==================== stream_rr_arbiter_flat
Fig. 1: stream_rr_arbiter_flat, clock wiring as the flow saved it
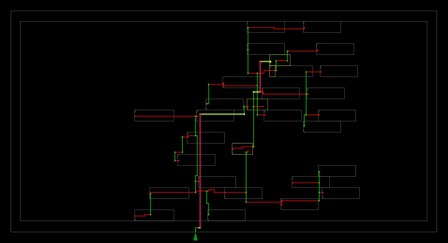

File: src/rtl/stream_rr_arbiter_pkg.sv
// Shared types and helpers for the round-robin stream arbiter.
//   stage_state_t : occupancy of the two-entry registered output stage
//   rr_pick       : circular first-one search starting just after a pointer
package stream_arb_pkg;

  typedef enum logic [1:0] {
    EMPTY = 2'd0,
    BUSY  = 2'd1,
    FULL  = 2'd2
  } stage_state_t;

  localparam int unsigned MaxInputs = 16;

  // Returns the first set index of req[n-1:0] searching ptr+1, ptr+2, ... modulo n.
  // Returns 0 when req is empty; callers qualify the result with |req.
  function automatic logic [3:0] rr_pick(input logic [15:0] req, input logic [3:0] ptr,
                                         input int unsigned n);
    logic        found;
    int unsigned k;
    rr_pick = '0;
    found   = 1'b0;
    for (int unsigned i = 1; i <= MaxInputs; i++) begin
      k = (32'(ptr) + i) % n;
      if ((i <= n) && !found && req[k]) begin
        rr_pick = k[3:0];
        found   = 1'b1;
      end
    end
  endfunction

endpackage

File: src/rtl/stream_rr_arbiter_if.sv
// Handshake bundle between NUM_INPUTS upstream requesters, the arbiter and one
// downstream consumer.
//   i_valid/i_data/i_last : per-requester beat offered upstream
//   i_ready               : per-requester acceptance (at most one bit high)
//   o_valid/o_data/o_source/o_last, o_ready : downstream stream
// Modports: slave = arbiter side, master = requester/consumer side.
interface stream_rr_arbiter_if #(
  parameter int NUM_INPUTS = 4,
  parameter int WORD_WIDTH = 8,
  parameter int SRC_WIDTH  = $clog2(NUM_INPUTS)
);
  logic [NUM_INPUTS-1:0]            i_valid;
  logic [NUM_INPUTS-1:0]            i_ready;
  logic [NUM_INPUTS*WORD_WIDTH-1:0] i_data;
  logic [NUM_INPUTS-1:0]            i_last;
  logic                             o_valid;
  logic                             o_ready;
  logic [WORD_WIDTH-1:0]            o_data;
  logic [SRC_WIDTH-1:0]             o_source;
  logic                             o_last;

  modport slave (
    input  i_valid, i_data, i_last, o_ready,
    output i_ready, o_valid, o_data, o_source, o_last
  );

  modport master (
    output i_valid, i_data, i_last, o_ready,
    input  i_ready, o_valid, o_data, o_source, o_last
  );
endinterface

File: src/rtl/stream_rr_arbiter_rr_grant.sv
// Combinational circular priority picker.
//   req_i   : request vector
//   ptr_i   : index granted last; search starts at ptr_i+1
//   grant_o : one-hot grant (all zero when no request)
//   idx_o   : index of the granted requester
//   any_o   : at least one request present
module rr_grant
  import stream_arb_pkg::*;
#(
  parameter int NUM_INPUTS = 4,
  parameter int SRC_WIDTH  = $clog2(NUM_INPUTS)
) (
  input  logic [NUM_INPUTS-1:0] req_i,
  input  logic [SRC_WIDTH-1:0]  ptr_i,
  output logic [NUM_INPUTS-1:0] grant_o,
  output logic [SRC_WIDTH-1:0]  idx_o,
  output logic                  any_o
);

  logic [3:0] pick;
  logic       unused_pick;

  assign pick        = rr_pick(16'(req_i), 4'(ptr_i), NUM_INPUTS);
  assign unused_pick = ^pick;
  assign idx_o       = pick[SRC_WIDTH-1:0];
  assign any_o       = |req_i;
  assign grant_o     = any_o ? (NUM_INPUTS'(1) << idx_o) : '0;

endmodule

File: src/rtl/stream_rr_arbiter.sv
// Round-robin arbiter sharing one valid/ready stream between NUM_INPUTS requesters.
// Each output beat is tagged with its source index. Output passes through a
// registered two-entry stage, so o_* and every i_ready bit come from flops
// (i_ready additionally gated by the combinational grant from i_valid).
//   clk, reset_n : clock, asynchronous active-low reset
//   bus          : stream_rr_arbiter_if.slave handshake bundle
// Optional feature: define STREAM_ARB_PACKET_LOCK_EN to hold the grant on one
// requester from its first beat until its i_last beat; otherwise o_last is 0.
module stream_rr_arbiter
  import stream_arb_pkg::*;
#(
  parameter int NUM_INPUTS = 4,
  parameter int WORD_WIDTH = 8,
  parameter int SRC_WIDTH  = $clog2(NUM_INPUTS)
) (
  input logic                clk,
  input logic                reset_n,
  stream_rr_arbiter_if.slave bus
);

  stage_state_t          state_q, state_d;
  logic                  stage_ready_q, stage_ready_d;
  logic                  valid_q, valid_d;
  logic [WORD_WIDTH-1:0] out_data_q, out_data_d, buf_data_q, buf_data_d;
  logic [SRC_WIDTH-1:0]  out_src_q, out_src_d, buf_src_q, buf_src_d;
  logic                  out_last_q, out_last_d, buf_last_q, buf_last_d;
  logic [SRC_WIDTH-1:0]  rr_ptr_q, rr_ptr_d;

  logic [NUM_INPUTS-1:0] req;
  logic [NUM_INPUTS-1:0] grant;
  logic [SRC_WIDTH-1:0]  grant_idx;
  logic                  grant_any;
  logic                  accept;
  logic [WORD_WIDTH-1:0] in_data;
  logic                  in_last;

  // Grant only ever covers requesters with i_valid high, so accept needs no
  // further qualification.
  assign accept = grant_any && stage_ready_q;

`ifdef STREAM_ARB_PACKET_LOCK_EN
  logic                 locked_q, locked_d;
  logic [SRC_WIDTH-1:0] lock_idx_q, lock_idx_d;

  always_comb begin
    req = bus.i_valid;
    if (locked_q) req = bus.i_valid & (NUM_INPUTS'(1) << lock_idx_q);
  end

  always_comb begin
    in_last = 1'b0;
    for (int k = 0; k < NUM_INPUTS; k++) begin
      if (grant[k]) in_last = bus.i_last[k];
    end
  end

  always_comb begin
    locked_d   = locked_q;
    lock_idx_d = lock_idx_q;
    if (accept) begin
      locked_d   = !in_last;
      lock_idx_d = grant_idx;
    end
  end

  always_ff @(posedge clk or negedge reset_n) begin
    if (!reset_n) begin
      locked_q   <= 1'b0;
      lock_idx_q <= '0;
    end else begin
      locked_q   <= locked_d;
      lock_idx_q <= lock_idx_d;
    end
  end
`else
  logic unused_last;

  assign req         = bus.i_valid;
  assign in_last     = 1'b0;
  assign unused_last = ^bus.i_last;
`endif

  rr_grant #(
    .NUM_INPUTS(NUM_INPUTS),
    .SRC_WIDTH (SRC_WIDTH)
  ) u_rr_grant (
    .req_i  (req),
    .ptr_i  (rr_ptr_q),
    .grant_o(grant),
    .idx_o  (grant_idx),
    .any_o  (grant_any)
  );

  always_comb begin
    in_data = '0;
    for (int k = 0; k < NUM_INPUTS; k++) begin
      if (grant[k]) in_data = bus.i_data[k*WORD_WIDTH +: WORD_WIDTH];
    end
  end

  assign rr_ptr_d = accept ? grant_idx : rr_ptr_q;

  // Output stage: out_* is the presented entry, buf_* catches the one beat
  // that may arrive in the cycle o_ready drops.
  always_comb begin
    state_d    = state_q;
    out_data_d = out_data_q;
    out_src_d  = out_src_q;
    out_last_d = out_last_q;
    buf_data_d = buf_data_q;
    buf_src_d  = buf_src_q;
    buf_last_d = buf_last_q;
    unique case (state_q)
      EMPTY: begin
        if (accept) begin
          out_data_d = in_data;
          out_src_d  = grant_idx;
          out_last_d = in_last;
          state_d    = BUSY;
        end
      end
      BUSY: begin
        if (accept && bus.o_ready) begin
          out_data_d = in_data;
          out_src_d  = grant_idx;
          out_last_d = in_last;
        end else if (accept) begin
          buf_data_d = in_data;
          buf_src_d  = grant_idx;
          buf_last_d = in_last;
          state_d    = FULL;
        end else if (bus.o_ready) begin
          state_d = EMPTY;
        end
      end
      FULL: begin
        if (bus.o_ready) begin
          out_data_d = buf_data_q;
          out_src_d  = buf_src_q;
          out_last_d = buf_last_q;
          state_d    = BUSY;
        end
      end
      default: state_d = EMPTY;
    endcase
    stage_ready_d = (state_d != FULL);
    valid_d       = (state_d != EMPTY);
  end

  always_ff @(posedge clk or negedge reset_n) begin
    if (!reset_n) begin
      state_q       <= EMPTY;
      stage_ready_q <= 1'b1;
      valid_q       <= 1'b0;
      out_data_q    <= '0;
      out_src_q     <= '0;
      out_last_q    <= 1'b0;
      buf_data_q    <= '0;
      buf_src_q     <= '0;
      buf_last_q    <= 1'b0;
      rr_ptr_q      <= SRC_WIDTH'(NUM_INPUTS - 1);
    end else begin
      state_q       <= state_d;
      stage_ready_q <= stage_ready_d;
      valid_q       <= valid_d;
      out_data_q    <= out_data_d;
      out_src_q     <= out_src_d;
      out_last_q    <= out_last_d;
      buf_data_q    <= buf_data_d;
      buf_src_q     <= buf_src_d;
      buf_last_q    <= buf_last_d;
      rr_ptr_q      <= rr_ptr_d;
    end
  end

  assign bus.i_ready  = stage_ready_q ? grant : '0;
  assign bus.o_valid  = valid_q;
  assign bus.o_data   = out_data_q;
  assign bus.o_source = out_src_q;
  assign bus.o_last   = out_last_q;

endmodule
File: src/flat_wrapper.sv
// flat-port wrapper written by rule: the top's interface ports become plain ports
module stream_rr_arbiter_flat import stream_arb_pkg::*;
#(
  parameter int NUM_INPUTS = 4,
  parameter int WORD_WIDTH = 8,
  parameter int SRC_WIDTH  = $clog2(NUM_INPUTS)
)
  (clk, reset_n, bus_i_valid, bus_i_data, bus_i_last, bus_o_ready, bus_i_ready, bus_o_valid, bus_o_data, bus_o_source, bus_o_last);
  stream_rr_arbiter_if #(.NUM_INPUTS(NUM_INPUTS), .WORD_WIDTH(WORD_WIDTH), .SRC_WIDTH(SRC_WIDTH)) bus_i ();
  input logic clk;
  input logic reset_n;
  input wire logic [$bits(bus_i.i_valid)-1:0] bus_i_valid;
  input wire logic [$bits(bus_i.i_data)-1:0] bus_i_data;
  input wire logic [$bits(bus_i.i_last)-1:0] bus_i_last;
  input wire logic [$bits(bus_i.o_ready)-1:0] bus_o_ready;
  output wire logic [$bits(bus_i.i_ready)-1:0] bus_i_ready;
  output wire logic [$bits(bus_i.o_valid)-1:0] bus_o_valid;
  output wire logic [$bits(bus_i.o_data)-1:0] bus_o_data;
  output wire logic [$bits(bus_i.o_source)-1:0] bus_o_source;
  output wire logic [$bits(bus_i.o_last)-1:0] bus_o_last;
  assign bus_i.i_valid = bus_i_valid;
  assign bus_i.i_data = bus_i_data;
  assign bus_i.i_last = bus_i_last;
  assign bus_i.o_ready = bus_o_ready;
  assign bus_i_ready = bus_i.i_ready;
  assign bus_o_valid = bus_i.o_valid;
  assign bus_o_data = bus_i.o_data;
  assign bus_o_source = bus_i.o_source;
  assign bus_o_last = bus_i.o_last;
  stream_rr_arbiter #(.NUM_INPUTS(NUM_INPUTS), .WORD_WIDTH(WORD_WIDTH), .SRC_WIDTH(SRC_WIDTH)) u_core (.clk(clk), .reset_n(reset_n), .bus(bus_i));
endmodule
File: config.mk
export PLATFORM = sky130hd
export DESIGN_NAME = stream_rr_arbiter_flat
export DESIGN_NICKNAME = d
export VERILOG_FILES = /design/src/rtl/stream_rr_arbiter_pkg.sv /design/src/rtl/stream_rr_arbiter_if.sv /design/src/rtl/stream_rr_arbiter_rr_grant.sv /design/src/rtl/stream_rr_arbiter.sv /design/src/flat_wrapper.sv
export SDC_FILE = /design/constraint.sdc
export NUM_CORES = 1
export LEC_CHECK = 0
export ABC_CLOCK_PERIOD_IN_PS = 4800
export CAP_MARGIN = 20
export CORE_ASPECT_RATIO = 0.5
export CORE_MARGIN = 2
export CORE_UTILIZATION = 30
export DETAILED_ROUTE_END_ITERATION = 7
export GPL_TIMING_DRIVEN = 0
export PLACE_DENSITY = 0.69
export SYNTH_ARGS = -nofsm -noshare
export SYNTH_HDL_FRONTEND = slang
export SYNTH_SLANG_ARGS = --single-unit
File: constraint.sdc
create_clock -name clk -period 4.8 [get_ports clk]
set_input_delay 0.48 -clock clk [delete_from_list [all_inputs] [get_ports clk]]
set_output_delay 0.48 -clock clk [all_outputs]
set_load 0.005 [all_outputs]
==================== rr_pick8
**src/rtl/rr_arbiter8_pkg.sv**
```systemverilog
// Shared types and constants for the eight-way round-robin arbiter.
// Optional hold timeout is enabled with `define RR_ARBITER8_TIMEOUT_EN.
package rr_arbiter8_pkg;

  localparam int ARB_N     = 8;
  localparam int ARB_IDX_W = 3;

  typedef enum logic {
    ST_IDLE  = 1'b0,
    ST_GRANT = 1'b1
  } arb_state_e;

endpackage

```
**src/rtl/rr_arbiter8_pick.sv**
```systemverilog
// Combinational rotating-priority search: rotate by ptr, take the lowest set
// bit, then un-rotate the winner's index back into requester numbering.
module rr_pick8
  import rr_arbiter8_pkg::*;
(
  input  logic [ARB_N-1:0]     req_i,
  input  logic [ARB_IDX_W-1:0] ptr_i,
  output logic [ARB_N-1:0]     gnt_o,
  output logic [ARB_IDX_W-1:0] idx_o,
  output logic                 any_o
);

  logic [2*ARB_N-1:0]   dbl;
  logic [ARB_N-1:0]     rot;
  logic [ARB_IDX_W-1:0] rot_idx;

  always_comb begin
    dbl     = {req_i, req_i} >> ptr_i;
    rot     = dbl[ARB_N-1:0];
    rot_idx = '0;
    for (int i = ARB_N - 1; i >= 0; i--) begin
      if (rot[i]) rot_idx = ARB_IDX_W'(i);
    end
    any_o = |req_i;
    idx_o = rot_idx + ptr_i;
    gnt_o = any_o ? (ARB_N'(1) << idx_o) : '0;
  end

endmodule

```
**config.mk**
```make
export PLATFORM = sky130hd
export DESIGN_NAME = rr_pick8
export DESIGN_NICKNAME = d
export VERILOG_FILES = /design/src/rtl/rr_arbiter8_pkg.sv /design/src/rtl/rr_arbiter8_pick.sv
export SDC_FILE = /design/constraint.sdc
export NUM_CORES = 1
export LEC_CHECK = 0
export CAP_MARGIN = 20
export CELL_PAD_IN_SITES_DETAIL_PLACEMENT = 0
export CELL_PAD_IN_SITES_GLOBAL_PLACEMENT = 2
export CORE_ASPECT_RATIO = 0.9
export CORE_MARGIN = 2
export CORE_UTILIZATION = 33
export DETAILED_ROUTE_END_ITERATION = 16
export PLACE_DENSITY_LB_ADDON = 0.12
export REMOVE_ABC_BUFFERS = 1
export SLEW_MARGIN = 30
export SYNTH_ARGS = -nofsm -noshare
export SYNTH_HDL_FRONTEND = slang
export SYNTH_SLANG_ARGS = --single-unit
```
**constraint.sdc**
```tcl
create_clock -name vclk -period 8.6
set_input_delay 2.15 -clock vclk [all_inputs]
set_output_delay 2.15 -clock vclk [all_outputs]
set_load 0.01 [all_outputs]
```
==================== padder_drain
### config.mk
export PLATFORM = sky130hd
export DESIGN_NAME = padder_drain
export DESIGN_NICKNAME = d
export VERILOG_FILES = /design/src/rtl/padder_drain.sv
export SDC_FILE = /design/constraint.sdc
export NUM_CORES = 1
export LEC_CHECK = 0
export CAP_MARGIN = 20
export CORE_UTILIZATION = 45
export DETAILED_ROUTE_END_ITERATION = 12
export PLACE_DENSITY_LB_ADDON = 0.05
export SKIP_LAST_GASP = 1
export SLEW_MARGIN = 0
export SYNTH_ARGS = -nofsm -noshare
export SYNTH_HDL_FRONTEND = slang
export SYNTH_SLANG_ARGS = --single-unit
### constraint.sdc
create_clock -name Clock -period 2.9 [get_ports Clock]
set_input_delay 0.29 -clock Clock [delete_from_list [all_inputs] [get_ports Clock]]
set_output_delay 0.29 -clock Clock [all_outputs]
set_load 0.05 [all_outputs]
### src/rtl/padder_drain.sv
// Collects results from the 4-stage pipelined adder into an output FIFO.
// Tags track real operations, and credits throttle issue so the FIFO never overflows.
module padder_drain #(
   parameter int unsigned LATENCY = 4,
   parameter int unsigned DEPTH   = 8,
   parameter int unsigned SEQW    = 8
) (
   input  logic            Clock,
   input  logic            Reset_n,
   input  logic            InValid,
   output logic            InReady,
   input  logic [31:0]     PS,
   input  logic            PCO,
   output logic            OutValid,
   input  logic            OutReady,
   output logic [31:0]     OutSum,
   output logic            OutCarry,
   output logic [SEQW-1:0] OutSeq,
   output logic            Overflow
);

   localparam int unsigned CW = $clog2(DEPTH + 1);
   localparam int unsigned PW = (DEPTH > 1) ? $clog2(DEPTH) : 1;
   localparam logic [CW-1:0] L_DEPTH = CW'(DEPTH);
   localparam logic [PW-1:0] L_LAST  = PW'(DEPTH - 1);

   logic [SEQW-1:0]    r_seq;
   logic [LATENCY-1:0] r_tag_v;
   logic [SEQW-1:0]    r_tag_seq [LATENCY];
   logic [CW-1:0]      r_inflight;
   logic [CW-1:0]      r_count;
   logic [PW-1:0]      r_wptr;
   logic [PW-1:0]      r_rptr;
   logic [31:0]        r_mem_sum   [DEPTH];
   logic [DEPTH-1:0]   r_mem_carry;
   logic [SEQW-1:0]    r_mem_seq   [DEPTH];
   logic               r_overflow;

   logic               w_issue;
   logic               w_push;
   logic               w_pop;
   logic               w_full;
   logic               w_write;
   logic [CW:0]        w_used;

   // Credits are derived from registered state only, so a freed slot shows up next cycle.
   assign w_used   = {1'b0, r_count} + {1'b0, r_inflight};
   assign InReady  = (w_used < {1'b0, L_DEPTH});
   assign OutValid = (r_count != '0);
   assign w_issue  = InValid & InReady;
   assign w_push   = r_tag_v[LATENCY-1];
   assign w_pop    = OutValid & OutReady;
   assign w_full   = (r_count == L_DEPTH);
   assign w_write  = w_push & (~w_full | w_pop);

   assign OutSum   = r_mem_sum[r_rptr];
   assign OutCarry = r_mem_carry[r_rptr];
   assign OutSeq   = r_mem_seq[r_rptr];
   assign Overflow = r_overflow;

   always_ff @(posedge Clock or negedge Reset_n) begin
      if (!Reset_n) begin
         r_seq      <= '0;
         r_tag_v    <= '0;
         r_inflight <= '0;
         for (int unsigned i = 0; i < LATENCY; i++) begin
            r_tag_seq[i] <= '0;
         end
      end else begin
         if (w_issue) begin
            r_seq <= r_seq + SEQW'(1);
         end
         r_tag_v[0]   <= w_issue;
         r_tag_seq[0] <= r_seq;
         for (int unsigned i = 1; i < LATENCY; i++) begin
            r_tag_v[i]   <= r_tag_v[i-1];
            r_tag_seq[i] <= r_tag_seq[i-1];
         end
         case ({w_issue, w_push})
            2'b10:   r_inflight <= r_inflight + CW'(1);
            2'b01:   r_inflight <= r_inflight - CW'(1);
            default: r_inflight <= r_inflight;
         endcase
      end
   end

   always_ff @(posedge Clock or negedge Reset_n) begin
      if (!Reset_n) begin
         r_wptr      <= '0;
         r_rptr      <= '0;
         r_count     <= '0;
         r_overflow  <= 1'b0;
         r_mem_carry <= '0;
         for (int unsigned i = 0; i < DEPTH; i++) begin
            r_mem_sum[i] <= '0;
            r_mem_seq[i] <= '0;
         end
      end else begin
         if (w_write) begin
            r_mem_sum[r_wptr]   <= PS;
            r_mem_carry[r_wptr] <= PCO;
            r_mem_seq[r_wptr]   <= r_tag_seq[LATENCY-1];
            r_wptr              <= (r_wptr == L_LAST) ? '0 : r_wptr + PW'(1);
         end
         if (w_pop) begin
            r_rptr <= (r_rptr == L_LAST) ? '0 : r_rptr + PW'(1);
         end
         // A push into a full FIFO is only dropped when no pop frees the slot.
         if (w_push && w_full && !w_pop) begin
            r_overflow <= 1'b1;
         end
         case ({w_write, w_pop})
            2'b10:   r_count <= r_count + CW'(1);
            2'b01:   r_count <= r_count - CW'(1);
            default: r_count <= r_count;
         endcase
      end
   end

endmodule
Fig. 2: rr_pick8, zoomed window
The bar under the picture is 5 µm long. Region (18, 25) to (38, 45) µm. Cells in gray, sequential cells in the stronger gray; small squares are vias.
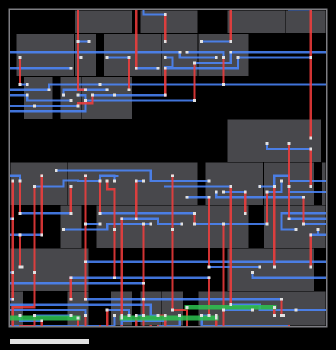
Key: red = metal 2; blue = metal 1; green = metal 3
Sequential cells in the window: 0. 27 logic cells have their middle in the window. Most frequent: clkdlybuf4s50_1 (6), nor2_1 (5), mux4_1 (3).

==> Table 3: Implementation characteristics, rr_pick8 <==
Table: implementation figures

Parameter                              Value

Status
  Run status .................. finished clean

Pwr
  Cell internal pwr .................. 47.8 µW
  Logic gate share of total power .................. 100.0%
  Power per cell area .................. 83.8 mW/mm²
  Overall power of the completed layout .................. 88.5 µW
  Clock power frac .................. 0%
  Power Sequential .................. 0 µW

Floorplanning
  Horizontal die size .................. 55.8 µm

Clock network
  Quantity of gates resized following cts .................. 0

Timing
  Slew @ Worst Pin .................. 0.567 ns
  Worst-case setup margin in the final layout .................. 0.509 ns
  Pins Over Slew Limit .................. 0
  Normalized max-slew margin .................. 62.1%
  Final tally of hold violations .................. 0
  Fin crit share .................. 94.1%

Cells and area
  Tally of clock buffers in the finished layout .................. 0
  Top cells excl fill/tap .................. 23 x clkdlybuf4s50_1, 10 x nor2_1, 8 x mux2i_1
  Finished Cell Area .................. 0.00106 mm²

Synth
  Number of cell instances after yosys synthesis .................. 82
  Top-area cell type share of the netlist area .................. 19.7%
  Register share after synthesis .................. 0%
  Number of instances in the synthesized netlist .................. 82
  Synthesized area .................. 798 µm²
  Post-synthesis area per instance .................. 9.73 µm²
  Proportion of synthesized area in mux cells .................. 51.4%
  Adder and majority gate portion of the synthesized area .................. 4.08%
  Simple-gate share of the synthesized area .................. 24.6%

Detailed routing
  Routed met1 length .................. 1.06 mm
  Drt wl/cell .................. 15.5 µm
  Iteration count of the initial detailed-routing pass .................. 4

GRT
  Global route overflow .................. 0
  Busiest layer in global routing .................. met1
  Met1 usage .................. 24.2%
  Antenna violations before repair .................. 0

Setup path
  Most frequent cell on the critical path .................. clkdlybuf4s50_1
  CP max-delay cell .................. clkdlybuf4s50_1
  Arrival time of data at the critical path endpoint .................. 5.94 ns
  Path type of the worst setup path .................. in2out
  Setup crit start kind .................. input port

Place
  Buffers added on ports .................. 23
  Post-placement worst setup slack .................. 0.450 ns
-- rr_pick8: path summary, 6_finish.rpt --
kind	start	to	cells after the start	slack, ns
setup / recovery	ptr_i[2]	gnt_o[6]	12	0.51
hold / removal	req_i[3]	any_o	5	5.82
-- rr_pick8: cell type report --
class | instances | share of cell area [%]
well taps | 27 | 3.20
multi-input cells | 73 | 70.7
repair buffers | 27 | 24.6
inverters | 4 | 1.42
-- rr_pick8: tightest hold or removal path: stages --
cell             delay (ns)
clkdlybuf4s50_1        0.57
nor2_1                 0.10
and4_1                 0.21
inv_1                  0.10
clkdlybuf4s50_1        0.53
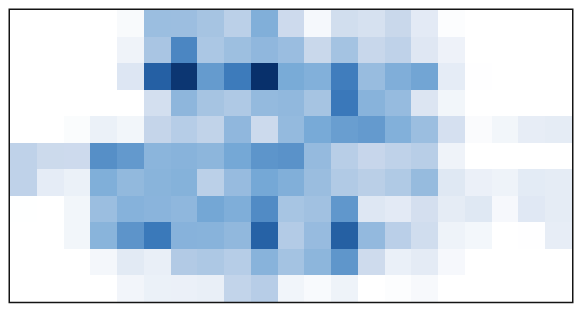
Fig. 3. Signal metal coverage by tile (stream_rr_arbiter_flat).
21 x 11 tiles, from white (low) to dark blue (high), scaled to the fullest tile. Values are wire area over tile area, all layers added.
11% of the tiles are over half the peak. The mean over all tiles is 0.11. The fullest tile reaches 0.48. The emptiest ninth of the die: lower right. 28% of the tiles are nearly empty.

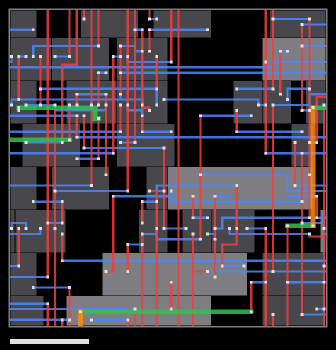
Fig. 4. Zoomed window (stream_rr_arbiter_flat).
The bar under the picture is 5 µm long. Region (42, 28) to (62, 48) µm. Cells in gray, sequential cells in the stronger gray; small squares are vias.
Key: green = metal 3; red = metal 2; blue = metal 1; orange = metal 4
Most frequent: clkdlybuf4s50_1 (8), a221oi_1 (6), dfrtp_1 (3). 26 logic cells have their middle in the window. Sequential cells in the window: 3. Netlist names of flops here include `u_core.buf_data_q` (2), `u_core.bus.o_data` (1).

## Picture notes: Fig. 1
Clk Latency, worst-skew pair: 0.27 ns
tally of clock buffers in the finished layout: 4
clk_skew: 0.00134 ns

==> Table 3: Implementation characteristics, stream_rr_arbiter_flat <==
Table: implementation figures

Parameter                              Value

Status
  Run status .................. finished clean

Pwr
  Max IR drop VDD .................. 0.000156 V
  Power in the clock group .................. 127 µW
  Switching part of the total .................. 38.3%

Cells and area
  Non-clock buffer contribution to total cell area .................. 28.5%
  Clock distribution area overhead in the final layout .................. 2.07%
  Final core occ .................. 44.5%
  Seq. cell area .................. 654 µm²
  Logic area .................. 754 µm²
  Final Net Count .................. 258

Place
  Total placed instance area .................. 0.00213 mm²
  Post-placement worst setup slack .................. 1.72 ns

Setup path
  Crit path required time .................. 4.32 ns
  Biggest cell delay along the critical path .................. 0.53 ns
  Count of cell instances traversed by the critical path .................. 7
  Path type of the worst setup path .................. in2out
  Crit path buffers/inverters .................. 3
  Start of the worst register-to-register path .................. u_core.rr_ptr_q[1]$_DFFE_PN1P_
  Arrival time of data at the critical path endpoint .................. 2.57 ns
  CP max-delay cell .................. a21boi_1
  Setup crit start kind .................. input port

Detailed routing
  Detailed route wirelength on metal2 .................. 2.03 mm
  Post-route ant nets .................. 0
  Iteration count of the initial detailed-routing pass .................. 4

Hold path
  Hold Path Cell Cnt .................. 2
  Tightest Hold Check Type .................. reg2reg

Clock network
  Clock slew at reported path FFs .................. 0.09 ns
  CTS root buf .................. clkbuf_8
  Total clock sinks .................. 26
  Post-CTS Hold Fix Bufs .................. 0
  Quantity of gates resized following cts .................. 0

GRT
  Antenna violations before repair .................. 0
  GR Util All Layers .................. 15.0%
  Global routing met2 resource utilization .................. 26.4%
  Maximum number of pins on one net before global-route repair .................. 16
  Met1 usage .................. 19.5%

Synth
  Post-synthesis area per instance .................. 9.53 µm²
  Yosys warns .................. 0
  Leading post-synthesis cells by cell area .................. dfrtp_1 38%, dfstp_2 5.2%, a221oi_1 4.6%
  Synthesis area per yosys .................. 0.00152 mm²
  Fraction of the mapped netlist area in compound gates .................. 31.2%
  Top-area cell type share of the netlist area .................. 38.0%

Timing
  Final tally of hold violations .................. 0

Floorplanning
  Total core area .................. 0.00489 mm²
==> stream_rr_arbiter_flat: cell usage in the layout (no fill, tap or decap), drive strengths merged, types with 2 or more instances in the layout <==
master	n
clkdlybuf4s50	50
dfrtp	23
nor2	16
o21ai	13
a21oi	13
buf	10
nand3	9
o2bb2ai	8
a221oi	8
a22oi	8
clkbuf	7
nand2	5
nand2b	4
inv	4
or2	3
nor2b	3
and2	3
dfstp	3
and2b	2
or3	2
o311ai	2
nor3	2
a21boi	2
==> stream_rr_arbiter_flat: cell families after synthesis <==
logic type      after synthesis
other cells                   1
flops                        26
compound gates               64
buf+inv                      16
simple gates                 50
mux                           2
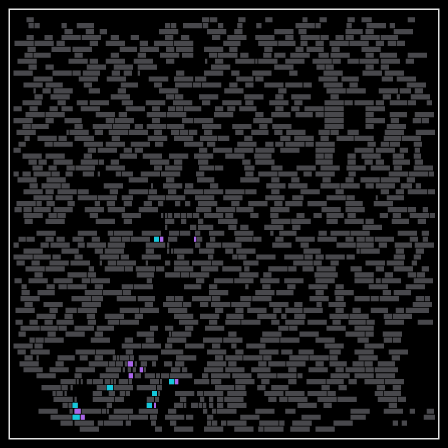
Fig. 5. Gate-type map (padder_drain).
Key: purple = NOR gates [cells 9, most used nor3_1]; cyan = AND-OR and OR-AND gates [cells 7, most used a21o_1]

==> Table 3: Implementation characteristics, padder_drain <==
Table: implementation figures

Parameter                              Value

Setup path
  Start of the worst register-to-register path .................. r_count[1]$_DFFE_PN0P_
  Crit path required time .................. 3.33 ns
  CP max-delay cell .................. dfrtp_1
  Count of cell instances traversed by the critical path .................. 10
  Startpoint of the worst setup timing path .................. r_count[1]$_DFFE_PN0P_
  Path type of the worst setup path .................. reg2reg

Synth
  Most used standard cell by instance count after synthesis .................. dfrtp_1
  Top cell types by occurrence after synthesis .................. 387 x dfrtp_1, 329 x mux2_2, 82 x mux4_2
  Syn nets .................. 1058
  Main flop type after synthesis .................. dfrtp_1
  Register share after synthesis .................. 57.1%

Cells and area
  Dominant logic cell type in the layout .................. dfrtp_1
  Clock distribution area overhead in the final layout .................. 7.29%
  Multi-Input Combinational .................. 544
  Filler cell count in the final layout .................. 3042
  Combinational fraction of the cell area .................. 34.9%
  Finished Layout Cells .................. 1647
  Final Net Count .................. 1165
  Tally of clock buffers in the finished layout .................. 70
  Logic area .................. 0.00699 mm²
  Synthesis-to-finish area growth .................. 18.1%

Place
  Routability Congestion .................. 0.695
  Post-placement worst setup slack .................. 0.0717 ns
  Dpl hpwl .................. 20.8 mm

Clock network
  CTS root buf .................. clkbuf_16
  Clk Latency, worst-skew pair .................. 0.55 ns
  Number of levels in the clock H-tree .................. 2
  Number of buffers on the longest clock path .................. 3

Pwr
  Power per cell area .................. 1200 mW/mm²
  Comb pwr .................. 9.69 mW
  Switching part of the total .................. 34.0%
  Leakage power summed over all cells .................. 9.41 nW
  Max IR drop VDD .................. 0.000730 V
  Clock power frac .................. 23.2%
  Logic gate share of total power .................. 40.3%

Floorplanning
  Tap cell count .................. 504
  Initial cell density of the core .................. 46.0%

Timing
  Clk_skew .................. 0.0104 ns
  Sum Neg Setup Slack .................. 0 ns
  Normalized max-slew margin .................. 66.5%

Detailed routing
  Routed met1 length .................. 17.0 mm
  Number of design-rule violations left by the first detailed-router iteration .................. 220
  Highest routed layer .................. met4
  DRC errors left .................. 0

GRT
  Busiest layer in global routing .................. met2
  Global routing met2 resource utilization .................. 31.2%
  Via count of the first global-routing pass .................. 9579

Hold path
  Tightest Hold Check Type .................. in2async

Status
  Run status .................. finished clean
## padder_drain: registers in the layout (all words and copies together), names as in the netlist
register,flops
r_mem_sum,256
r_mem_seq,64
r_tag_seq,32
r_mem_carry,8
r_seq,8
r_count,4
r_inflight,4
r_tag_v,4
r_rptr,3
r_wptr,3
Overflow,1
## padder_drain: cells by family after synthesis
group	after synthesis	synth area share, %
compound gates	17	0.752
xor+xnor	11	0.568
fa+ha+maj	16	1.27
buf+inv	74	2.29
flops	387	57.1
mux	456	36.6
simple gates	44	1.50

==> layout pictures side by side <==
Pin placement.
panel A
The bar under the picture is 20 µm long. Pins as bars across the die edge, other pins in gray.
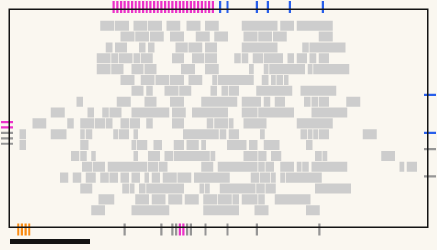
panel B
The bar under the picture is 20 µm long. Pins as bars across the die edge, other pins in gray.
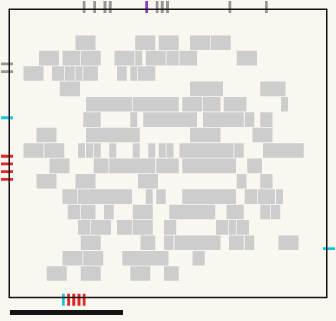
panel C
The bar under the picture is 50 µm long. Pins as bars across the die edge, other pins in gray.
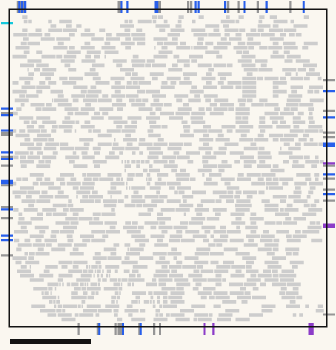
Panel B comes from rr_pick8.
Panel A comes from stream_rr_arbiter_flat.
Panel C comes from padder_drain.
The one with the most pins is panel C.
The one with the smallest die is panel B.

Key to panel B:
Key: cyan = `ptr_i` [pins 3, direction input, edge 1 right, 1 left, 1 bottom]; red = `req_i` [pins 8, direction input, edge 4 bottom, 4 left]; purple = `any_o` [pins 1, direction output, edge top]
All pins by edge: 10 top, 7 left, 5 bottom, 1 right.


==================== uart_tx_fifo_param
Fig. 6: uart_tx_fifo_param, pin placement
The bar under the picture is 20 µm long. Pins as bars across the die edge, other pins in gray.
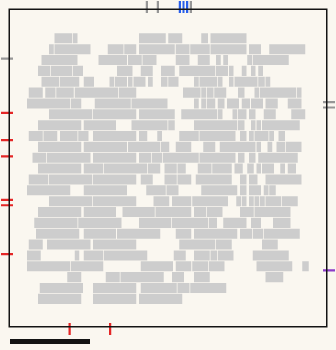

### src/rtl/uart_pkg.sv
// Shared UART definitions: parity modes, FSM state encoding and baud divisor helper.
package uart_pkg;

  localparam int unsigned PARITY_NONE = 0;
  localparam int unsigned PARITY_ODD  = 1;
  localparam int unsigned PARITY_EVEN = 2;

  localparam logic [2:0] ST_IDLE   = 3'd0;
  localparam logic [2:0] ST_START  = 3'd1;
  localparam logic [2:0] ST_DATA   = 3'd2;
  localparam logic [2:0] ST_PARITY = 3'd3;
  localparam logic [2:0] ST_STOP   = 3'd4;

  function automatic int unsigned baud_num(input int unsigned clk_freq,
                                           input int unsigned baud_rate);
    return clk_freq / baud_rate;
  endfunction

endpackage

### src/rtl/uart_sync_fifo.sv
// Synchronous FIFO with occupancy count; read data is the head word (fall-through).
module uart_sync_fifo #(
  parameter int unsigned WIDTH = 8,
  parameter int unsigned DEPTH = 4
) (
  input  logic                     clk,
  input  logic                     rstn,
  input  logic                     push_i,
  input  logic [WIDTH-1:0]         wdata_i,
  input  logic                     pop_i,
  output logic [WIDTH-1:0]         rdata_o,
  output logic                     full_o,
  output logic                     empty_o,
  output logic [$clog2(DEPTH):0]   level_o
);

  localparam int unsigned AW = $clog2(DEPTH);
  localparam logic [AW:0] LVL_FULL = (AW+1)'(DEPTH);

  logic [WIDTH-1:0] mem_q [DEPTH];
  logic [AW-1:0]    wr_ptr_q, rd_ptr_q;
  logic [AW:0]      level_q;
  logic             push_ok, pop_ok;

  assign full_o  = (level_q == LVL_FULL);
  assign empty_o = (level_q == '0);
  assign level_o = level_q;
  assign rdata_o = mem_q[rd_ptr_q];
  assign push_ok = push_i && !full_o;
  assign pop_ok  = pop_i && !empty_o;

  always_ff @(posedge clk or negedge rstn) begin
    if (!rstn) begin
      wr_ptr_q <= '0;
      rd_ptr_q <= '0;
      level_q  <= '0;
    end else begin
      if (push_ok) wr_ptr_q <= wr_ptr_q + 1'b1;
      if (pop_ok)  rd_ptr_q <= rd_ptr_q + 1'b1;
      if (push_ok && !pop_ok)      level_q <= level_q + 1'b1;
      else if (pop_ok && !push_ok) level_q <= level_q - 1'b1;
    end
  end

  always_ff @(posedge clk) begin
    if (push_ok) mem_q[wr_ptr_q] <= wdata_i;
  end

endmodule

### src/rtl/uart_tx_fifo_param.sv
// Parametrised UART transmitter fed by a small input FIFO; back-to-back frames with no gap.
module uart_tx_fifo_param
  import uart_pkg::*;
#(
  parameter int unsigned CLK_FREQ   = 50_000_000,
  parameter int unsigned BAUD_RATE  = 115200,
  parameter int unsigned DATA_BITS  = 8,
  parameter int unsigned PARITY     = 1,
  parameter int unsigned STOP_BITS  = 1,
  parameter int unsigned FIFO_DEPTH = 4
) (
  input  logic                          clk,
  input  logic                          rstn,
  input  logic                          tx_data_valid,
  input  logic [DATA_BITS-1:0]          tx_data,
  output logic                          tx_data_ready,
  output logic                          tx,
  output logic                          tx_busy,
  output logic                          tx_done,
  output logic [$clog2(FIFO_DEPTH):0]   fifo_level
);

  localparam int unsigned BAUD_NUM = baud_num(CLK_FREQ, BAUD_RATE);
  localparam int unsigned BW       = $clog2(BAUD_NUM);
  localparam int unsigned BITW     = $clog2(DATA_BITS);
  localparam logic [BW-1:0]   BAUD_LAST = BW'(BAUD_NUM - 1);
  localparam logic [BITW-1:0] BIT_LAST  = BITW'(DATA_BITS - 1);
  localparam logic            STOP_LAST = 1'(STOP_BITS - 1);

  if (DATA_BITS < 5 || DATA_BITS > 9) begin : g_bad_data_bits
    $error("DATA_BITS must be in 5..9");
  end
  if (PARITY > 2) begin : g_bad_parity
    $error("PARITY must be 0, 1 or 2");
  end
  if (STOP_BITS != 1 && STOP_BITS != 2) begin : g_bad_stop_bits
    $error("STOP_BITS must be 1 or 2");
  end
  if (BAUD_NUM < 2) begin : g_bad_baud
    $error("CLK_FREQ/BAUD_RATE must be at least 2");
  end
  if (FIFO_DEPTH < 2 || (FIFO_DEPTH & (FIFO_DEPTH - 1)) != 0) begin : g_bad_depth
    $error("FIFO_DEPTH must be a power of two, at least 2");
  end

  logic [2:0]           state_q, state_d;
  logic [BW-1:0]        baud_cnt_q, baud_cnt_d;
  logic [BITW-1:0]      bit_cnt_q, bit_cnt_d;
  logic                 stop_cnt_q, stop_cnt_d;
  logic [DATA_BITS-1:0] shift_q, shift_d;
  logic                 par_q, par_d;
  logic                 tx_q, tx_d;

  logic                 fifo_full, fifo_empty, fifo_pop;
  logic [DATA_BITS-1:0] fifo_rdata;
  logic                 baud_end, frame_end;

  uart_sync_fifo #(
    .WIDTH (DATA_BITS),
    .DEPTH (FIFO_DEPTH)
  ) u_fifo (
    .clk     (clk),
    .rstn    (rstn),
    .push_i  (tx_data_valid && tx_data_ready),
    .wdata_i (tx_data),
    .pop_i   (fifo_pop),
    .rdata_o (fifo_rdata),
    .full_o  (fifo_full),
    .empty_o (fifo_empty),
    .level_o (fifo_level)
  );

  assign baud_end  = (baud_cnt_q == BAUD_LAST);
  assign frame_end = (state_q == ST_STOP) && baud_end && (stop_cnt_q == STOP_LAST);
  assign fifo_pop  = !fifo_empty && ((state_q == ST_IDLE) || frame_end);

  always_comb begin
    state_d    = state_q;
    bit_cnt_d  = bit_cnt_q;
    stop_cnt_d = stop_cnt_q;
    shift_d    = shift_q;
    par_d      = par_q;
    tx_d       = tx_q;
    baud_cnt_d = (state_q == ST_IDLE || baud_end) ? '0 : baud_cnt_q + 1'b1;
    case (state_q)
      ST_START: if (baud_end) begin
        tx_d    = shift_q[0];
        shift_d = shift_q >> 1;
        state_d = ST_DATA;
      end
      ST_DATA: if (baud_end) begin
        if (bit_cnt_q == BIT_LAST) begin
          bit_cnt_d = '0;
          if (PARITY != PARITY_NONE) begin
            tx_d    = par_q;
            state_d = ST_PARITY;
          end else begin
            tx_d    = 1'b1;
            state_d = ST_STOP;
          end
        end else begin
          bit_cnt_d = bit_cnt_q + 1'b1;
          tx_d      = shift_q[0];
          shift_d   = shift_q >> 1;
        end
      end
      ST_PARITY: if (baud_end) begin
        tx_d    = 1'b1;
        state_d = ST_STOP;
      end
      ST_STOP: if (baud_end) begin
        if (stop_cnt_q == STOP_LAST) begin
          stop_cnt_d = 1'b0;
          tx_d       = 1'b1;
          state_d    = ST_IDLE;
        end else begin
          stop_cnt_d = 1'b1;
        end
      end
      default: ;
    endcase
    // A pop (from IDLE or at the last stop-bit edge) overrides the case above and starts a new frame.
    if (fifo_pop) begin
      state_d = ST_START;
      tx_d    = 1'b0;
      shift_d = fifo_rdata;
      par_d   = (^fifo_rdata) ^ (PARITY == PARITY_ODD);
    end
  end

  always_ff @(posedge clk or negedge rstn) begin
    if (!rstn) begin
      state_q    <= ST_IDLE;
      baud_cnt_q <= '0;
      bit_cnt_q  <= '0;
      stop_cnt_q <= 1'b0;
      shift_q    <= '0;
      par_q      <= 1'b0;
      tx_q       <= 1'b1;
    end else begin
      state_q    <= state_d;
      baud_cnt_q <= baud_cnt_d;
      bit_cnt_q  <= bit_cnt_d;
      stop_cnt_q <= stop_cnt_d;
      shift_q    <= shift_d;
      par_q      <= par_d;
      tx_q       <= tx_d;
    end
  end

  assign tx            = tx_q;
  assign tx_done       = frame_end;
  assign tx_busy       = (state_q != ST_IDLE) || (fifo_level != '0);
  assign tx_data_ready = !fifo_full;

endmodule

### config.mk
export PLATFORM = sky130hd
export DESIGN_NAME = uart_tx_fifo_param
export DESIGN_NICKNAME = d
export VERILOG_FILES = /design/src/rtl/uart_pkg.sv /design/src/rtl/uart_sync_fifo.sv /design/src/rtl/uart_tx_fifo_param.sv
export SDC_FILE = /design/constraint.sdc
export NUM_CORES = 1
export LEC_CHECK = 0
export CAP_MARGIN = 20
export CORE_MARGIN = 4
export CORE_UTILIZATION = 59
export CTS_CLUSTER_SIZE = 40
export DETAILED_ROUTE_END_ITERATION = 8
export GPL_TIMING_DRIVEN = 0
export PLACE_DENSITY_LB_ADDON = 0.15
export SLEW_MARGIN = 30
export SYNTH_ARGS = -nofsm -noshare
export SYNTH_HDL_FRONTEND = slang
export SYNTH_HIERARCHICAL = 1
export SYNTH_SLANG_ARGS = --single-unit
export TNS_END_PERCENT = 30
### constraint.sdc
create_clock -name clk -period 5.15 [get_ports clk]
set_input_delay 1.03 -clock clk [delete_from_list [all_inputs] [get_ports clk]]
set_output_delay 1.03 -clock clk [all_outputs]
set_load 0.02 [all_outputs]
==================== muldiv_hilo_ctrl
--- src/rtl/muldiv_hilo_ctrl.sv ---
`default_nettype none
// ============================================================================
//  Module      : muldiv_hilo_ctrl
//  Description : Multi-cycle MULT/MULTU/DIV/DIVU sequencer owning HI/LO.
//                Multiplies finish after MUL_LATENCY edges. Divides use an
//                iterative restoring divider plus a sign-fix state.
//                Define MULDIV_DIV_EN to build the divider. Without it,
//                DIV/DIVU finish in one edge and leave HI/LO unchanged.
//  Revision    : 1.0 - initial release
// ============================================================================
module muldiv_hilo_ctrl #(
    parameter int WIDTH       = 32,
    parameter int MUL_LATENCY = 4
) (
    input  logic             clk,
    input  logic             rst_n,
    input  logic             start,
    input  logic [2:0]       op,
    input  logic             flush,
    input  logic [WIDTH-1:0] a,
    input  logic [WIDTH-1:0] b,
    output logic             busy,
    output logic             done,
    output logic             div_by_zero,
    output logic [WIDTH-1:0] hi,
    output logic [WIDTH-1:0] lo
);

    localparam logic [2:0] OP_MULT  = 3'b000;
    localparam logic [2:0] OP_MULTU = 3'b001;
    localparam logic [2:0] OP_DIV   = 3'b010;
    localparam logic [2:0] OP_DIVU  = 3'b011;
    localparam logic [2:0] OP_MTHI  = 3'b100;
    localparam logic [2:0] OP_MTLO  = 3'b101;
    localparam int         CW       = $clog2(WIDTH + MUL_LATENCY) + 1;

    typedef enum logic [1:0] {ST_IDLE, ST_MUL, ST_DIV, ST_FIX} state_t;

    state_t           state_q, state_d;
    logic [CW-1:0]    cnt_q, cnt_d;
    logic [WIDTH-1:0] a_q, a_d, b_q, b_d, hi_q, hi_d, lo_q, lo_d;
    logic             mul_signed_q, mul_signed_d;
    logic             done_q, done_d, dbz_q, dbz_d;
    logic [2*WIDTH-1:0] w_ext_a, w_ext_b, w_prod;
`ifdef MULDIV_DIV_EN
    // quo_q starts as the dividend magnitude and shifts quotient bits in.
    logic [WIDTH-1:0] rem_q, rem_d, quo_q, quo_d;
    logic             q_neg_q, q_neg_d, r_neg_q, r_neg_d;
    logic             w_div_signed, w_a_neg, w_b_neg;
    logic [WIDTH-1:0] w_mag_a, w_mag_b;
    logic [WIDTH:0]   w_shift, w_diff;
`endif

    assign busy        = (state_q != ST_IDLE);
    assign done        = done_q;
    assign div_by_zero = dbz_q;
    assign hi          = hi_q;
    assign lo          = lo_q;

    // State, operand and HI/LO registers with asynchronous clear.
    always_ff @(posedge clk or negedge rst_n) begin
        if (!rst_n) begin
            state_q      <= ST_IDLE;
            cnt_q        <= '0;
            a_q          <= '0;
            b_q          <= '0;
            hi_q         <= '0;
            lo_q         <= '0;
            mul_signed_q <= 1'b0;
            done_q       <= 1'b0;
            dbz_q        <= 1'b0;
`ifdef MULDIV_DIV_EN
            rem_q        <= '0;
            quo_q        <= '0;
            q_neg_q      <= 1'b0;
            r_neg_q      <= 1'b0;
`endif
        end else begin
            state_q      <= state_d;
            cnt_q        <= cnt_d;
            a_q          <= a_d;
            b_q          <= b_d;
            hi_q         <= hi_d;
            lo_q         <= lo_d;
            mul_signed_q <= mul_signed_d;
            done_q       <= done_d;
            dbz_q        <= dbz_d;
`ifdef MULDIV_DIV_EN
            rem_q        <= rem_d;
            quo_q        <= quo_d;
            q_neg_q      <= q_neg_d;
            r_neg_q      <= r_neg_d;
`endif
        end
    end

    // Next-state, datapath and completion pulses; flush overrides everything.
    always_comb begin
        state_d      = state_q;
        cnt_d        = cnt_q;
        a_d          = a_q;
        b_d          = b_q;
        hi_d         = hi_q;
        lo_d         = lo_q;
        mul_signed_d = mul_signed_q;
        done_d       = 1'b0;
        dbz_d        = 1'b0;
        // A sign- or zero-extended 2W x 2W product truncated to 2W bits is
        // the correct signed or unsigned result.
        w_ext_a = mul_signed_q ? {{WIDTH{a_q[WIDTH-1]}}, a_q} : {{WIDTH{1'b0}}, a_q};
        w_ext_b = mul_signed_q ? {{WIDTH{b_q[WIDTH-1]}}, b_q} : {{WIDTH{1'b0}}, b_q};
        w_prod  = w_ext_a * w_ext_b;
`ifdef MULDIV_DIV_EN
        rem_d        = rem_q;
        quo_d        = quo_q;
        q_neg_d      = q_neg_q;
        r_neg_d      = r_neg_q;
        w_div_signed = (op == OP_DIV);
        w_a_neg      = w_div_signed & a[WIDTH-1];
        w_b_neg      = w_div_signed & b[WIDTH-1];
        w_mag_a      = w_a_neg ? -a : a;
        w_mag_b      = w_b_neg ? -b : b;
        // The partial remainder stays below the divisor, so the shifted
        // value fits in WIDTH+1 bits and the top bit of the difference
        // is the borrow.
        w_shift      = {rem_q, quo_q[WIDTH-1]};
        w_diff       = w_shift - {1'b0, b_q};
`endif

        if (flush) begin
            state_d = ST_IDLE;
        end else begin
            case (state_q)
                ST_IDLE: begin
                    if (start) begin
                        case (op)
                            OP_MULT, OP_MULTU: begin
                                a_d          = a;
                                b_d          = b;
                                mul_signed_d = (op == OP_MULT);
                                cnt_d        = CW'(MUL_LATENCY - 1);
                                state_d      = ST_MUL;
                            end
                            OP_DIV, OP_DIVU: begin
`ifdef MULDIV_DIV_EN
                                a_d     = a;
                                b_d     = w_mag_b;
                                quo_d   = w_mag_a;
                                rem_d   = '0;
                                q_neg_d = w_a_neg ^ w_b_neg;
                                r_neg_d = w_a_neg;
                                cnt_d   = CW'(WIDTH - 1);
                                state_d = ST_DIV;
`else
                                done_d  = 1'b1;
`endif
                            end
                            OP_MTHI: hi_d = a;
                            OP_MTLO: lo_d = a;
                            default: ;
                        endcase
                    end
                end
                ST_MUL: begin
                    if (cnt_q == '0) begin
                        {hi_d, lo_d} = w_prod;
                        done_d       = 1'b1;
                        state_d      = ST_IDLE;
                    end else begin
                        cnt_d = cnt_q - CW'(1);
                    end
                end
`ifdef MULDIV_DIV_EN
                ST_DIV: begin
                    if (b_q == '0) begin
                        done_d  = 1'b1;
                        dbz_d   = 1'b1;
                        state_d = ST_IDLE;
                    end else begin
                        if (!w_diff[WIDTH]) begin
                            rem_d = w_diff[WIDTH-1:0];
                            quo_d = {quo_q[WIDTH-2:0], 1'b1};
                        end else begin
                            rem_d = w_shift[WIDTH-1:0];
                            quo_d = {quo_q[WIDTH-2:0], 1'b0};
                        end
                        if (cnt_q == '0) begin
                            state_d = ST_FIX;
                        end else begin
                            cnt_d = cnt_q - CW'(1);
                        end
                    end
                end
                ST_FIX: begin
                    lo_d    = q_neg_q ? -quo_q : quo_q;
                    hi_d    = r_neg_q ? -rem_q : rem_q;
                    done_d  = 1'b1;
                    state_d = ST_IDLE;
                end
`endif
                default: state_d = ST_IDLE;
            endcase
        end
    end

endmodule
`default_nettype wire

--- config.mk ---
export PLATFORM = sky130hd
export DESIGN_NAME = muldiv_hilo_ctrl
export DESIGN_NICKNAME = d
export VERILOG_FILES = /design/src/rtl/muldiv_hilo_ctrl.sv
export SDC_FILE = /design/constraint.sdc
export NUM_CORES = 2
export LEC_CHECK = 0
export CORE_MARGIN = 5
export CORE_UTILIZATION = 34
export DETAILED_ROUTE_END_ITERATION = 8
export MAX_ROUTING_LAYER = met4
export PLACE_DENSITY = 0.56
export SYNTH_ARGS = -nofsm -noshare
export SYNTH_HDL_FRONTEND = slang
export SYNTH_SLANG_ARGS = --single-unit
export TNS_END_PERCENT = 100
--- constraint.sdc ---
create_clock -name clk -period 9.6 [get_ports clk]
set_clock_uncertainty 0.05 [all_clocks]
set_input_delay 1.92 -clock clk [delete_from_list [all_inputs] [get_ports clk]]
set_output_delay 1.92 -clock clk [all_outputs]
set_load 0.1 [all_outputs]
==================== fetch_queue_unit
[src/rtl/fetch_queue_unit.sv]
// Prefetching instruction-fetch front end: one outstanding READ to a variable-latency
// memory, fetched words queued with their PC tags in a DEPTH-entry FIFO for the decoder.
module fetch_queue_unit #(
    parameter int              AW       = 9,
    parameter int              DW       = 16,
    parameter int              DEPTH    = 4,
    parameter logic [AW-1:0]   RESET_PC = '0,
    localparam int             CW       = $clog2(DEPTH + 1)
) (
    input  logic          clk,
    input  logic          reset,
    output logic [1:0]    mem_cmd,
    output logic [AW-1:0] mem_addr,
    input  logic [DW-1:0] mem_rdata,
    input  logic          mem_ready,
    output logic          ir_valid,
    output logic [DW-1:0] ir_out,
    output logic [AW-1:0] ir_pc,
    input  logic          ir_take,
    input  logic          redirect,
    input  logic [AW-1:0] redirect_pc,
    input  logic          halt,
    output logic [CW-1:0] count
);

    localparam int         PW       = (DEPTH > 1) ? $clog2(DEPTH) : 1;
    localparam logic [1:0] CMD_NONE = 2'b00;
    localparam logic [1:0] CMD_READ = 2'b01;

    typedef enum logic [1:0] {
        ST_RUN   = 2'b00,
        ST_WAIT  = 2'b01,
        ST_FLUSH = 2'b10
    } state_t;

    state_t          state_q, state_d;
    logic [1:0]      mem_cmd_q, mem_cmd_d;
    logic [AW-1:0]   mem_addr_q, mem_addr_d;
    logic [AW-1:0]   fetch_pc_q, fetch_pc_d;
    logic [CW-1:0]   count_q, count_d;
    logic [PW-1:0]   rd_ptr_q, rd_ptr_d;
    logic [PW-1:0]   wr_ptr_q, wr_ptr_d;

    logic [DW-1:0]   data_q [DEPTH];
    logic [AW-1:0]   tag_q  [DEPTH];

    logic push, pop, issue, launch;

    // Redirect outranks everything: a completing word is dropped and the pop is ignored.
    assign push = (state_q == ST_WAIT) && mem_ready && !redirect;
    assign pop  = ir_take && (count_q != '0) && !redirect;

    always_comb begin
        count_d = count_q;
        if (redirect)
            count_d = '0;
        else if (push && !pop)
            count_d = count_q + CW'(1);
        else if (pop && !push)
            count_d = count_q - CW'(1);
    end

    // Using post-edge occupancy keeps a slot free for the word still in flight.
    assign issue  = !halt && (count_d < CW'(DEPTH));
    assign launch = issue && ((state_q == ST_RUN) || mem_ready);

    always_ff @(posedge clk or negedge reset) begin
        if (!reset) begin
            state_q    <= ST_RUN;
            mem_cmd_q  <= CMD_NONE;
            mem_addr_q <= RESET_PC;
            fetch_pc_q <= RESET_PC;
            count_q    <= '0;
            rd_ptr_q   <= '0;
            wr_ptr_q   <= '0;
        end else begin
            state_q    <= state_d;
            mem_cmd_q  <= mem_cmd_d;
            mem_addr_q <= mem_addr_d;
            fetch_pc_q <= fetch_pc_d;
            count_q    <= count_d;
            rd_ptr_q   <= rd_ptr_d;
            wr_ptr_q   <= wr_ptr_d;
        end
    end

    always_comb begin
        state_d = state_q;
        case (state_q)
            ST_RUN:   state_d = issue ? ST_WAIT : ST_RUN;
            ST_WAIT: begin
                if (mem_ready)
                    state_d = issue ? ST_WAIT : ST_RUN;
                else if (redirect)
                    state_d = ST_FLUSH;
            end
            ST_FLUSH: begin
                if (mem_ready)
                    state_d = issue ? ST_WAIT : ST_RUN;
            end
            default:  state_d = ST_RUN;
        endcase
    end

    always_comb begin
        mem_cmd_d  = (state_d == ST_RUN) ? CMD_NONE : CMD_READ;
        fetch_pc_d = fetch_pc_q;
        if (state_q == ST_WAIT && mem_ready)
            fetch_pc_d = mem_addr_q + AW'(1);
        if (redirect)
            fetch_pc_d = redirect_pc;
        mem_addr_d = launch ? fetch_pc_d : mem_addr_q;
    end

    always_comb begin
        rd_ptr_d = rd_ptr_q;
        wr_ptr_d = wr_ptr_q;
        if (redirect) begin
            rd_ptr_d = '0;
            wr_ptr_d = '0;
        end else begin
            if (push) wr_ptr_d = wr_ptr_q + PW'(1);
            if (pop)  rd_ptr_d = rd_ptr_q + PW'(1);
        end
    end

    always_ff @(posedge clk) begin
        if (push) begin
            data_q[wr_ptr_q] <= mem_rdata;
            tag_q[wr_ptr_q]  <= mem_addr_q;
        end
    end

    assign mem_cmd  = mem_cmd_q;
    assign mem_addr = mem_addr_q;
    assign count    = count_q;
    assign ir_valid = (count_q != '0);
    assign ir_out   = ir_valid ? data_q[rd_ptr_q] : '0;
    assign ir_pc    = ir_valid ? tag_q[rd_ptr_q]  : '0;

endmodule

[config.mk]
export PLATFORM = sky130hd
export DESIGN_NAME = fetch_queue_unit
export DESIGN_NICKNAME = d
export VERILOG_FILES = /design/src/rtl/fetch_queue_unit.sv
export SDC_FILE = /design/constraint.sdc
export NUM_CORES = 1
export LEC_CHECK = 0
export ABC_CLOCK_PERIOD_IN_PS = 1900
export CORE_MARGIN = 2
export CORE_UTILIZATION = 49
export DETAILED_ROUTE_END_ITERATION = 8
export GPL_TIMING_DRIVEN = 0
export PLACE_DENSITY = 0.84
export SLEW_MARGIN = 40
export SYNTH_ARGS = -nofsm -noshare
export SYNTH_HDL_FRONTEND = slang
export SYNTH_SLANG_ARGS = --single-unit
[constraint.sdc]
create_clock -name clk -period 1.9 [get_ports clk]
set_input_delay 0.19 -clock clk [delete_from_list [all_inputs] [get_ports clk]]
set_output_delay 0.19 -clock clk [all_outputs]
set_load 0.01 [all_outputs]
==================== ebpf_divmod_seq
### config.mk
export PLATFORM = sky130hd
export DESIGN_NAME = ebpf_divmod_seq
export DESIGN_NICKNAME = d
export VERILOG_FILES = /design/src/rtl/ebpf_divmod_seq.sv
export SDC_FILE = /design/constraint.sdc
export NUM_CORES = 1
export LEC_CHECK = 0
export CORE_UTILIZATION = 31
export CTS_CLUSTER_SIZE = 40
export DETAILED_ROUTE_END_ITERATION = 10
export SYNTH_ARGS = -nofsm -noshare
export SYNTH_HDL_FRONTEND = slang
export SYNTH_SLANG_ARGS = --single-unit
### constraint.sdc
create_clock -name clk -period 3.8 [get_ports clk]
set_input_delay 0.95 -clock clk [delete_from_list [all_inputs] [get_ports clk]]
set_output_delay 0.95 -clock clk [all_outputs]
set_load 0.05 [all_outputs]
### src/rtl/ebpf_divmod_seq.sv
// ---------------------------------------------------------------------------
// ebpf_divmod_seq
//
// Multi-cycle unsigned divide / modulo engine for the eBPF ALU (BPF_DIV and
// BPF_MOD, ALU64 and ALU32 classes). A radix-2 restoring divider resolves one
// quotient bit per cycle. This keeps the wide combinational quotient path off
// the critical path.
//
// Handshakes (both sides): a transfer happens on a rising clk edge where
// valid && ready are both high and kill is low. Once valid is raised, the
// payload is not read anywhere except at that transfer edge. kill takes
// priority over every transfer that would occur on the same edge.
//
// Ports:
//   clk, rst_n            core clock, asynchronous active-low reset
//   in_valid / in_ready   operation offered / engine idle and able to accept
//   op_mod                0 = quotient, 1 = remainder
//   is_alu32              1 = 32-bit operation (operands truncated, result
//                         zero-extended)
//   dividend, divisor     operands, sampled only at the accept edge
//   tag_in                destination register tag carried with the op
//   kill                  synchronous abort of anything in flight
//   out_valid / out_ready result available / writeback accepts
//   result, tag_out       result payload; held while out_valid && !out_ready,
//                         retained after drain
//   busy                  high in CALC or DONE
//   dbg_state             current FSM state (0 IDLE, 1 CALC, 2 DONE)
// ---------------------------------------------------------------------------
module ebpf_divmod_seq #(
    parameter int DATA_W = 64,
    parameter int TAG_W  = 4
) (
    input  logic              clk,
    input  logic              rst_n,
    input  logic              in_valid,
    output logic              in_ready,
    input  logic              op_mod,
    input  logic              is_alu32,
    input  logic [DATA_W-1:0] dividend,
    input  logic [DATA_W-1:0] divisor,
    input  logic [TAG_W-1:0]  tag_in,
    input  logic              kill,
    output logic              out_valid,
    input  logic              out_ready,
    output logic [DATA_W-1:0] result,
    output logic [TAG_W-1:0]  tag_out,
    output logic              busy,
    output logic [1:0]        dbg_state
);

    localparam int HALF_W = 32;
    localparam int CNT_W  = $clog2(DATA_W + 1);

    typedef enum logic [1:0] {
        S_IDLE = 2'd0,
        S_CALC = 2'd1,
        S_DONE = 2'd2
    } state_t;

    state_t r_state;
    state_t w_next;

    logic [DATA_W-1:0] r_rem;      // partial remainder (always < divisor)
    logic [DATA_W-1:0] r_quo;      // quotient bits shifted in LSB-first
    logic [DATA_W-1:0] r_dvd;      // dividend, MSB consumed each cycle
    logic [DATA_W-1:0] r_dvs;
    logic [CNT_W-1:0]  r_cnt;      // iterations still to run
    logic              r_op_mod;
    logic              r_alu32;
    logic [TAG_W-1:0]  r_tag;      // tag of the op in flight
    logic [DATA_W-1:0] r_result;
    logic [TAG_W-1:0]  r_tag_out;

    logic              w_accept;
    logic              w_drain;
    logic              w_last;
    logic              w_div_zero;
    logic [DATA_W-1:0] w_dvd_in;   // dividend after ALU32 truncation
    logic [DATA_W-1:0] w_dvs_in;   // divisor after ALU32 truncation
    logic [DATA_W-1:0] w_dvd_load; // dividend aligned so its top bit is MSB
    logic [DATA_W:0]   w_shift;    // DATA_W+1 bit shifted partial remainder
    logic [DATA_W:0]   w_diff;
    logic              w_ge;
    logic [DATA_W-1:0] w_rem_next;
    logic [DATA_W-1:0] w_quo_next;
    logic [DATA_W-1:0] w_sel;
    logic [DATA_W-1:0] w_result_fmt;

    // ---------------------------------------------------------------
    // Handshake qualifiers
    // ---------------------------------------------------------------
    assign in_ready  = (r_state == S_IDLE);
    assign out_valid = (r_state == S_DONE);
    assign busy      = (r_state != S_IDLE);
    assign dbg_state = r_state;
    assign result    = r_result;
    assign tag_out   = r_tag_out;

    assign w_accept = in_valid && in_ready && !kill;
    assign w_drain  = out_valid && out_ready && !kill;
    assign w_last   = (r_state == S_CALC) && (r_cnt == CNT_W'(1));

    // ---------------------------------------------------------------
    // Operand conditioning at accept
    // ---------------------------------------------------------------
    assign w_dvd_in   = is_alu32 ? {{(DATA_W-HALF_W){1'b0}}, dividend[HALF_W-1:0]} : dividend;
    assign w_dvs_in   = is_alu32 ? {{(DATA_W-HALF_W){1'b0}}, divisor[HALF_W-1:0]}  : divisor;
    assign w_div_zero = (w_dvs_in == '0);
    // An ALU32 dividend is parked in the upper half so that the same
    // MSB-first shift feeds its 32 bits in 32 iterations.
    assign w_dvd_load = is_alu32 ? {dividend[HALF_W-1:0], {(DATA_W-HALF_W){1'b0}}} : dividend;

    // ---------------------------------------------------------------
    // One restoring iteration
    // ---------------------------------------------------------------
    assign w_shift    = {r_rem, r_dvd[DATA_W-1]};
    assign w_diff     = w_shift - {1'b0, r_dvs};
    assign w_ge       = ~w_diff[DATA_W];
    assign w_rem_next = w_ge ? w_diff[DATA_W-1:0] : w_shift[DATA_W-1:0];
    assign w_quo_next = {r_quo[DATA_W-2:0], w_ge};

    assign w_sel        = r_op_mod ? w_rem_next : w_quo_next;
    assign w_result_fmt = r_alu32 ? {{(DATA_W-HALF_W){1'b0}}, w_sel[HALF_W-1:0]} : w_sel;

    // ---------------------------------------------------------------
    // FSM
    // ---------------------------------------------------------------
    always_ff @(posedge clk or negedge rst_n) begin
        if (!rst_n) begin
            r_state <= S_IDLE;
        end else begin
            r_state <= w_next;
        end
    end

    always_comb begin
        w_next = r_state;
        case (r_state)
            S_IDLE: if (w_accept) w_next = w_div_zero ? S_DONE : S_CALC;
            S_CALC: if (w_last)   w_next = S_DONE;
            S_DONE: if (w_drain)  w_next = S_IDLE;
            default:              w_next = S_IDLE;
        endcase
        if (kill) begin
            w_next = S_IDLE;
        end
    end

    // ---------------------------------------------------------------
    // Datapath
    // ---------------------------------------------------------------
    always_ff @(posedge clk or negedge rst_n) begin
        if (!rst_n) begin
            r_rem     <= '0;
            r_quo     <= '0;
            r_dvd     <= '0;
            r_dvs     <= '0;
            r_cnt     <= '0;
            r_op_mod  <= 1'b0;
            r_alu32   <= 1'b0;
            r_tag     <= '0;
            r_result  <= '0;
            r_tag_out <= '0;
        end else if (w_accept) begin
            r_rem    <= '0;
            r_quo    <= '0;
            r_dvd    <= w_dvd_load;
            r_dvs    <= w_dvs_in;
            r_cnt    <= is_alu32 ? CNT_W'(HALF_W) : CNT_W'(DATA_W);
            r_op_mod <= op_mod;
            r_alu32  <= is_alu32;
            r_tag    <= tag_in;
            // Divide by zero: DIV yields 0, MOD yields the (truncated) dividend.
            if (w_div_zero) begin
                r_result  <= op_mod ? w_dvd_in : '0;
                r_tag_out <= tag_in;
            end
        end else if ((r_state == S_CALC) && !kill) begin
            r_rem <= w_rem_next;
            r_quo <= w_quo_next;
            r_dvd <= r_dvd << 1;
            r_cnt <= r_cnt - CNT_W'(1);
            if (w_last) begin
                r_result  <= w_result_fmt;
                r_tag_out <= r_tag;
            end
        end
    end

endmodule

Fig. 7: ebpf_divmod_seq, gate-type map
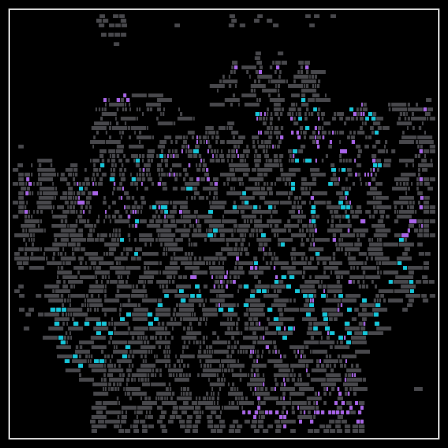
Key: purple = NOR gates [cells 197, most used nor2_1]; cyan = AND-OR and OR-AND gates [cells 129, most used a22o_1]

==> Table 3: Implementation characteristics, ebpf_divmod_seq <==
Table: implementation figures

Parameter                              Value

Synth
  Number of instances in the synthesized netlist .................. 2206
  Most used standard cell by instance count after synthesis .................. nand2_1
  Post-synth EDFFs .................. 0
  Register share after synthesis .................. 44.5%
  Dominant combinational family .................. AND-OR/OR-AND gates

Detailed routing
  Drt wl/cell .................. 21.8 µm

Timing
  Normalized max-slew margin .................. 43.3%
  Clk_skew .................. 0.0130 ns

Cells and area
  Dominant logic cell type in the layout .................. nand2_1
  Share of post-route cells with drive strength above 1 .................. 9.71%
  Finished Cell Area .................. 0.0243 mm²

Setup path
  Crit path required time .................. 4.31 ns
  Worst-case reg-to-reg path depth .................. 17

Status
  Run status .................. finished clean

GRT
  GR Util All Layers .................. 22.2%

Clock network
  Post-CTS Hold Fix Bufs .................. 0
  Number of buffers added by the clock tree synthesis step .................. 39
  CTS root buf .................. clkbuf_16

Floorplanning
  Number of core rows .................. 90
-- ebpf_divmod_seq: per-layer routing --
layer  global-route usage [%]  share of wire (%)  vias to the layer above
met5                        0                  0                        -
met4                     7.48                3.2                        0
met3                     3.20                6.1                      116
met2                     37.5                 49                      675
met1                     29.0                 42                     8835
li1                         -                  -                     8305
-- ebpf_divmod_seq: layout make-up --
cell class              instances  area, µm²
clock inverters                15        173
fillers                      6006      36200
multi-input cells            1627       9960
flip-flops and latches        338       8460
clock buffers                  53       1090
repair buffers                327       3280
well taps                     782        978
inverters                      91        342
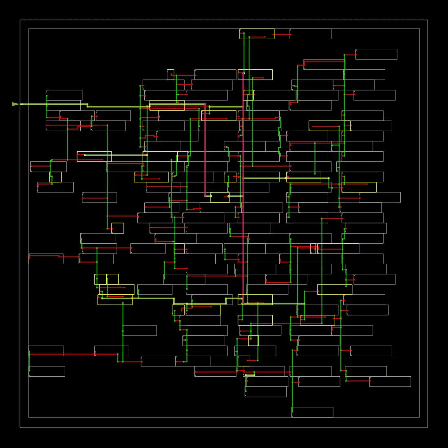
Fig. 8. Clock wiring as the flow saved it (fetch_queue_unit).
total clock sinks: 128
tally of clock buffers in the finished layout: 18

==> Table 3: Implementation characteristics, fetch_queue_unit <==
Table: implementation figures

Parameter                              Value

Floorplanning
  Tap cell count .................. 140
  Initial cell density of the core .................. 49.7%
  Die Footprint .................. 0.0117 mm²

Detailed routing
  Detailed-route wire length .................. 12.3 mm
  Post-route ant nets .................. 0
  Routed met1 length .................. 4.82 mm
  DRC errors left .................. 0

Place
  Dpl hpwl .................. 6.31 mm

Timing
  Max Clock Freq .................. 0.461 GHz
  Setup repair after global routing missed its margin .................. yes
  Slew @ Worst Pin .................. 0.652 ns
  Worst-case setup margin in the final layout .................. -0.267 ns
  Number of failing setup endpoints in the final timing report .................. 35

Synth
  Most used standard cell by instance count after synthesis .................. edfxtp_1
  Proportion of synthesized area in mux cells .................. 13.0%
  Post-synthesis async set-or-reset flop share .................. 21.9%
  Top cell types by occurrence after synthesis .................. 100 x edfxtp_1, 29 x and2_1, 28 x dfrtp_1
  Dominant combinational family .................. multiplexers
  Post-synth EDFFs .................. 100
  Top cell type by total area after synthesis .................. edfxtp_1
  Fraction of the mapped netlist area in compound gates .................. 3.75%
  Syn nets .................. 349
  Register share after synthesis .................. 69.4%
  Yosys warns .................. 0
  Number of instances in the synthesized netlist .................. 310

Setup path
  Critical path fanouts, max .................. 6
  Worst-case reg-to-reg path depth .................. 9
  Setup slack of the most critical reg-to-reg path .................. -0.16 ns

Status
  Run status .................. finished, violations left
  Violations in the final reports .................. negative setup slack

Cells and area
  Register with the most flip-flops .................. data_q
  Fraction of area in registers .................. 50.9%
  Combinational fraction of the cell area .................. 23.6%
  Finished Cell Area .................. 0.00729 mm²
  Inserted Diodes .................. 0
  Final Net Count .................. 464
  Max FFs per register .................. 64

Run
  Maximum Capacitance Violations .................. 0

Hold path
  Tightest Hold Check Type .................. in2async
==> fetch_queue_unit: repair_timing <==
| action | CTS | global route |
|---|---|---|
| buffers inserted | 17 | 8 |
| pin swaps | 32 | 7 |
| hold buffers | 1 | 0 |
| endpoints found under the setup margin | 136 | 62 |
| cloned | 7 | 0 |
| resized | 176 | 34 |
| endpoints found under the hold margin | 28 | 0 |
==> fetch_queue_unit: cell families after synthesis <==
kind of cell,Yosys count
AND-OR/OR-AND,23
multiplexers,37
AND/OR/NAND/NOR,77
XOR/XNOR,12
flip-flops,128
other,1
adder cells (fa/ha/maj),9
buffers and inverters,23
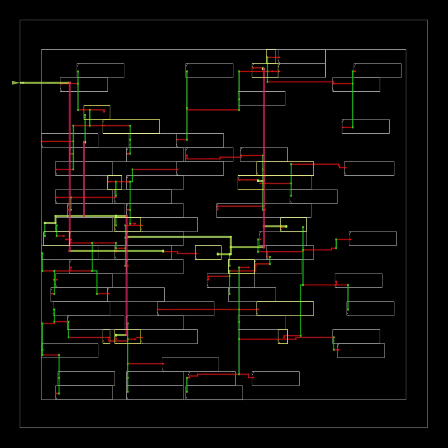
Fig. 9. Clock wiring as the flow saved it (uart_tx_fifo_param).
Clk Latency, worst-skew pair: 0.34 ns
number of flip-flops and latches: 64
total clock sinks: 64

Notes on Fig. 6 above:
Key: blue = `fifo_level` [pins 3, direction output, edge top]; red = `tx_data` [pins 8, direction input, edge 6 left, 2 bottom]; purple = `rstn` [pins 1, direction input, edge right]
All pins by edge: 7 left, 6 top, 3 right, 2 bottom.

==> Table 3: Implementation characteristics, uart_tx_fifo_param <==
Table: implementation figures

Parameter                              Value

Detailed routing
  Drt wl/cell .................. 16.2 µm

Cells and area
  Logic area .................. 0.00114 mm²
  Seq. cell area .................. 0.00176 mm²
  Non-clock buffer contribution to total cell area .................. 6.02%
  Count of buffers not belonging to the clock network in the layout .................. 24
  Combinational fraction of the cell area .................. 33.0%

Setup path
  Biggest cell delay along the critical path .................. 0.60 ns

Floorplanning
  Total core area .................. 0.00482 mm²
  Initial cell density of the core .................. 62.1%
  Chip height .................. 79.2 µm
  Top-Level Pins .................. 18

Synth
  Top cell type by total area after synthesis .................. edfxtp_1
  Top cell types by occurrence after synthesis .................. 32 x edfxtp_1, 31 x dfrtp_1, 18 x nor2_1, 18 x xnor2_1, 10 x inv_1
  Synthesis area per yosys .................. 0.00299 mm²

Status
  Run status .................. finished clean

Timing
  Number of failing setup endpoints in the final timing report .................. 0
  Setup repair after global routing missed its margin .................. no
  Fin crit share .................. 66.4%

Hold path
  Start point of the worst min-delay path .................. shift_q[7]$_DFFE_PN0P_
  Hold Path Cell Cnt .................. 1

Place
  Buffers added on ports .................. 17
## uart_tx_fifo_param: metal layers
| layer | track usage (%) | part of all wire (%) |
|---|---|---|
| met1 | 21.6 | 41 |
| met2 | 31.7 | 53 |
| met3 | 3.85 | 3.6 |
| met4 | 9.28 | 2.4 |
| met5 | 0 | 0 |
## uart_tx_fifo_param: per-stage QoR
stage / setup WS [ns] / utilization, % / hold slack, ns
floorplan: 2.47 / - / 0.458
global placement: 2.13 / 67.3 / 0.477
global route: 1.60 / 72.1 / 0.536
detailed placement: 2.10 / 67.2 / 0.485
CTS: 1.74 / 72.1 / 0.505
finish: 1.73 / 72.1 / 0.502
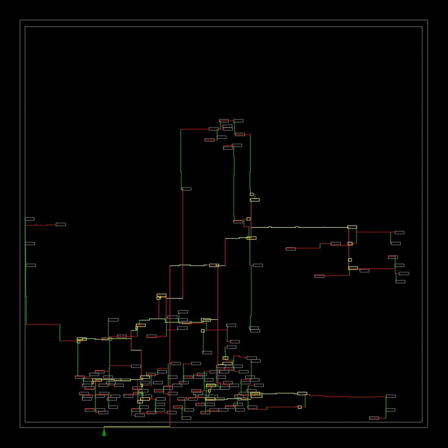
Fig. 10. Clock wiring as the flow saved it (muldiv_hilo_ctrl).
Clk Latency, worst-skew pair: 0.52 ns
total clock sinks: 138
tally of clock buffers in the finished layout: 21
number of flip-flops and latches: 138

==> Table 3: Implementation characteristics, muldiv_hilo_ctrl <==
Table: implementation figures

Parameter                              Value

GRT
  Busiest layer in global routing .................. met2
  Maximum number of pins on one net before global-route repair .................. 92
  Global routing usage on met3 .................. 1.80%

Setup path
  Kind of cell adding the most delay to the critical path .................. adder cells
  Worst-case reg-to-reg path depth .................. 29
  Path type of the worst setup path .................. reg2reg
  Setup slack of the most critical reg-to-reg path .................. 0.33 ns
  CP max-delay cell .................. dfrtp_1

Timing
  Final tally of hold violations .................. 0
  Max Clock Freq .................. 0.108 GHz
  Slew @ Worst Pin .................. 1.12 ns
  Worst-case setup margin in the final layout .................. 0.330 ns

Detailed routing
  DRC errors left .................. 0
  Via count .................. 36900
  Number of vias per cell .................. 4.77

Synth
  Distinct cell type count of the synthesized netlist .................. 62
  Number of cell instances after yosys synthesis .................. 5599
  Leading post-synthesis cells by cell area .................. fa_1 53%, inv_1 11%, ha_1 7.3%
  Post-synthesis area per instance .................. 9.55 µm²
  Adder and majority gate portion of the synthesized area .................. 60.4%
  Xor+xnor area frac .................. 2.10%
  Yosys warns .................. 0
  Top cell types by occurrence after synthesis .................. 1526 x inv_1, 1419 x fa_1, 624 x nand2_1

Place
  Dpl hpwl .................. 140 mm

Status
  Run status .................. finished clean

Run
  Maximum Capacitance Violations .................. 0

Floorplanning
  Horizontal die size .................. 407 µm

Hold path
  Start point of the worst min-delay path .................. hi[19]$_DFFE_PN0P_
## muldiv_hilo_ctrl: placed cells by master (no fill, tap or decap), drive strengths merged, types with 4 or more instances in the layout
cell              n
a211oi            7
a21boi            6
a21o             37
a21oi           129
a31o              7
a31oi            13
and2            568
and3             26
buf             186
clkbuf           21
clkdlybuf4s50   135
clkinv            4
dfrtp           138
fa             1419
ha              310
inv            1531
mux2             64
mux2i            11
nand2           624
nand3            20
nand4            13
nor2             59
nor2b            29
nor3             14
nor3b             9
o21a              4
o21ai           105
o21bai           10
o221ai            4
or2               4
xnor2           103
xor2             25

==================== ecc_61_enc_fault_detc
Fig. 11: ecc_61_enc_fault_detc, gate-type map
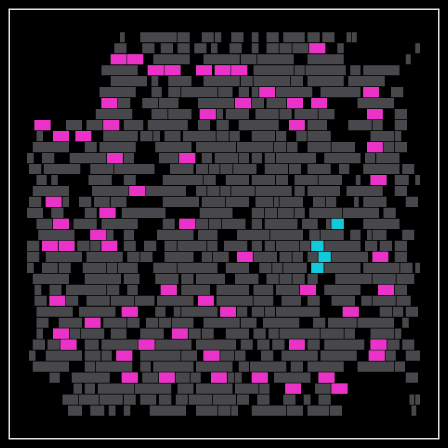

==> config.mk <==
export PLATFORM = sky130hd
export DESIGN_NAME = ecc_61_enc_fault_detc
export DESIGN_NICKNAME = d
export VERILOG_FILES = /design/src/rtl/ecc_61_pkg.sv /design/src/rtl/ecc_61_enc_core.sv /design/src/rtl/ecc_61_enc_fault_detc.sv
export SDC_FILE = /design/constraint.sdc
export NUM_CORES = 1
export LEC_CHECK = 0
export CAP_MARGIN = 5
export CORE_MARGIN = 4
export CORE_UTILIZATION = 40
export DETAILED_ROUTE_END_ITERATION = 16
export GPL_ROUTABILITY_DRIVEN = 1
export PLACE_DENSITY = 0.77
export SLEW_MARGIN = 30
export SYNTH_ARGS = -nofsm -noshare
export SYNTH_HDL_FRONTEND = slang
export SYNTH_SLANG_ARGS = --single-unit
==> constraint.sdc <==
create_clock -name clk -period 1.5 [get_ports clk]
set_input_delay 0.3 -clock clk [delete_from_list [all_inputs] [get_ports clk]]
set_output_delay 0.3 -clock clk [all_outputs]
set_load 0.03 [all_outputs]
==> src/rtl/ecc_61_pkg.sv <==
// Shared constants and check-byte function for the 61-bit SECDED FIFO ECC.
package ecc_61_pkg;

    localparam int unsigned DATA_WIDTH   = 61;
    localparam int unsigned PARITY_WIDTH = 8;
    localparam int unsigned HAM_BITS     = 7;

    // Flipping two Hamming bits gives a nonzero syndrome with even overall parity,
    // which the read-side decoder classifies as an uncorrectable double-bit error.
    localparam logic [PARITY_WIDTH-1:0] POISON_MASK = 8'h03;

    // Codeword positions run 1..68; data fills the non-power-of-two positions in order.
    function automatic logic [HAM_BITS-1:0][DATA_WIDTH-1:0] build_pos_masks();
        logic [HAM_BITS-1:0][DATA_WIDTH-1:0] masks;
        int unsigned pos;
        masks = '0;
        pos   = 1;
        for (int d = 0; d < DATA_WIDTH; d++) begin
            while ((pos & (pos - 1)) == 0) pos++;
            for (int i = 0; i < HAM_BITS; i++) masks[i][d] = pos[i];
            pos++;
        end
        return masks;
    endfunction

    localparam logic [HAM_BITS-1:0][DATA_WIDTH-1:0] POS_MASK = build_pos_masks();

    function automatic logic [PARITY_WIDTH-1:0] calc_parity(input logic [DATA_WIDTH-1:0] data);
        logic [PARITY_WIDTH-1:0] p;
        p = '0;
        for (int i = 0; i < HAM_BITS; i++) p[i] = ^(data & POS_MASK[i]);
        p[PARITY_WIDTH-1] = ^{data, p[HAM_BITS-1:0]};
        return p;
    endfunction

endpackage

==> src/rtl/ecc_61_enc_core.sv <==
// Combinational SECDED check-byte generator for one 61-bit word.
module ecc_61_enc_core
    import ecc_61_pkg::*;
(
    input  logic [DATA_WIDTH-1:0]   data,
    output logic [PARITY_WIDTH-1:0] parity
);

    assign parity = calc_parity(data);

endmodule

==> src/rtl/ecc_61_enc_fault_detc.sv <==
// Write-side SECDED encoder with redundant encoder compare, check-byte poisoning and
// one registered valid/ready stage. Define ECC_ENC_FAULT_INJ_EN to add inj_en/inj_mask.
module ecc_61_enc_fault_detc
    import ecc_61_pkg::*;
#(
    parameter int unsigned CNT_WIDTH = 8
) (
    input  logic                    clk,
    input  logic                    rst_n,
    input  logic                    ecc_fault_detc_en,
    input  logic                    bypass,
    input  logic                    in_vld,
    output logic                    in_rdy,
    input  logic [DATA_WIDTH-1:0]   data_in,
    output logic                    out_vld,
    input  logic                    out_rdy,
    output logic [DATA_WIDTH-1:0]   data_out,
    output logic [PARITY_WIDTH-1:0] parity_out,
    output logic                    ecc_fault,
    output logic                    fault_sticky,
    output logic [CNT_WIDTH-1:0]    fault_cnt,
`ifdef ECC_ENC_FAULT_INJ_EN
    input  logic                    inj_en,
    input  logic [PARITY_WIDTH-1:0] inj_mask,
`endif
    input  logic                    fault_clr
);

    logic [PARITY_WIDTH-1:0] enc0_parity, enc1_parity, enc1_cmp;
    logic                    accept, mismatch;

    logic                    out_vld_q, out_vld_d;
    logic [DATA_WIDTH-1:0]   data_q, data_d;
    logic [PARITY_WIDTH-1:0] parity_q, parity_d;
    logic                    fault_q, fault_d;
    logic                    sticky_q, sticky_d;
    logic [CNT_WIDTH-1:0]    cnt_q, cnt_d;

    ecc_61_enc_core u_enc0 (
        .data   (data_in),
        .parity (enc0_parity)
    );

    ecc_61_enc_core u_enc1 (
        .data   (data_in),
        .parity (enc1_parity)
    );

`ifdef ECC_ENC_FAULT_INJ_EN
    assign enc1_cmp = inj_en ? (enc1_parity ^ inj_mask) : enc1_parity;
`else
    assign enc1_cmp = enc1_parity;
`endif

    assign in_rdy   = ~out_vld_q | out_rdy;
    assign accept   = in_vld & in_rdy;
    assign mismatch = (enc0_parity != enc1_cmp) & ecc_fault_detc_en & ~bypass;

    always_comb begin
        out_vld_d = out_vld_q;
        data_d    = data_q;
        parity_d  = parity_q;
        fault_d   = fault_q;
        sticky_d  = sticky_q;
        cnt_d     = cnt_q;

        if (accept) begin
            out_vld_d = 1'b1;
            data_d    = data_in;
            fault_d   = mismatch;
            if (bypass) begin
                parity_d = '0;
            end else begin
                parity_d = mismatch ? (enc0_parity ^ POISON_MASK) : enc0_parity;
            end
        end else if (out_rdy) begin
            out_vld_d = 1'b0;
        end

        // A new fault in the same cycle as a clear takes precedence over the clear.
        if (accept && mismatch) begin
            sticky_d = 1'b1;
            if (fault_clr) begin
                cnt_d = CNT_WIDTH'(1);
            end else if (cnt_q != {CNT_WIDTH{1'b1}}) begin
                cnt_d = cnt_q + CNT_WIDTH'(1);
            end
        end else if (fault_clr) begin
            sticky_d = 1'b0;
            cnt_d    = '0;
        end
    end

    always_ff @(posedge clk or negedge rst_n) begin
        if (!rst_n) begin
            out_vld_q <= 1'b0;
            data_q    <= '0;
            parity_q  <= '0;
            fault_q   <= 1'b0;
            sticky_q  <= 1'b0;
            cnt_q     <= '0;
        end else begin
            out_vld_q <= out_vld_d;
            data_q    <= data_d;
            parity_q  <= parity_d;
            fault_q   <= fault_d;
            sticky_q  <= sticky_d;
            cnt_q     <= cnt_d;
        end
    end

    assign out_vld      = out_vld_q;
    assign data_out     = data_q;
    assign parity_out   = parity_q;
    assign ecc_fault    = fault_q;
    assign fault_sticky = sticky_q;
    assign fault_cnt    = cnt_q;

endmodule

==================== led_pattern_gen
$ cat config.mk
export PLATFORM = sky130hd
export DESIGN_NAME = led_pattern_gen
export DESIGN_NICKNAME = d
export VERILOG_FILES = /design/src/rtl/led_pattern_gen.sv
export SDC_FILE = /design/constraint.sdc
export NUM_CORES = 1
export LEC_CHECK = 0
export ABC_AREA = 1
export CORE_ASPECT_RATIO = 1.75
export CORE_MARGIN = 2
export CORE_UTILIZATION = 40
export CTS_CLUSTER_DIAMETER = 40
export DETAILED_ROUTE_END_ITERATION = 10
export SETUP_SLACK_MARGIN = 0.3
export SYNTH_ARGS = -nofsm -noshare
export SYNTH_HDL_FRONTEND = slang
export SYNTH_SLANG_ARGS = --single-unit
$ cat constraint.sdc
create_clock -name clk_in -period 2.85 [get_ports clk_in]
set_clock_uncertainty 0.1 [all_clocks]
set_input_delay 0.285 -clock clk_in [delete_from_list [all_inputs] [get_ports clk_in]]
set_output_delay 0.285 -clock clk_in [all_outputs]
set_load 0.1 [all_outputs]
$ cat src/rtl/led_pattern_gen.sv
// LED pattern generator: rotate-left/right, bounce and blink-all stepped by a speed-selected tick.
// led and tick are registered together so every pattern step coincides with a one-cycle tick.
module led_pattern_gen #(
  parameter int N_LED    = 4,
  parameter int CLK_HZ   = 5_000_000,
  parameter int STEP_MS0 = 200,
  parameter int STEP_MS1 = 350,
  parameter int STEP_MS2 = 500,
  parameter int STEP_MS3 = 1000
) (
  input  logic             clk_in,
  input  logic             rst,
  input  logic             enable,
  input  logic [1:0]       mode,
  input  logic [1:0]       speed,
  output logic [N_LED-1:0] led,
  output logic             tick
);

  localparam int unsigned RELOAD0 = CLK_HZ / 1000 * STEP_MS0;
  localparam int unsigned RELOAD1 = CLK_HZ / 1000 * STEP_MS1;
  localparam int unsigned RELOAD2 = CLK_HZ / 1000 * STEP_MS2;
  localparam int unsigned RELOAD3 = CLK_HZ / 1000 * STEP_MS3;
  localparam int unsigned RMAX01  = (RELOAD0 > RELOAD1) ? RELOAD0 : RELOAD1;
  localparam int unsigned RMAX23  = (RELOAD2 > RELOAD3) ? RELOAD2 : RELOAD3;
  localparam int unsigned RMAX    = (RMAX01 > RMAX23) ? RMAX01 : RMAX23;
  localparam int          CW      = (RMAX > 1) ? $clog2(RMAX) : 1;

  localparam logic [CW-1:0]    LAST0    = CW'(RELOAD0 - 1);
  localparam logic [CW-1:0]    LAST1    = CW'(RELOAD1 - 1);
  localparam logic [CW-1:0]    LAST2    = CW'(RELOAD2 - 1);
  localparam logic [CW-1:0]    LAST3    = CW'(RELOAD3 - 1);
  localparam logic [N_LED-1:0] LED_INIT = N_LED'(1);

  typedef enum logic {DIR_DOWN = 1'b0, DIR_UP = 1'b1} dir_t;

  logic [CW-1:0]    cnt_q, cnt_nxt;
  logic [N_LED-1:0] led_q, led_nxt;
  logic             tick_q, tick_nxt;
  dir_t             dir_q, dir_nxt;
  logic [1:0]       prev_mode, prev_speed;

  logic [CW-1:0]    last;
  logic             mode_chg, speed_chg;
  logic [N_LED-1:0] rotl, rotr;

  // State register
  always_ff @(posedge clk_in) begin
    if (rst) begin
      cnt_q      <= '0;
      led_q      <= LED_INIT;
      tick_q     <= 1'b0;
      dir_q      <= DIR_UP;
      prev_mode  <= mode;
      prev_speed <= speed;
    end else begin
      cnt_q      <= cnt_nxt;
      led_q      <= led_nxt;
      tick_q     <= tick_nxt;
      dir_q      <= dir_nxt;
      prev_mode  <= mode;
      prev_speed <= speed;
    end
  end

  always_comb begin
    case (speed)
      2'b00:   last = LAST0;
      2'b01:   last = LAST1;
      2'b10:   last = LAST2;
      default: last = LAST3;
    endcase
  end

  assign mode_chg  = (mode != prev_mode);
  assign speed_chg = (speed != prev_speed);

  // Index-based rotates degenerate to a hold when N_LED is 1.
  always_comb begin
    rotl = '0;
    rotr = '0;
    for (int i = 0; i < N_LED; i++) begin
      rotl[i] = led_q[(i + N_LED - 1) % N_LED];
      rotr[i] = led_q[(i + 1) % N_LED];
    end
  end

  // Next-state logic: mode change > speed change > enabled counting.
  always_comb begin
    cnt_nxt  = cnt_q;
    led_nxt  = led_q;
    tick_nxt = 1'b0;
    dir_nxt  = dir_q;
    if (mode_chg) begin
      cnt_nxt = '0;
      led_nxt = (mode == 2'b11) ? '1 : LED_INIT;
      dir_nxt = DIR_UP;
    end else if (speed_chg) begin
      cnt_nxt = '0;
    end else if (enable) begin
      // >= keeps the counter bounded even if it were ever above the reload point
      if (cnt_q >= last) begin
        cnt_nxt  = '0;
        tick_nxt = 1'b1;
        case (mode)
          2'b00: led_nxt = rotl;
          2'b01: led_nxt = rotr;
          2'b10: begin
            if (N_LED > 1) begin
              if (dir_q == DIR_UP) begin
                if (led_q[N_LED-1]) begin
                  dir_nxt = DIR_DOWN;
                  led_nxt = led_q >> 1;
                end else begin
                  led_nxt = led_q << 1;
                end
              end else begin
                if (led_q[0]) begin
                  dir_nxt = DIR_UP;
                  led_nxt = led_q << 1;
                end else begin
                  led_nxt = led_q >> 1;
                end
              end
            end
          end
          default: led_nxt = ~led_q;
        endcase
      end else begin
        cnt_nxt = cnt_q + CW'(1);
      end
    end
  end

  // Outputs come straight from registers.
  always_comb begin
    led  = led_q;
    tick = tick_q;
  end

endmodule

==================== debug_scanner
===== config.mk =====
export PLATFORM = sky130hd
export DESIGN_NAME = debug_scanner
export DESIGN_NICKNAME = d
export VERILOG_FILES = /design/src/rtl/debug_scanner.sv
export SDC_FILE = /design/constraint.sdc
export NUM_CORES = 1
export LEC_CHECK = 0
export CAP_MARGIN = 0
export CORE_MARGIN = 1
export CORE_UTILIZATION = 25
export CTS_CLUSTER_DIAMETER = 60
export DETAILED_ROUTE_END_ITERATION = 8
export SETUP_SLACK_MARGIN = 0.5
export SYNTH_ARGS = -nofsm -noshare
export SYNTH_HDL_FRONTEND = slang
export SYNTH_SLANG_ARGS = --single-unit

===== constraint.sdc =====
create_clock -name clk -period 5.75 [get_ports clk]
set_input_delay 1.15 -clock clk [delete_from_list [all_inputs] [get_ports clk]]
set_output_delay 1.15 -clock clk [all_outputs]
set_load 0.05 [all_outputs]

===== src/rtl/debug_scanner.sv =====
// Debug scanner: single-steps a core through its debug port, then reads the
// debug register window address by address and streams each word to a sink.
module debug_scanner #(
  parameter int         STEP_HIGH  = 2,
  parameter int         STEP_LOW   = 2,
  parameter int         SETTLE     = 1,
  parameter logic [6:0] SCAN_FIRST = 7'd0,
  parameter logic [6:0] SCAN_LAST  = 7'd31
) (
  input  logic        clk,
  input  logic        rst,
  input  logic        cmd_valid,
  output logic        cmd_ready,
  input  logic [7:0]  cmd_steps,
  input  logic        cmd_run,
  output logic        debug_en,
  output logic        debug_step,
  output logic [6:0]  debug_addr,
  input  logic [31:0] debug_data,
  output logic        out_valid,
  input  logic        out_ready,
  output logic [31:0] out_data,
  output logic [6:0]  out_addr,
  output logic        out_last,
  output logic        busy
);

  typedef enum logic [2:0] {IDLE, STEP_HI, STEP_LO, SETTLE_W, SEND} state_t;

  // Terminal values of the shared phase counter for each timed state.
  localparam logic [15:0] HI_END  = 16'(STEP_HIGH - 1);
  localparam logic [15:0] LO_END  = 16'(STEP_LOW - 1);
  localparam logic [15:0] SET_END = 16'(SETTLE);

  state_t      state_q, state_d;
  logic [15:0] cnt_q, cnt_d;
  logic [7:0]  steps_q, steps_d;
  logic        en_q, en_d;
  logic        step_q, step_d;
  logic [6:0]  addr_q, addr_d;
  logic        ovalid_q, ovalid_d;
  logic [31:0] odata_q, odata_d;
  logic [6:0]  oaddr_q, oaddr_d;
  logic        olast_q, olast_d;

  always_ff @(posedge clk) begin
    if (!rst) begin
      state_q  <= IDLE;
      cnt_q    <= '0;
      steps_q  <= '0;
      en_q     <= 1'b0;
      step_q   <= 1'b0;
      addr_q   <= '0;
      ovalid_q <= 1'b0;
      odata_q  <= '0;
      oaddr_q  <= '0;
      olast_q  <= 1'b0;
    end else begin
      state_q  <= state_d;
      cnt_q    <= cnt_d;
      steps_q  <= steps_d;
      en_q     <= en_d;
      step_q   <= step_d;
      addr_q   <= addr_d;
      ovalid_q <= ovalid_d;
      odata_q  <= odata_d;
      oaddr_q  <= oaddr_d;
      olast_q  <= olast_d;
    end
  end

  always_comb begin
    state_d  = state_q;
    cnt_d    = cnt_q;
    steps_d  = steps_q;
    en_d     = en_q;
    step_d   = step_q;
    addr_d   = addr_q;
    ovalid_d = ovalid_q;
    odata_d  = odata_q;
    oaddr_d  = oaddr_q;
    olast_d  = olast_q;
    case (state_q)
      IDLE: begin
        if (cmd_valid) begin
          if (cmd_run) begin
            en_d = 1'b0;
          end else begin
            en_d    = 1'b1;
            steps_d = cmd_steps;
            cnt_d   = '0;
            if (cmd_steps != 8'd0) begin
              state_d = STEP_HI;
              step_d  = 1'b1;
            end else begin
              state_d = SETTLE_W;
              addr_d  = SCAN_FIRST;
            end
          end
        end
      end
      STEP_HI: begin
        if (cnt_q == HI_END) begin
          state_d = STEP_LO;
          step_d  = 1'b0;
          cnt_d   = '0;
        end else begin
          cnt_d = cnt_q + 16'd1;
        end
      end
      STEP_LO: begin
        if (cnt_q == LO_END) begin
          steps_d = steps_q - 8'd1;
          cnt_d   = '0;
          // steps_q still holds the pre-decrement count here.
          if (steps_q != 8'd1) begin
            state_d = STEP_HI;
            step_d  = 1'b1;
          end else begin
            state_d = SETTLE_W;
            addr_d  = SCAN_FIRST;
          end
        end else begin
          cnt_d = cnt_q + 16'd1;
        end
      end
      SETTLE_W: begin
        if (cnt_q == SET_END) begin
          state_d  = SEND;
          cnt_d    = '0;
          ovalid_d = 1'b1;
          odata_d  = debug_data;
          oaddr_d  = addr_q;
          olast_d  = (addr_q == SCAN_LAST);
        end else begin
          cnt_d = cnt_q + 16'd1;
        end
      end
      SEND: begin
        if (out_ready) begin
          ovalid_d = 1'b0;
          if (olast_q) begin
            state_d = IDLE;
          end else begin
            state_d = SETTLE_W;
            addr_d  = addr_q + 7'd1;
            cnt_d   = '0;
          end
        end
      end
      default: state_d = IDLE;
    endcase
  end

  assign cmd_ready  = (state_q == IDLE);
  assign busy       = (state_q != IDLE);
  assign debug_en   = en_q;
  assign debug_step = step_q;
  assign debug_addr = addr_q;
  assign out_valid  = ovalid_q;
  assign out_data   = odata_q;
  assign out_addr   = oaddr_q;
  assign out_last   = olast_q;

endmodule


==================== scan_xfer_ctrl_flat
`src/rtl/scan_pkg.sv`:
```
`default_nettype none
// ============================================================================
// Module   : scan_pkg
// Brief    : Shared encodings, widths and defaults for the scan transfer block.
// Revision : 1.0 - initial release
// ============================================================================
package scan_pkg;

    localparam int CNT_W = 7;

    localparam logic [CNT_W-1:0] FULL_LEVEL_DEF   = 7'd100;
    localparam logic [7:0]       XFER_TIMEOUT_DEF = 8'd127;

    typedef enum logic [2:0] {
        ST_IDLE   = 3'd0,
        ST_SCAN_A = 3'd1,
        ST_XFER_A = 3'd2,
        ST_SCAN_B = 3'd3,
        ST_XFER_B = 3'd4,
        ST_HALT   = 3'd5
    } state_t;

    function automatic logic [CNT_W-1:0] sat_inc(input logic [CNT_W-1:0] v);
        return (v == {CNT_W{1'b1}}) ? v : v + 1'b1;
    endfunction

endpackage
`default_nettype wire

```
`src/rtl/scan_xfer_ctrl_if.sv`:
```
`default_nettype none
// ============================================================================
// Module   : scan_xfer_ctrl_if
// Brief    : Host and dual-scanner signal bundle for the ping-pong controller.
// Revision : 1.0 - initial release
// ============================================================================
interface scan_xfer_ctrl_if;

    logic                         go;
    logic                         stop;
    logic                         rdy_a;
    logic                         rdy_b;
    logic                         second_a;
    logic                         second_b;
    logic [scan_pkg::CNT_W-1:0]   count_a;
    logic [scan_pkg::CNT_W-1:0]   count_b;
    logic                         start_scan_a;
    logic                         start_scan_b;
    logic                         transfer_a;
    logic                         transfer_b;
    logic                         standby_a;
    logic                         standby_b;
    logic [2:0]                   state;
    logic [scan_pkg::CNT_W-1:0]   xfer_cnt;
    logic [7:0]                   rounds;
    logic                         err;

    modport master (
        input  go, stop, rdy_a, rdy_b, second_a, second_b, count_a, count_b,
        output start_scan_a, start_scan_b, transfer_a, transfer_b,
               standby_a, standby_b, state, xfer_cnt, rounds, err
    );

    modport slave (
        output go, stop, rdy_a, rdy_b, second_a, second_b, count_a, count_b,
        input  start_scan_a, start_scan_b, transfer_a, transfer_b,
               standby_a, standby_b, state, xfer_cnt, rounds, err
    );

endinterface
`default_nettype wire

```
`src/rtl/drain_timer.sv`:
```
`default_nettype none
// ============================================================================
// Module   : drain_timer
// Brief    : 8-bit drain cycle counter; flags the last permitted drain cycle.
// Revision : 1.0 - initial release
// ============================================================================
module drain_timer
    import scan_pkg::*;
#(
    parameter logic [7:0] LIMIT = XFER_TIMEOUT_DEF
) (
    input  logic clk,
    input  logic rst,
    input  logic clear,
    input  logic enable,
    output logic timeout
);

    logic [7:0] count;

    always_ff @(posedge clk or posedge rst) begin
        if (rst) begin
            count <= 8'd0;
        end else if (clear) begin
            count <= 8'd0;
        end else if (enable && (count != 8'hFF)) begin
            count <= count + 8'd1;
        end
    end

    // count holds the cycles already spent, so the LIMIT-th cycle is count == LIMIT-1
    assign timeout = enable && (({1'b0, count} + 9'd1) >= {1'b0, LIMIT});

endmodule
`default_nettype wire

```
`src/rtl/scan_xfer_ctrl.sv`:
```
`default_nettype none
// ============================================================================
// Module   : scan_xfer_ctrl
// Brief    : Ping-pong controller alternating scan and drain of two scanners.
// Revision : 1.0 - initial release
// ============================================================================
module scan_xfer_ctrl
    import scan_pkg::*;
#(
    parameter logic [CNT_W-1:0] FULL_LEVEL   = FULL_LEVEL_DEF,
    parameter logic [7:0]       XFER_TIMEOUT = XFER_TIMEOUT_DEF
) (
    input  logic              clk,
    input  logic              rst,
    scan_xfer_ctrl_if.master  bus
);

    state_t             cur_state;
    logic               start_scan_a;
    logic               start_scan_b;
    logic               transfer_a;
    logic               transfer_b;
    logic               standby_a;
    logic               standby_b;
    logic [CNT_W-1:0]   xfer_cnt;
    logic [CNT_W-1:0]   prev_count;
    logic [7:0]         rounds;
    logic               err;
    logic               stop_pend;
    logic               other_started;
    logic               in_xfer;
    logic               timeout;

    assign in_xfer = (cur_state == ST_XFER_A) || (cur_state == ST_XFER_B);

    drain_timer #(
        .LIMIT   (XFER_TIMEOUT)
    ) u_drain_timer (
        .clk     (clk),
        .rst     (rst),
        .clear   (!in_xfer),
        .enable  (in_xfer),
        .timeout (timeout)
    );

    always_ff @(posedge clk or posedge rst) begin
        if (rst) begin
            cur_state     <= ST_IDLE;
            start_scan_a  <= 1'b0;
            start_scan_b  <= 1'b0;
            transfer_a    <= 1'b0;
            transfer_b    <= 1'b0;
            standby_a     <= 1'b1;
            standby_b     <= 1'b1;
            xfer_cnt      <= '0;
            prev_count    <= '0;
            rounds        <= 8'd0;
            err           <= 1'b0;
            stop_pend     <= 1'b0;
            other_started <= 1'b0;
        end else begin
            start_scan_a <= 1'b0;
            start_scan_b <= 1'b0;
            if ((cur_state != ST_IDLE) && bus.stop) begin
                stop_pend <= 1'b1;
            end
            case (cur_state)
                ST_IDLE: begin
                    stop_pend  <= 1'b0;
                    transfer_a <= 1'b0;
                    transfer_b <= 1'b0;
                    standby_a  <= 1'b1;
                    standby_b  <= 1'b1;
                    if (bus.go && !bus.stop && !err) begin
                        cur_state     <= ST_SCAN_A;
                        start_scan_a  <= 1'b1;
                        standby_a     <= 1'b0;
                        other_started <= 1'b0;
                    end
                end
                // The partner scanner is started at most once per scan phase,
                // either early on second_x or, failing that, when the drain begins.
                ST_SCAN_A: begin
                    if ((bus.count_a >= FULL_LEVEL) && bus.rdy_a) begin
                        cur_state  <= ST_XFER_A;
                        transfer_a <= 1'b1;
                        prev_count <= bus.count_a;
                        xfer_cnt   <= '0;
                        if (!other_started) begin
                            start_scan_b  <= 1'b1;
                            standby_b     <= 1'b0;
                            other_started <= 1'b1;
                        end
                    end else if (bus.second_a && !other_started) begin
                        start_scan_b  <= 1'b1;
                        standby_b     <= 1'b0;
                        other_started <= 1'b1;
                    end
                end
                ST_XFER_A: begin
                    prev_count <= bus.count_a;
                    if (bus.count_a < prev_count) begin
                        xfer_cnt <= sat_inc(xfer_cnt);
                    end
                    if (bus.count_a == '0) begin
                        transfer_a <= 1'b0;
                        rounds     <= rounds + 8'd1;
                        xfer_cnt   <= '0;
                        if (stop_pend || bus.stop) begin
                            cur_state <= ST_HALT;
                            standby_a <= 1'b1;
                            standby_b <= 1'b1;
                        end else begin
                            cur_state     <= ST_SCAN_B;
                            other_started <= 1'b0;
                        end
                    end else if (timeout) begin
                        err        <= 1'b1;
                        transfer_a <= 1'b0;
                        cur_state  <= ST_HALT;
                        standby_a  <= 1'b1;
                        standby_b  <= 1'b1;
                    end
                end
                ST_SCAN_B: begin
                    if ((bus.count_b >= FULL_LEVEL) && bus.rdy_b) begin
                        cur_state  <= ST_XFER_B;
                        transfer_b <= 1'b1;
                        prev_count <= bus.count_b;
                        xfer_cnt   <= '0;
                        if (!other_started) begin
                            start_scan_a  <= 1'b1;
                            standby_a     <= 1'b0;
                            other_started <= 1'b1;
                        end
                    end else if (bus.second_b && !other_started) begin
                        start_scan_a  <= 1'b1;
                        standby_a     <= 1'b0;
                        other_started <= 1'b1;
                    end
                end
                ST_XFER_B: begin
                    prev_count <= bus.count_b;
                    if (bus.count_b < prev_count) begin
                        xfer_cnt <= sat_inc(xfer_cnt);
                    end
                    if (bus.count_b == '0) begin
                        transfer_b <= 1'b0;
                        rounds     <= rounds + 8'd1;
                        xfer_cnt   <= '0;
                        if (stop_pend || bus.stop) begin
                            cur_state <= ST_HALT;
                            standby_a <= 1'b1;
                            standby_b <= 1'b1;
                        end else begin
                            cur_state     <= ST_SCAN_A;
                            other_started <= 1'b0;
                        end
                    end else if (timeout) begin
                        err        <= 1'b1;
                        transfer_b <= 1'b0;
                        cur_state  <= ST_HALT;
                        standby_a  <= 1'b1;
                        standby_b  <= 1'b1;
                    end
                end
                ST_HALT: begin
                    cur_state  <= ST_IDLE;
                    stop_pend  <= 1'b0;
                    transfer_a <= 1'b0;
                    transfer_b <= 1'b0;
                    standby_a  <= 1'b1;
                    standby_b  <= 1'b1;
                end
                default: begin
                    cur_state  <= ST_IDLE;
                    stop_pend  <= 1'b0;
                    transfer_a <= 1'b0;
                    transfer_b <= 1'b0;
                    standby_a  <= 1'b1;
                    standby_b  <= 1'b1;
                end
            endcase
        end
    end

    assign bus.state        = cur_state;
    assign bus.start_scan_a = start_scan_a;
    assign bus.start_scan_b = start_scan_b;
    assign bus.transfer_a   = transfer_a;
    assign bus.transfer_b   = transfer_b;
    assign bus.standby_a    = standby_a;
    assign bus.standby_b    = standby_b;
    assign bus.xfer_cnt     = xfer_cnt;
    assign bus.rounds       = rounds;
    assign bus.err          = err;

endmodule
`default_nettype wire

```
`src/flat_wrapper.sv`:
```
// flat-port wrapper written by rule: the top's interface ports become plain ports
module scan_xfer_ctrl_flat import scan_pkg::*;
#(
    parameter logic [CNT_W-1:0] FULL_LEVEL   = FULL_LEVEL_DEF,
    parameter logic [7:0]       XFER_TIMEOUT = XFER_TIMEOUT_DEF
)
  (clk, rst, bus_go, bus_stop, bus_rdy_a, bus_rdy_b, bus_second_a, bus_second_b, bus_count_a, bus_count_b, bus_start_scan_a, bus_start_scan_b, bus_transfer_a, bus_transfer_b, bus_standby_a, bus_standby_b, bus_state, bus_xfer_cnt, bus_rounds, bus_err);
  scan_xfer_ctrl_if bus_i ();
  input  logic clk;
  input  logic rst;
  input wire logic [$bits(bus_i.go)-1:0] bus_go;
  input wire logic [$bits(bus_i.stop)-1:0] bus_stop;
  input wire logic [$bits(bus_i.rdy_a)-1:0] bus_rdy_a;
  input wire logic [$bits(bus_i.rdy_b)-1:0] bus_rdy_b;
  input wire logic [$bits(bus_i.second_a)-1:0] bus_second_a;
  input wire logic [$bits(bus_i.second_b)-1:0] bus_second_b;
  input wire logic [$bits(bus_i.count_a)-1:0] bus_count_a;
  input wire logic [$bits(bus_i.count_b)-1:0] bus_count_b;
  output wire logic [$bits(bus_i.start_scan_a)-1:0] bus_start_scan_a;
  output wire logic [$bits(bus_i.start_scan_b)-1:0] bus_start_scan_b;
  output wire logic [$bits(bus_i.transfer_a)-1:0] bus_transfer_a;
  output wire logic [$bits(bus_i.transfer_b)-1:0] bus_transfer_b;
  output wire logic [$bits(bus_i.standby_a)-1:0] bus_standby_a;
  output wire logic [$bits(bus_i.standby_b)-1:0] bus_standby_b;
  output wire logic [$bits(bus_i.state)-1:0] bus_state;
  output wire logic [$bits(bus_i.xfer_cnt)-1:0] bus_xfer_cnt;
  output wire logic [$bits(bus_i.rounds)-1:0] bus_rounds;
  output wire logic [$bits(bus_i.err)-1:0] bus_err;
  assign bus_i.go = bus_go;
  assign bus_i.stop = bus_stop;
  assign bus_i.rdy_a = bus_rdy_a;
  assign bus_i.rdy_b = bus_rdy_b;
  assign bus_i.second_a = bus_second_a;
  assign bus_i.second_b = bus_second_b;
  assign bus_i.count_a = bus_count_a;
  assign bus_i.count_b = bus_count_b;
  assign bus_start_scan_a = bus_i.start_scan_a;
  assign bus_start_scan_b = bus_i.start_scan_b;
  assign bus_transfer_a = bus_i.transfer_a;
  assign bus_transfer_b = bus_i.transfer_b;
  assign bus_standby_a = bus_i.standby_a;
  assign bus_standby_b = bus_i.standby_b;
  assign bus_state = bus_i.state;
  assign bus_xfer_cnt = bus_i.xfer_cnt;
  assign bus_rounds = bus_i.rounds;
  assign bus_err = bus_i.err;
  scan_xfer_ctrl #(.FULL_LEVEL(FULL_LEVEL), .XFER_TIMEOUT(XFER_TIMEOUT)) u_core (.clk(clk), .rst(rst), .bus(bus_i));
endmodule
```
`config.mk`:
```
export PLATFORM = sky130hd
export DESIGN_NAME = scan_xfer_ctrl_flat
export DESIGN_NICKNAME = d
export VERILOG_FILES = /design/src/rtl/scan_pkg.sv /design/src/rtl/scan_xfer_ctrl_if.sv /design/src/rtl/drain_timer.sv /design/src/rtl/scan_xfer_ctrl.sv /design/src/flat_wrapper.sv
export SDC_FILE = /design/constraint.sdc
export NUM_CORES = 1
export LEC_CHECK = 0
export ABC_CLOCK_PERIOD_IN_PS = 4500
export CAP_MARGIN = 5
export CORE_MARGIN = 2
export CORE_UTILIZATION = 58
export DETAILED_ROUTE_END_ITERATION = 8
export GPL_TIMING_DRIVEN = 0
export PLACE_DENSITY = 0.86
export SLEW_MARGIN = 30
export SYNTH_ARGS = -nofsm -noshare
export SYNTH_HDL_FRONTEND = slang
export SYNTH_SLANG_ARGS = --single-unit
```
`constraint.sdc`:
```
create_clock -name clk -period 4.5 [get_ports clk]
set_clock_uncertainty 0.1 [all_clocks]
set_input_delay 1.35 -clock clk [delete_from_list [all_inputs] [get_ports clk]]
set_output_delay 1.35 -clock clk [all_outputs]
set_load 0.05 [all_outputs]
```
Fig. 12: debug_scanner, pin placement
The bar under the picture is 20 µm long. Pins as bars across the die edge, other pins in gray.
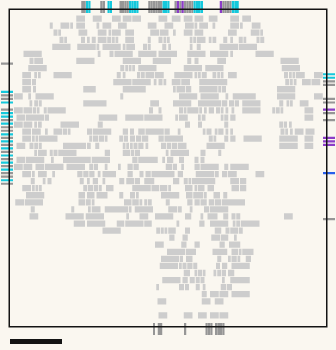
Key: purple = `debug_addr` [pins 7, direction output, edge 4 right, 3 top]; blue = `debug_step` [pins 1, direction output, edge right]; cyan = `out_data` [pins 32, direction output, edge 18 top, 12 left, 2 right]
All pins by edge: 45 top, 27 left, 14 right, 11 bottom.

==> Table 3: Implementation characteristics, debug_scanner <==
Table: implementation figures

Parameter                              Value

Setup path
  Reg2reg end .................. steps_q[7]$_SDFFE_PN0P_
  CP endpoint kind .................. output pin
  Path type of the worst setup path .................. reg2out
  Count of cell instances traversed by the critical path .................. 3

Pwr
  Overall power of the completed layout .................. 1.31 mW
  Group drawing the most power .................. the clock network
  Cell internal pwr .................. 995 µW

Floorplanning
  Top-Level Pins .................. 97
  Initial cell density of the core .................. 25.7%

GRT
  Via count of the first global-routing pass .................. 3294
  Antenna violations before repair .................. 0
  Busiest layer in global routing .................. met2

Cells and area
  Finished Cell Area .................. 0.00496 mm²
  Finished Layout Cells .................. 720

Synth
  Yosys warns .................. 0
  Post-synthesis async set-or-reset flop share .................. 0%
  Top cell types by occurrence after synthesis .................. 113 x nand2_1, 77 x dfxtp_1, 53 x a21oi_1
  Syn nets .................. 506
  Adder and majority gate portion of the synthesized area .................. 1.75%

Timing
  Clk_skew .................. 0.0101 ns
  Sum Neg Setup Slack .................. 0 ns
  Number of failing setup endpoints in the final timing report .................. 0
  Slew @ Worst Pin .................. 0.957 ns

Status
  Run status .................. finished clean

Place
  Dpl hpwl .................. 6.77 mm

Clock network
  Number of levels in the clock H-tree .................. 3

Hold path
  Worst Hold Path EP .................. out_addr[2]$_SDFFE_PN0P_
==> debug_scanner: sequential cells by signal, summed over array words and instances, names as in the netlist <==
signal / count
cnt_q: 16
out_data: 32
debug_step: 1
debug_en: 1
debug_addr: 7
out_last: 1
out_valid: 1
steps_q: 8
out_addr: 7
state_q: 3
==> debug_scanner: area by class of cell <==
type | count | share of cell area, %
clock buffer | 11 | 4.90
timing repair buffer | 99 | 19.8
sequential | 77 | 31.1
multi-input combinational | 339 | 37.3
inverter | 9 | 0.681
clock inverter | 5 | 1.69
tap | 180 | 4.54
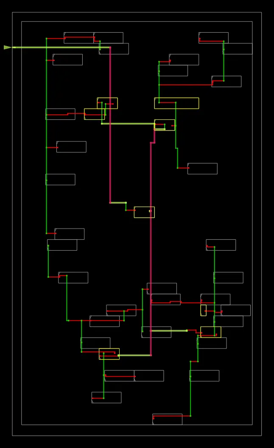
Fig. 13. Clock wiring as the flow saved it (led_pattern_gen).
number of flip-flops and latches: 33
total clock sinks: 33
tally of clock buffers in the finished layout: 7

==> Table 3: Implementation characteristics, led_pattern_gen <==
Table: implementation figures

Parameter                              Value

Cells and area
  Non-clock buffer contribution to total cell area .................. 6.73%
  Inserted Diodes .................. 0
  Fraction of area in registers .................. 24.4%

Synth
  Register share after synthesis .................. 28.0%
  Xor+xnor area frac .................. 7.04%
  Leading post-synthesis cells by cell area .................. dfxtp_1 28%, ha_1 12%, nand2_1 9.5%
  Yosys warns .................. 0

Floorplanning
  Tap cell count .................. 78

Pwr
  Total net switching power .................. 303 µW
  Comb pwr .................. 170 µW
  Leakage power summed over all cells .................. 1.16 nW
  Power per cell area .................. 411 mW/mm²

Detailed routing
  Routed met1 length .................. 1.91 mm

Timing
  Pins Over Slew Limit .................. 0
  Setup repair after global routing missed its margin .................. no

Clock network
  Postcts setup bufs .................. 0
  Number of levels in the clock H-tree .................. 2
  CTS root buf .................. clkbuf_8

GRT
  Busiest layer in global routing .................. met2
  Global-route wire length before repair .................. 9.10 mm

Hold path
  Worst Hold Path EP .................. prev_speed[0]$_DFF_P_

Setup path
  Path type of the worst setup path .................. in2reg

Status
  Run status .................. finished clean
## led_pattern_gen: metrics by stage
stage               worst slack, ns  total power [mW]  util, %  cells  hold WS, ns
floorplan                     0.764             0.612        -    327        0.213
global placement            0.00403             0.660     44.7    420        0.386
detailed placement           0.0160             0.661     44.7    420        0.387
CTS                           0.318              1.13     46.7    428        0.397
global route                  0.512              1.16     46.9    428        0.136
finish                        0.714              1.11     46.9    428        0.122
## led_pattern_gen: worst max-delay path, delay by kind of cell
family	cells	cell delay (ns)
buffers and inverters	4	0.52
AND/OR/NAND/NOR	9	0.80
adder cells (fa/ha/maj)	2	0.62
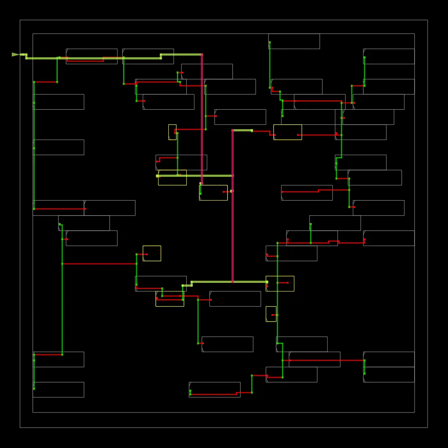
Fig. 14. Clock wiring as the flow saved it (scan_xfer_ctrl_flat).
number of flip-flops and latches: 42
Clk Latency, worst-skew pair: 0.29 ns
number of buffers added by the clock tree synthesis step: 5
total clock sinks: 42

==> Table 3: Implementation characteristics, scan_xfer_ctrl_flat <==
Table: implementation figures

Parameter                              Value

Status
  Run status .................. finished clean

Detailed routing
  Number of vias per cell .................. 6.30
  Iteration count of the initial detailed-routing pass .................. 5
  Detailed route wirelength on metal2 .................. 3.24 mm
  Post-route ant nets .................. 0

Setup path
  Critical path fanouts, max .................. 5
  Start of the worst register-to-register path .................. u_core.u_drain_timer.count[1]$_DFFE_PP0P_
  Kind of cell adding the most delay to the critical path .................. AND-OR/OR-AND gates
  Capturing instance or port of the critical path .................. u_core.bus.xfer_cnt[3]$_DFFE_PP0P_
  Setup crit start kind .................. input port
  Worst-case reg-to-reg path depth .................. 6
  Crit path required time .................. 4.59 ns
  Setup slack of the most critical reg-to-reg path .................. 1.97 ns

Place
  Buffers added on ports .................. 46
  Dpl cells .................. 395
  Routability Congestion .................. 0.952

Cells and area
  Count of non-CTS inverters in the layout .................. 15
  Clock distribution area overhead in the final layout .................. 2.53%
  Combinational fraction of the cell area .................. 47.0%
  Top cells excl fill/tap .................. 46 x clkdlybuf4s50_1, 40 x dfrtp_1, 25 x nand2_1, 20 x a21oi_1, 18 x nor2_1
  Filler cell count in the final layout .................. 352
  Finished Cell Area .................. 0.00341 mm²

Floorplanning
  Number of core rows .................. 25
  Top-Level Pins .................. 47
  Horizontal die size .................. 73.2 µm

GRT
  Global route overflow .................. 0
  Global-route wire length before repair .................. 10.9 mm

Synth
  Main flop type after synthesis .................. dfrtp_1
  Distinct cell type count of the synthesized netlist .................. 67
  Number of cell instances after yosys synthesis .................. 294
  Post-synth EDFFs .................. 0
  Dominant combinational family .................. AND-OR/OR-AND gates

Pwr
  Clock power frac .................. 14.9%
  Group drawing the most power .................. combinational logic
  Power Sequential .................. 515 µW
  Switching part of the total .................. 43.9%

Clock network
  CTS root buf .................. clkbuf_8
  Clock slew at reported path FFs .................. 0.08 ns

Timing
  Fin crit share .................. 81.1%

Run
  Maximum Capacitance Violations .................. 0
scan_xfer_ctrl_flat: flip-flops by register name, indices dropped and copies added (netlist names):
signal and flops:
u_core.bus.standby_a 1, u_core.prev_count 7, u_core.u_drain_timer.count 8, u_core.bus.xfer_cnt 7, u_core.bus.standby_b 1, u_core.stop_pend 1, u_core.bus.start_scan_b 1, u_core.bus.rounds 8
u_core.bus.start_scan_a 1, u_core.bus.err 1, u_core.bus.state 3, u_core.bus.transfer_a 1, u_core.other_started 1, u_core.bus.transfer_b 1
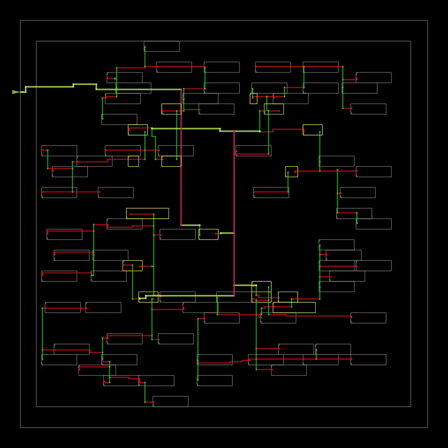
Fig. 15. Clock wiring as the flow saved it (ecc_61_enc_fault_detc).
clk_skew: 0.0119 ns
total clock sinks: 70
power in the clock group: 1.77 mW
number of buffers added by the clock tree synthesis step: 9

## Picture notes: Fig. 11
Key: magenta = multiplexers [cells 61, most used mux2_2, where spread over the die]; cyan = AND-OR and OR-AND gates [cells 4, most used a22o_1, where middle right]

==> Table 3: Implementation characteristics, ecc_61_enc_fault_detc <==
Table: implementation figures

Parameter                              Value

Setup path
  Crit path buffers/inverters .................. 1
  Kind of cell adding the most delay to the critical path .................. XOR/XNOR gates
  Count of cell instances traversed by the critical path .................. 8

Detailed routing
  DRC errors left .................. 0

Timing
  Number of failing setup endpoints in the final timing report .................. 7
  Worst-case setup margin in the final layout .................. -0.541 ns

Status
  Violations in the final reports .................. negative setup slack
  Run status .................. finished, violations left

Synth
  Synthesized area .................. 0.00384 mm²
  Leading post-synthesis cells by cell area .................. dfrtp_1 46%, xnor2_1 20%, mux2_2 12%

GRT
  Global routing met2 resource utilization .................. 33.7%

Place
  Total placed instance area .................. 0.00585 mm²

Run
  Number of logged tool warnings .................. 31

Floorplanning
  Horizontal die size .................. 106 µm

Pwr
  Overall power of the completed layout .................. 9.10 mW
## ecc_61_enc_fault_detc: cells in the final DEF (no fill, tap or decap), drive strengths merged
master and count:
conb 10, clkinv 2, mux2 61, nand2b 2
xor3 1, dlygate4sd3 1, buf 104, clkbuf 21
clkdlybuf4s50 4, clkdlybuf4s15 8, xnor3 10, o31ai 4
clkinvlp 1, bufinv 2, a22o 4, nor2 1
xor2 16, dfrtp 70, xnor2 90, dlygate4sd2 78
dlymetal6s2s 1, nand2 5

==> gallery <==
Signal metal coverage by tile.
picture 1
15 x 15 tiles, from white (low) to dark blue (high), scaled to the fullest tile. Values are wire area over tile area, all layers added.
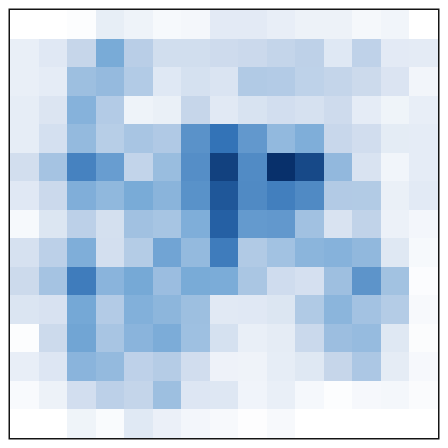
picture 2
21 x 21 tiles, from white (low) to dark blue (high), scaled to the fullest tile. Values are wire area over tile area, all layers added.
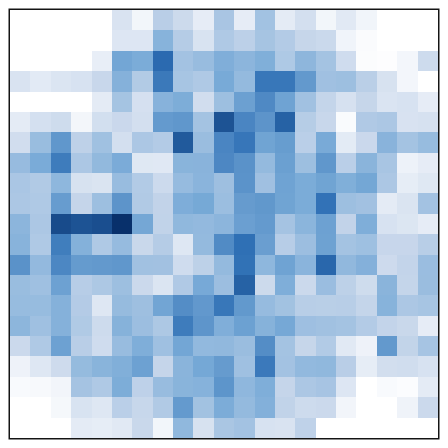
picture 3
12 x 21 tiles, from white (low) to dark blue (high), scaled to the fullest tile. Values are wire area over tile area, all layers added.
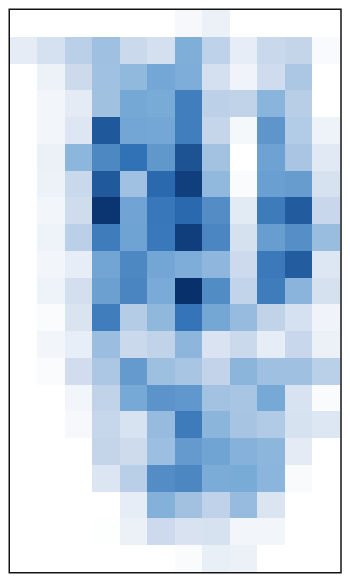
picture 4
24 x 24 tiles, from white (low) to dark blue (high), scaled to the fullest tile. Values are wire area over tile area, all layers added.
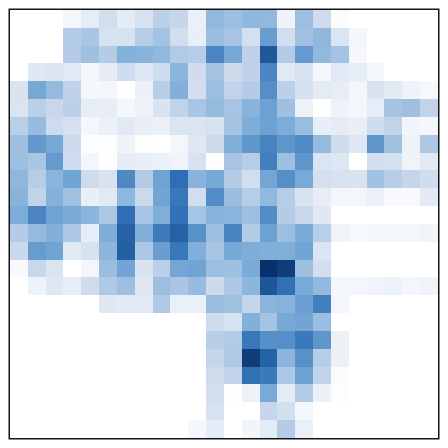
| from | picture |
|---|---|
| scan_xfer_ctrl_flat | picture 1 |
| debug_scanner | picture 4 |
| led_pattern_gen | picture 3 |
| ecc_61_enc_fault_detc | picture 2 |

Key to picture 1:
11% of the tiles are over half the peak. 6.7% of the tiles are nearly empty. The mean over all tiles is 0.19. The fullest tile reaches 0.74. The densest ninth of the die: center.



==> notes/layouts.md <==
Pictures saved along the way, in no particular order.

Zoomed window.
image #1
The bar under the picture is 5 µm long. Region (115, 165) to (135, 185) µm. Cells in gray, sequential cells in the stronger gray; small squares are vias.
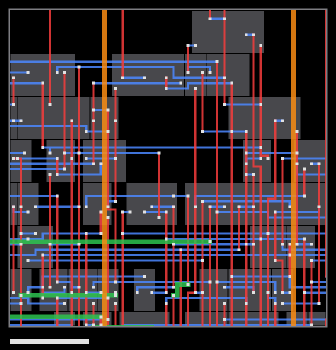
image #2
The bar under the picture is 5 µm long. Region (88, 127) to (108, 147) µm. Cells in gray, sequential cells in the stronger gray; small squares are vias.
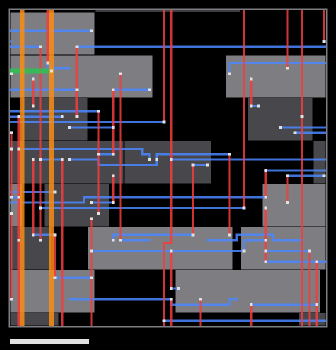
image #3
The bar under the picture is 5 µm long. Region (30, 45) to (50, 65) µm. Cells in gray, sequential cells in the stronger gray; small squares are vias.
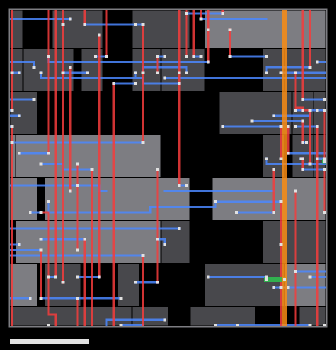
image #4
The bar under the picture is 5 µm long. Region (27, 41) to (47, 61) µm. Cells in gray, sequential cells in the stronger gray; small squares are vias.
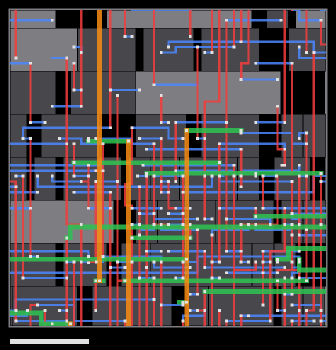
image #5
The bar under the picture is 5 µm long. Region (43, 64) to (63, 84) µm. Cells in gray, sequential cells in the stronger gray; small squares are vias.
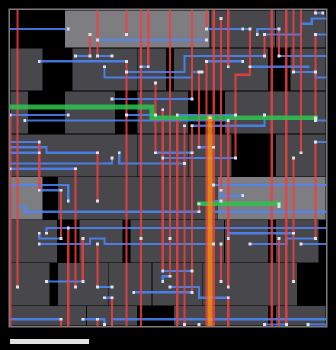
image #6
The bar under the picture is 5 µm long. Region (51, 75) to (71, 95) µm. Cells in gray, sequential cells in the stronger gray; small squares are vias.
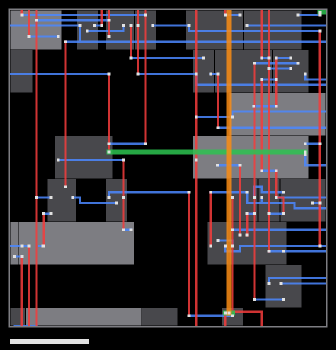
Image #2 is padder_drain.
Image #1 is ebpf_divmod_seq.
Image #6 is debug_scanner.
Image #4 is scan_xfer_ctrl_flat.
Image #3 is uart_tx_fifo_param.
Image #5 is ecc_61_enc_fault_detc.
- smallest die: image #4
- largest die: image #1


==> notes/layouts.md <==
Pictures saved along the way, in no particular order.

Gate-type map.
(a)
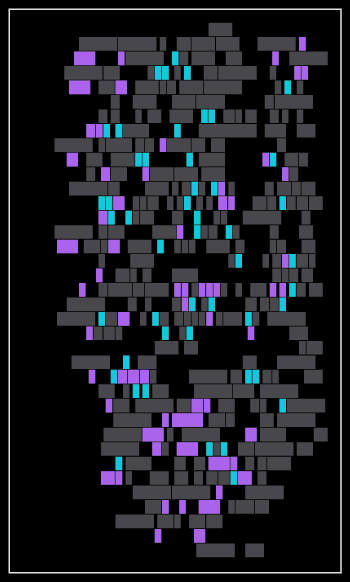
(b)
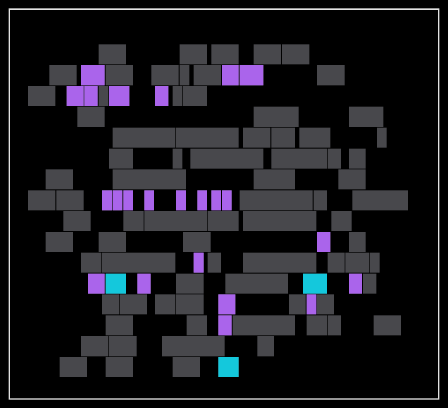
(c)
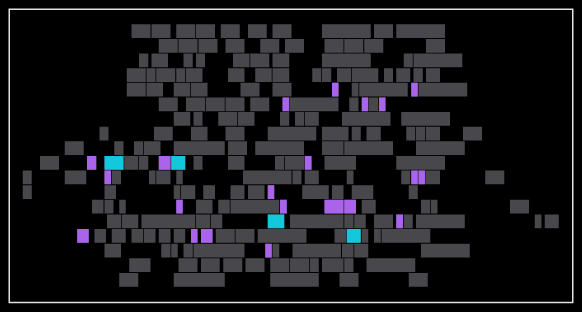
(d)
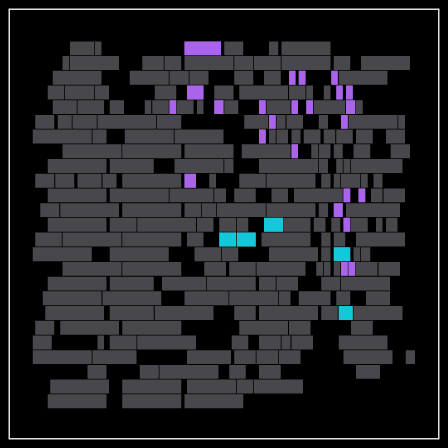
(e)
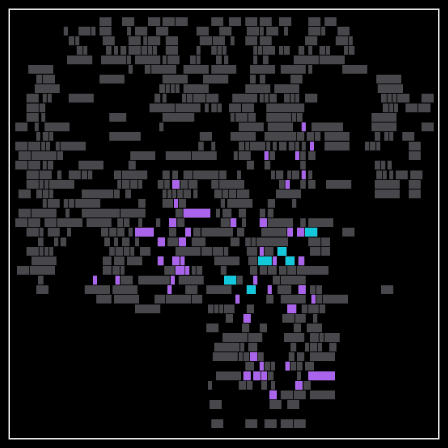
(f)
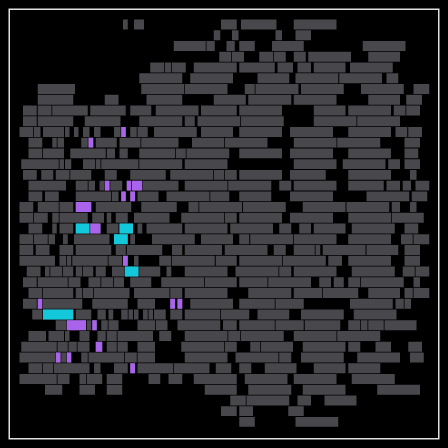
- (b) = rr_pick8
- (d) = uart_tx_fifo_param
- (c) = stream_rr_arbiter_flat
- (a) = led_pattern_gen
- (f) = fetch_queue_unit
- (e) = debug_scanner
Of these, most cells: (e)

Key to (a):
Key: purple = NOR gates [cells 63, most used nor2_1]; cyan = inverters [cells 48, most used inv_1]

Power figures rest on the tool's default switching activity, not on a simulated workload.
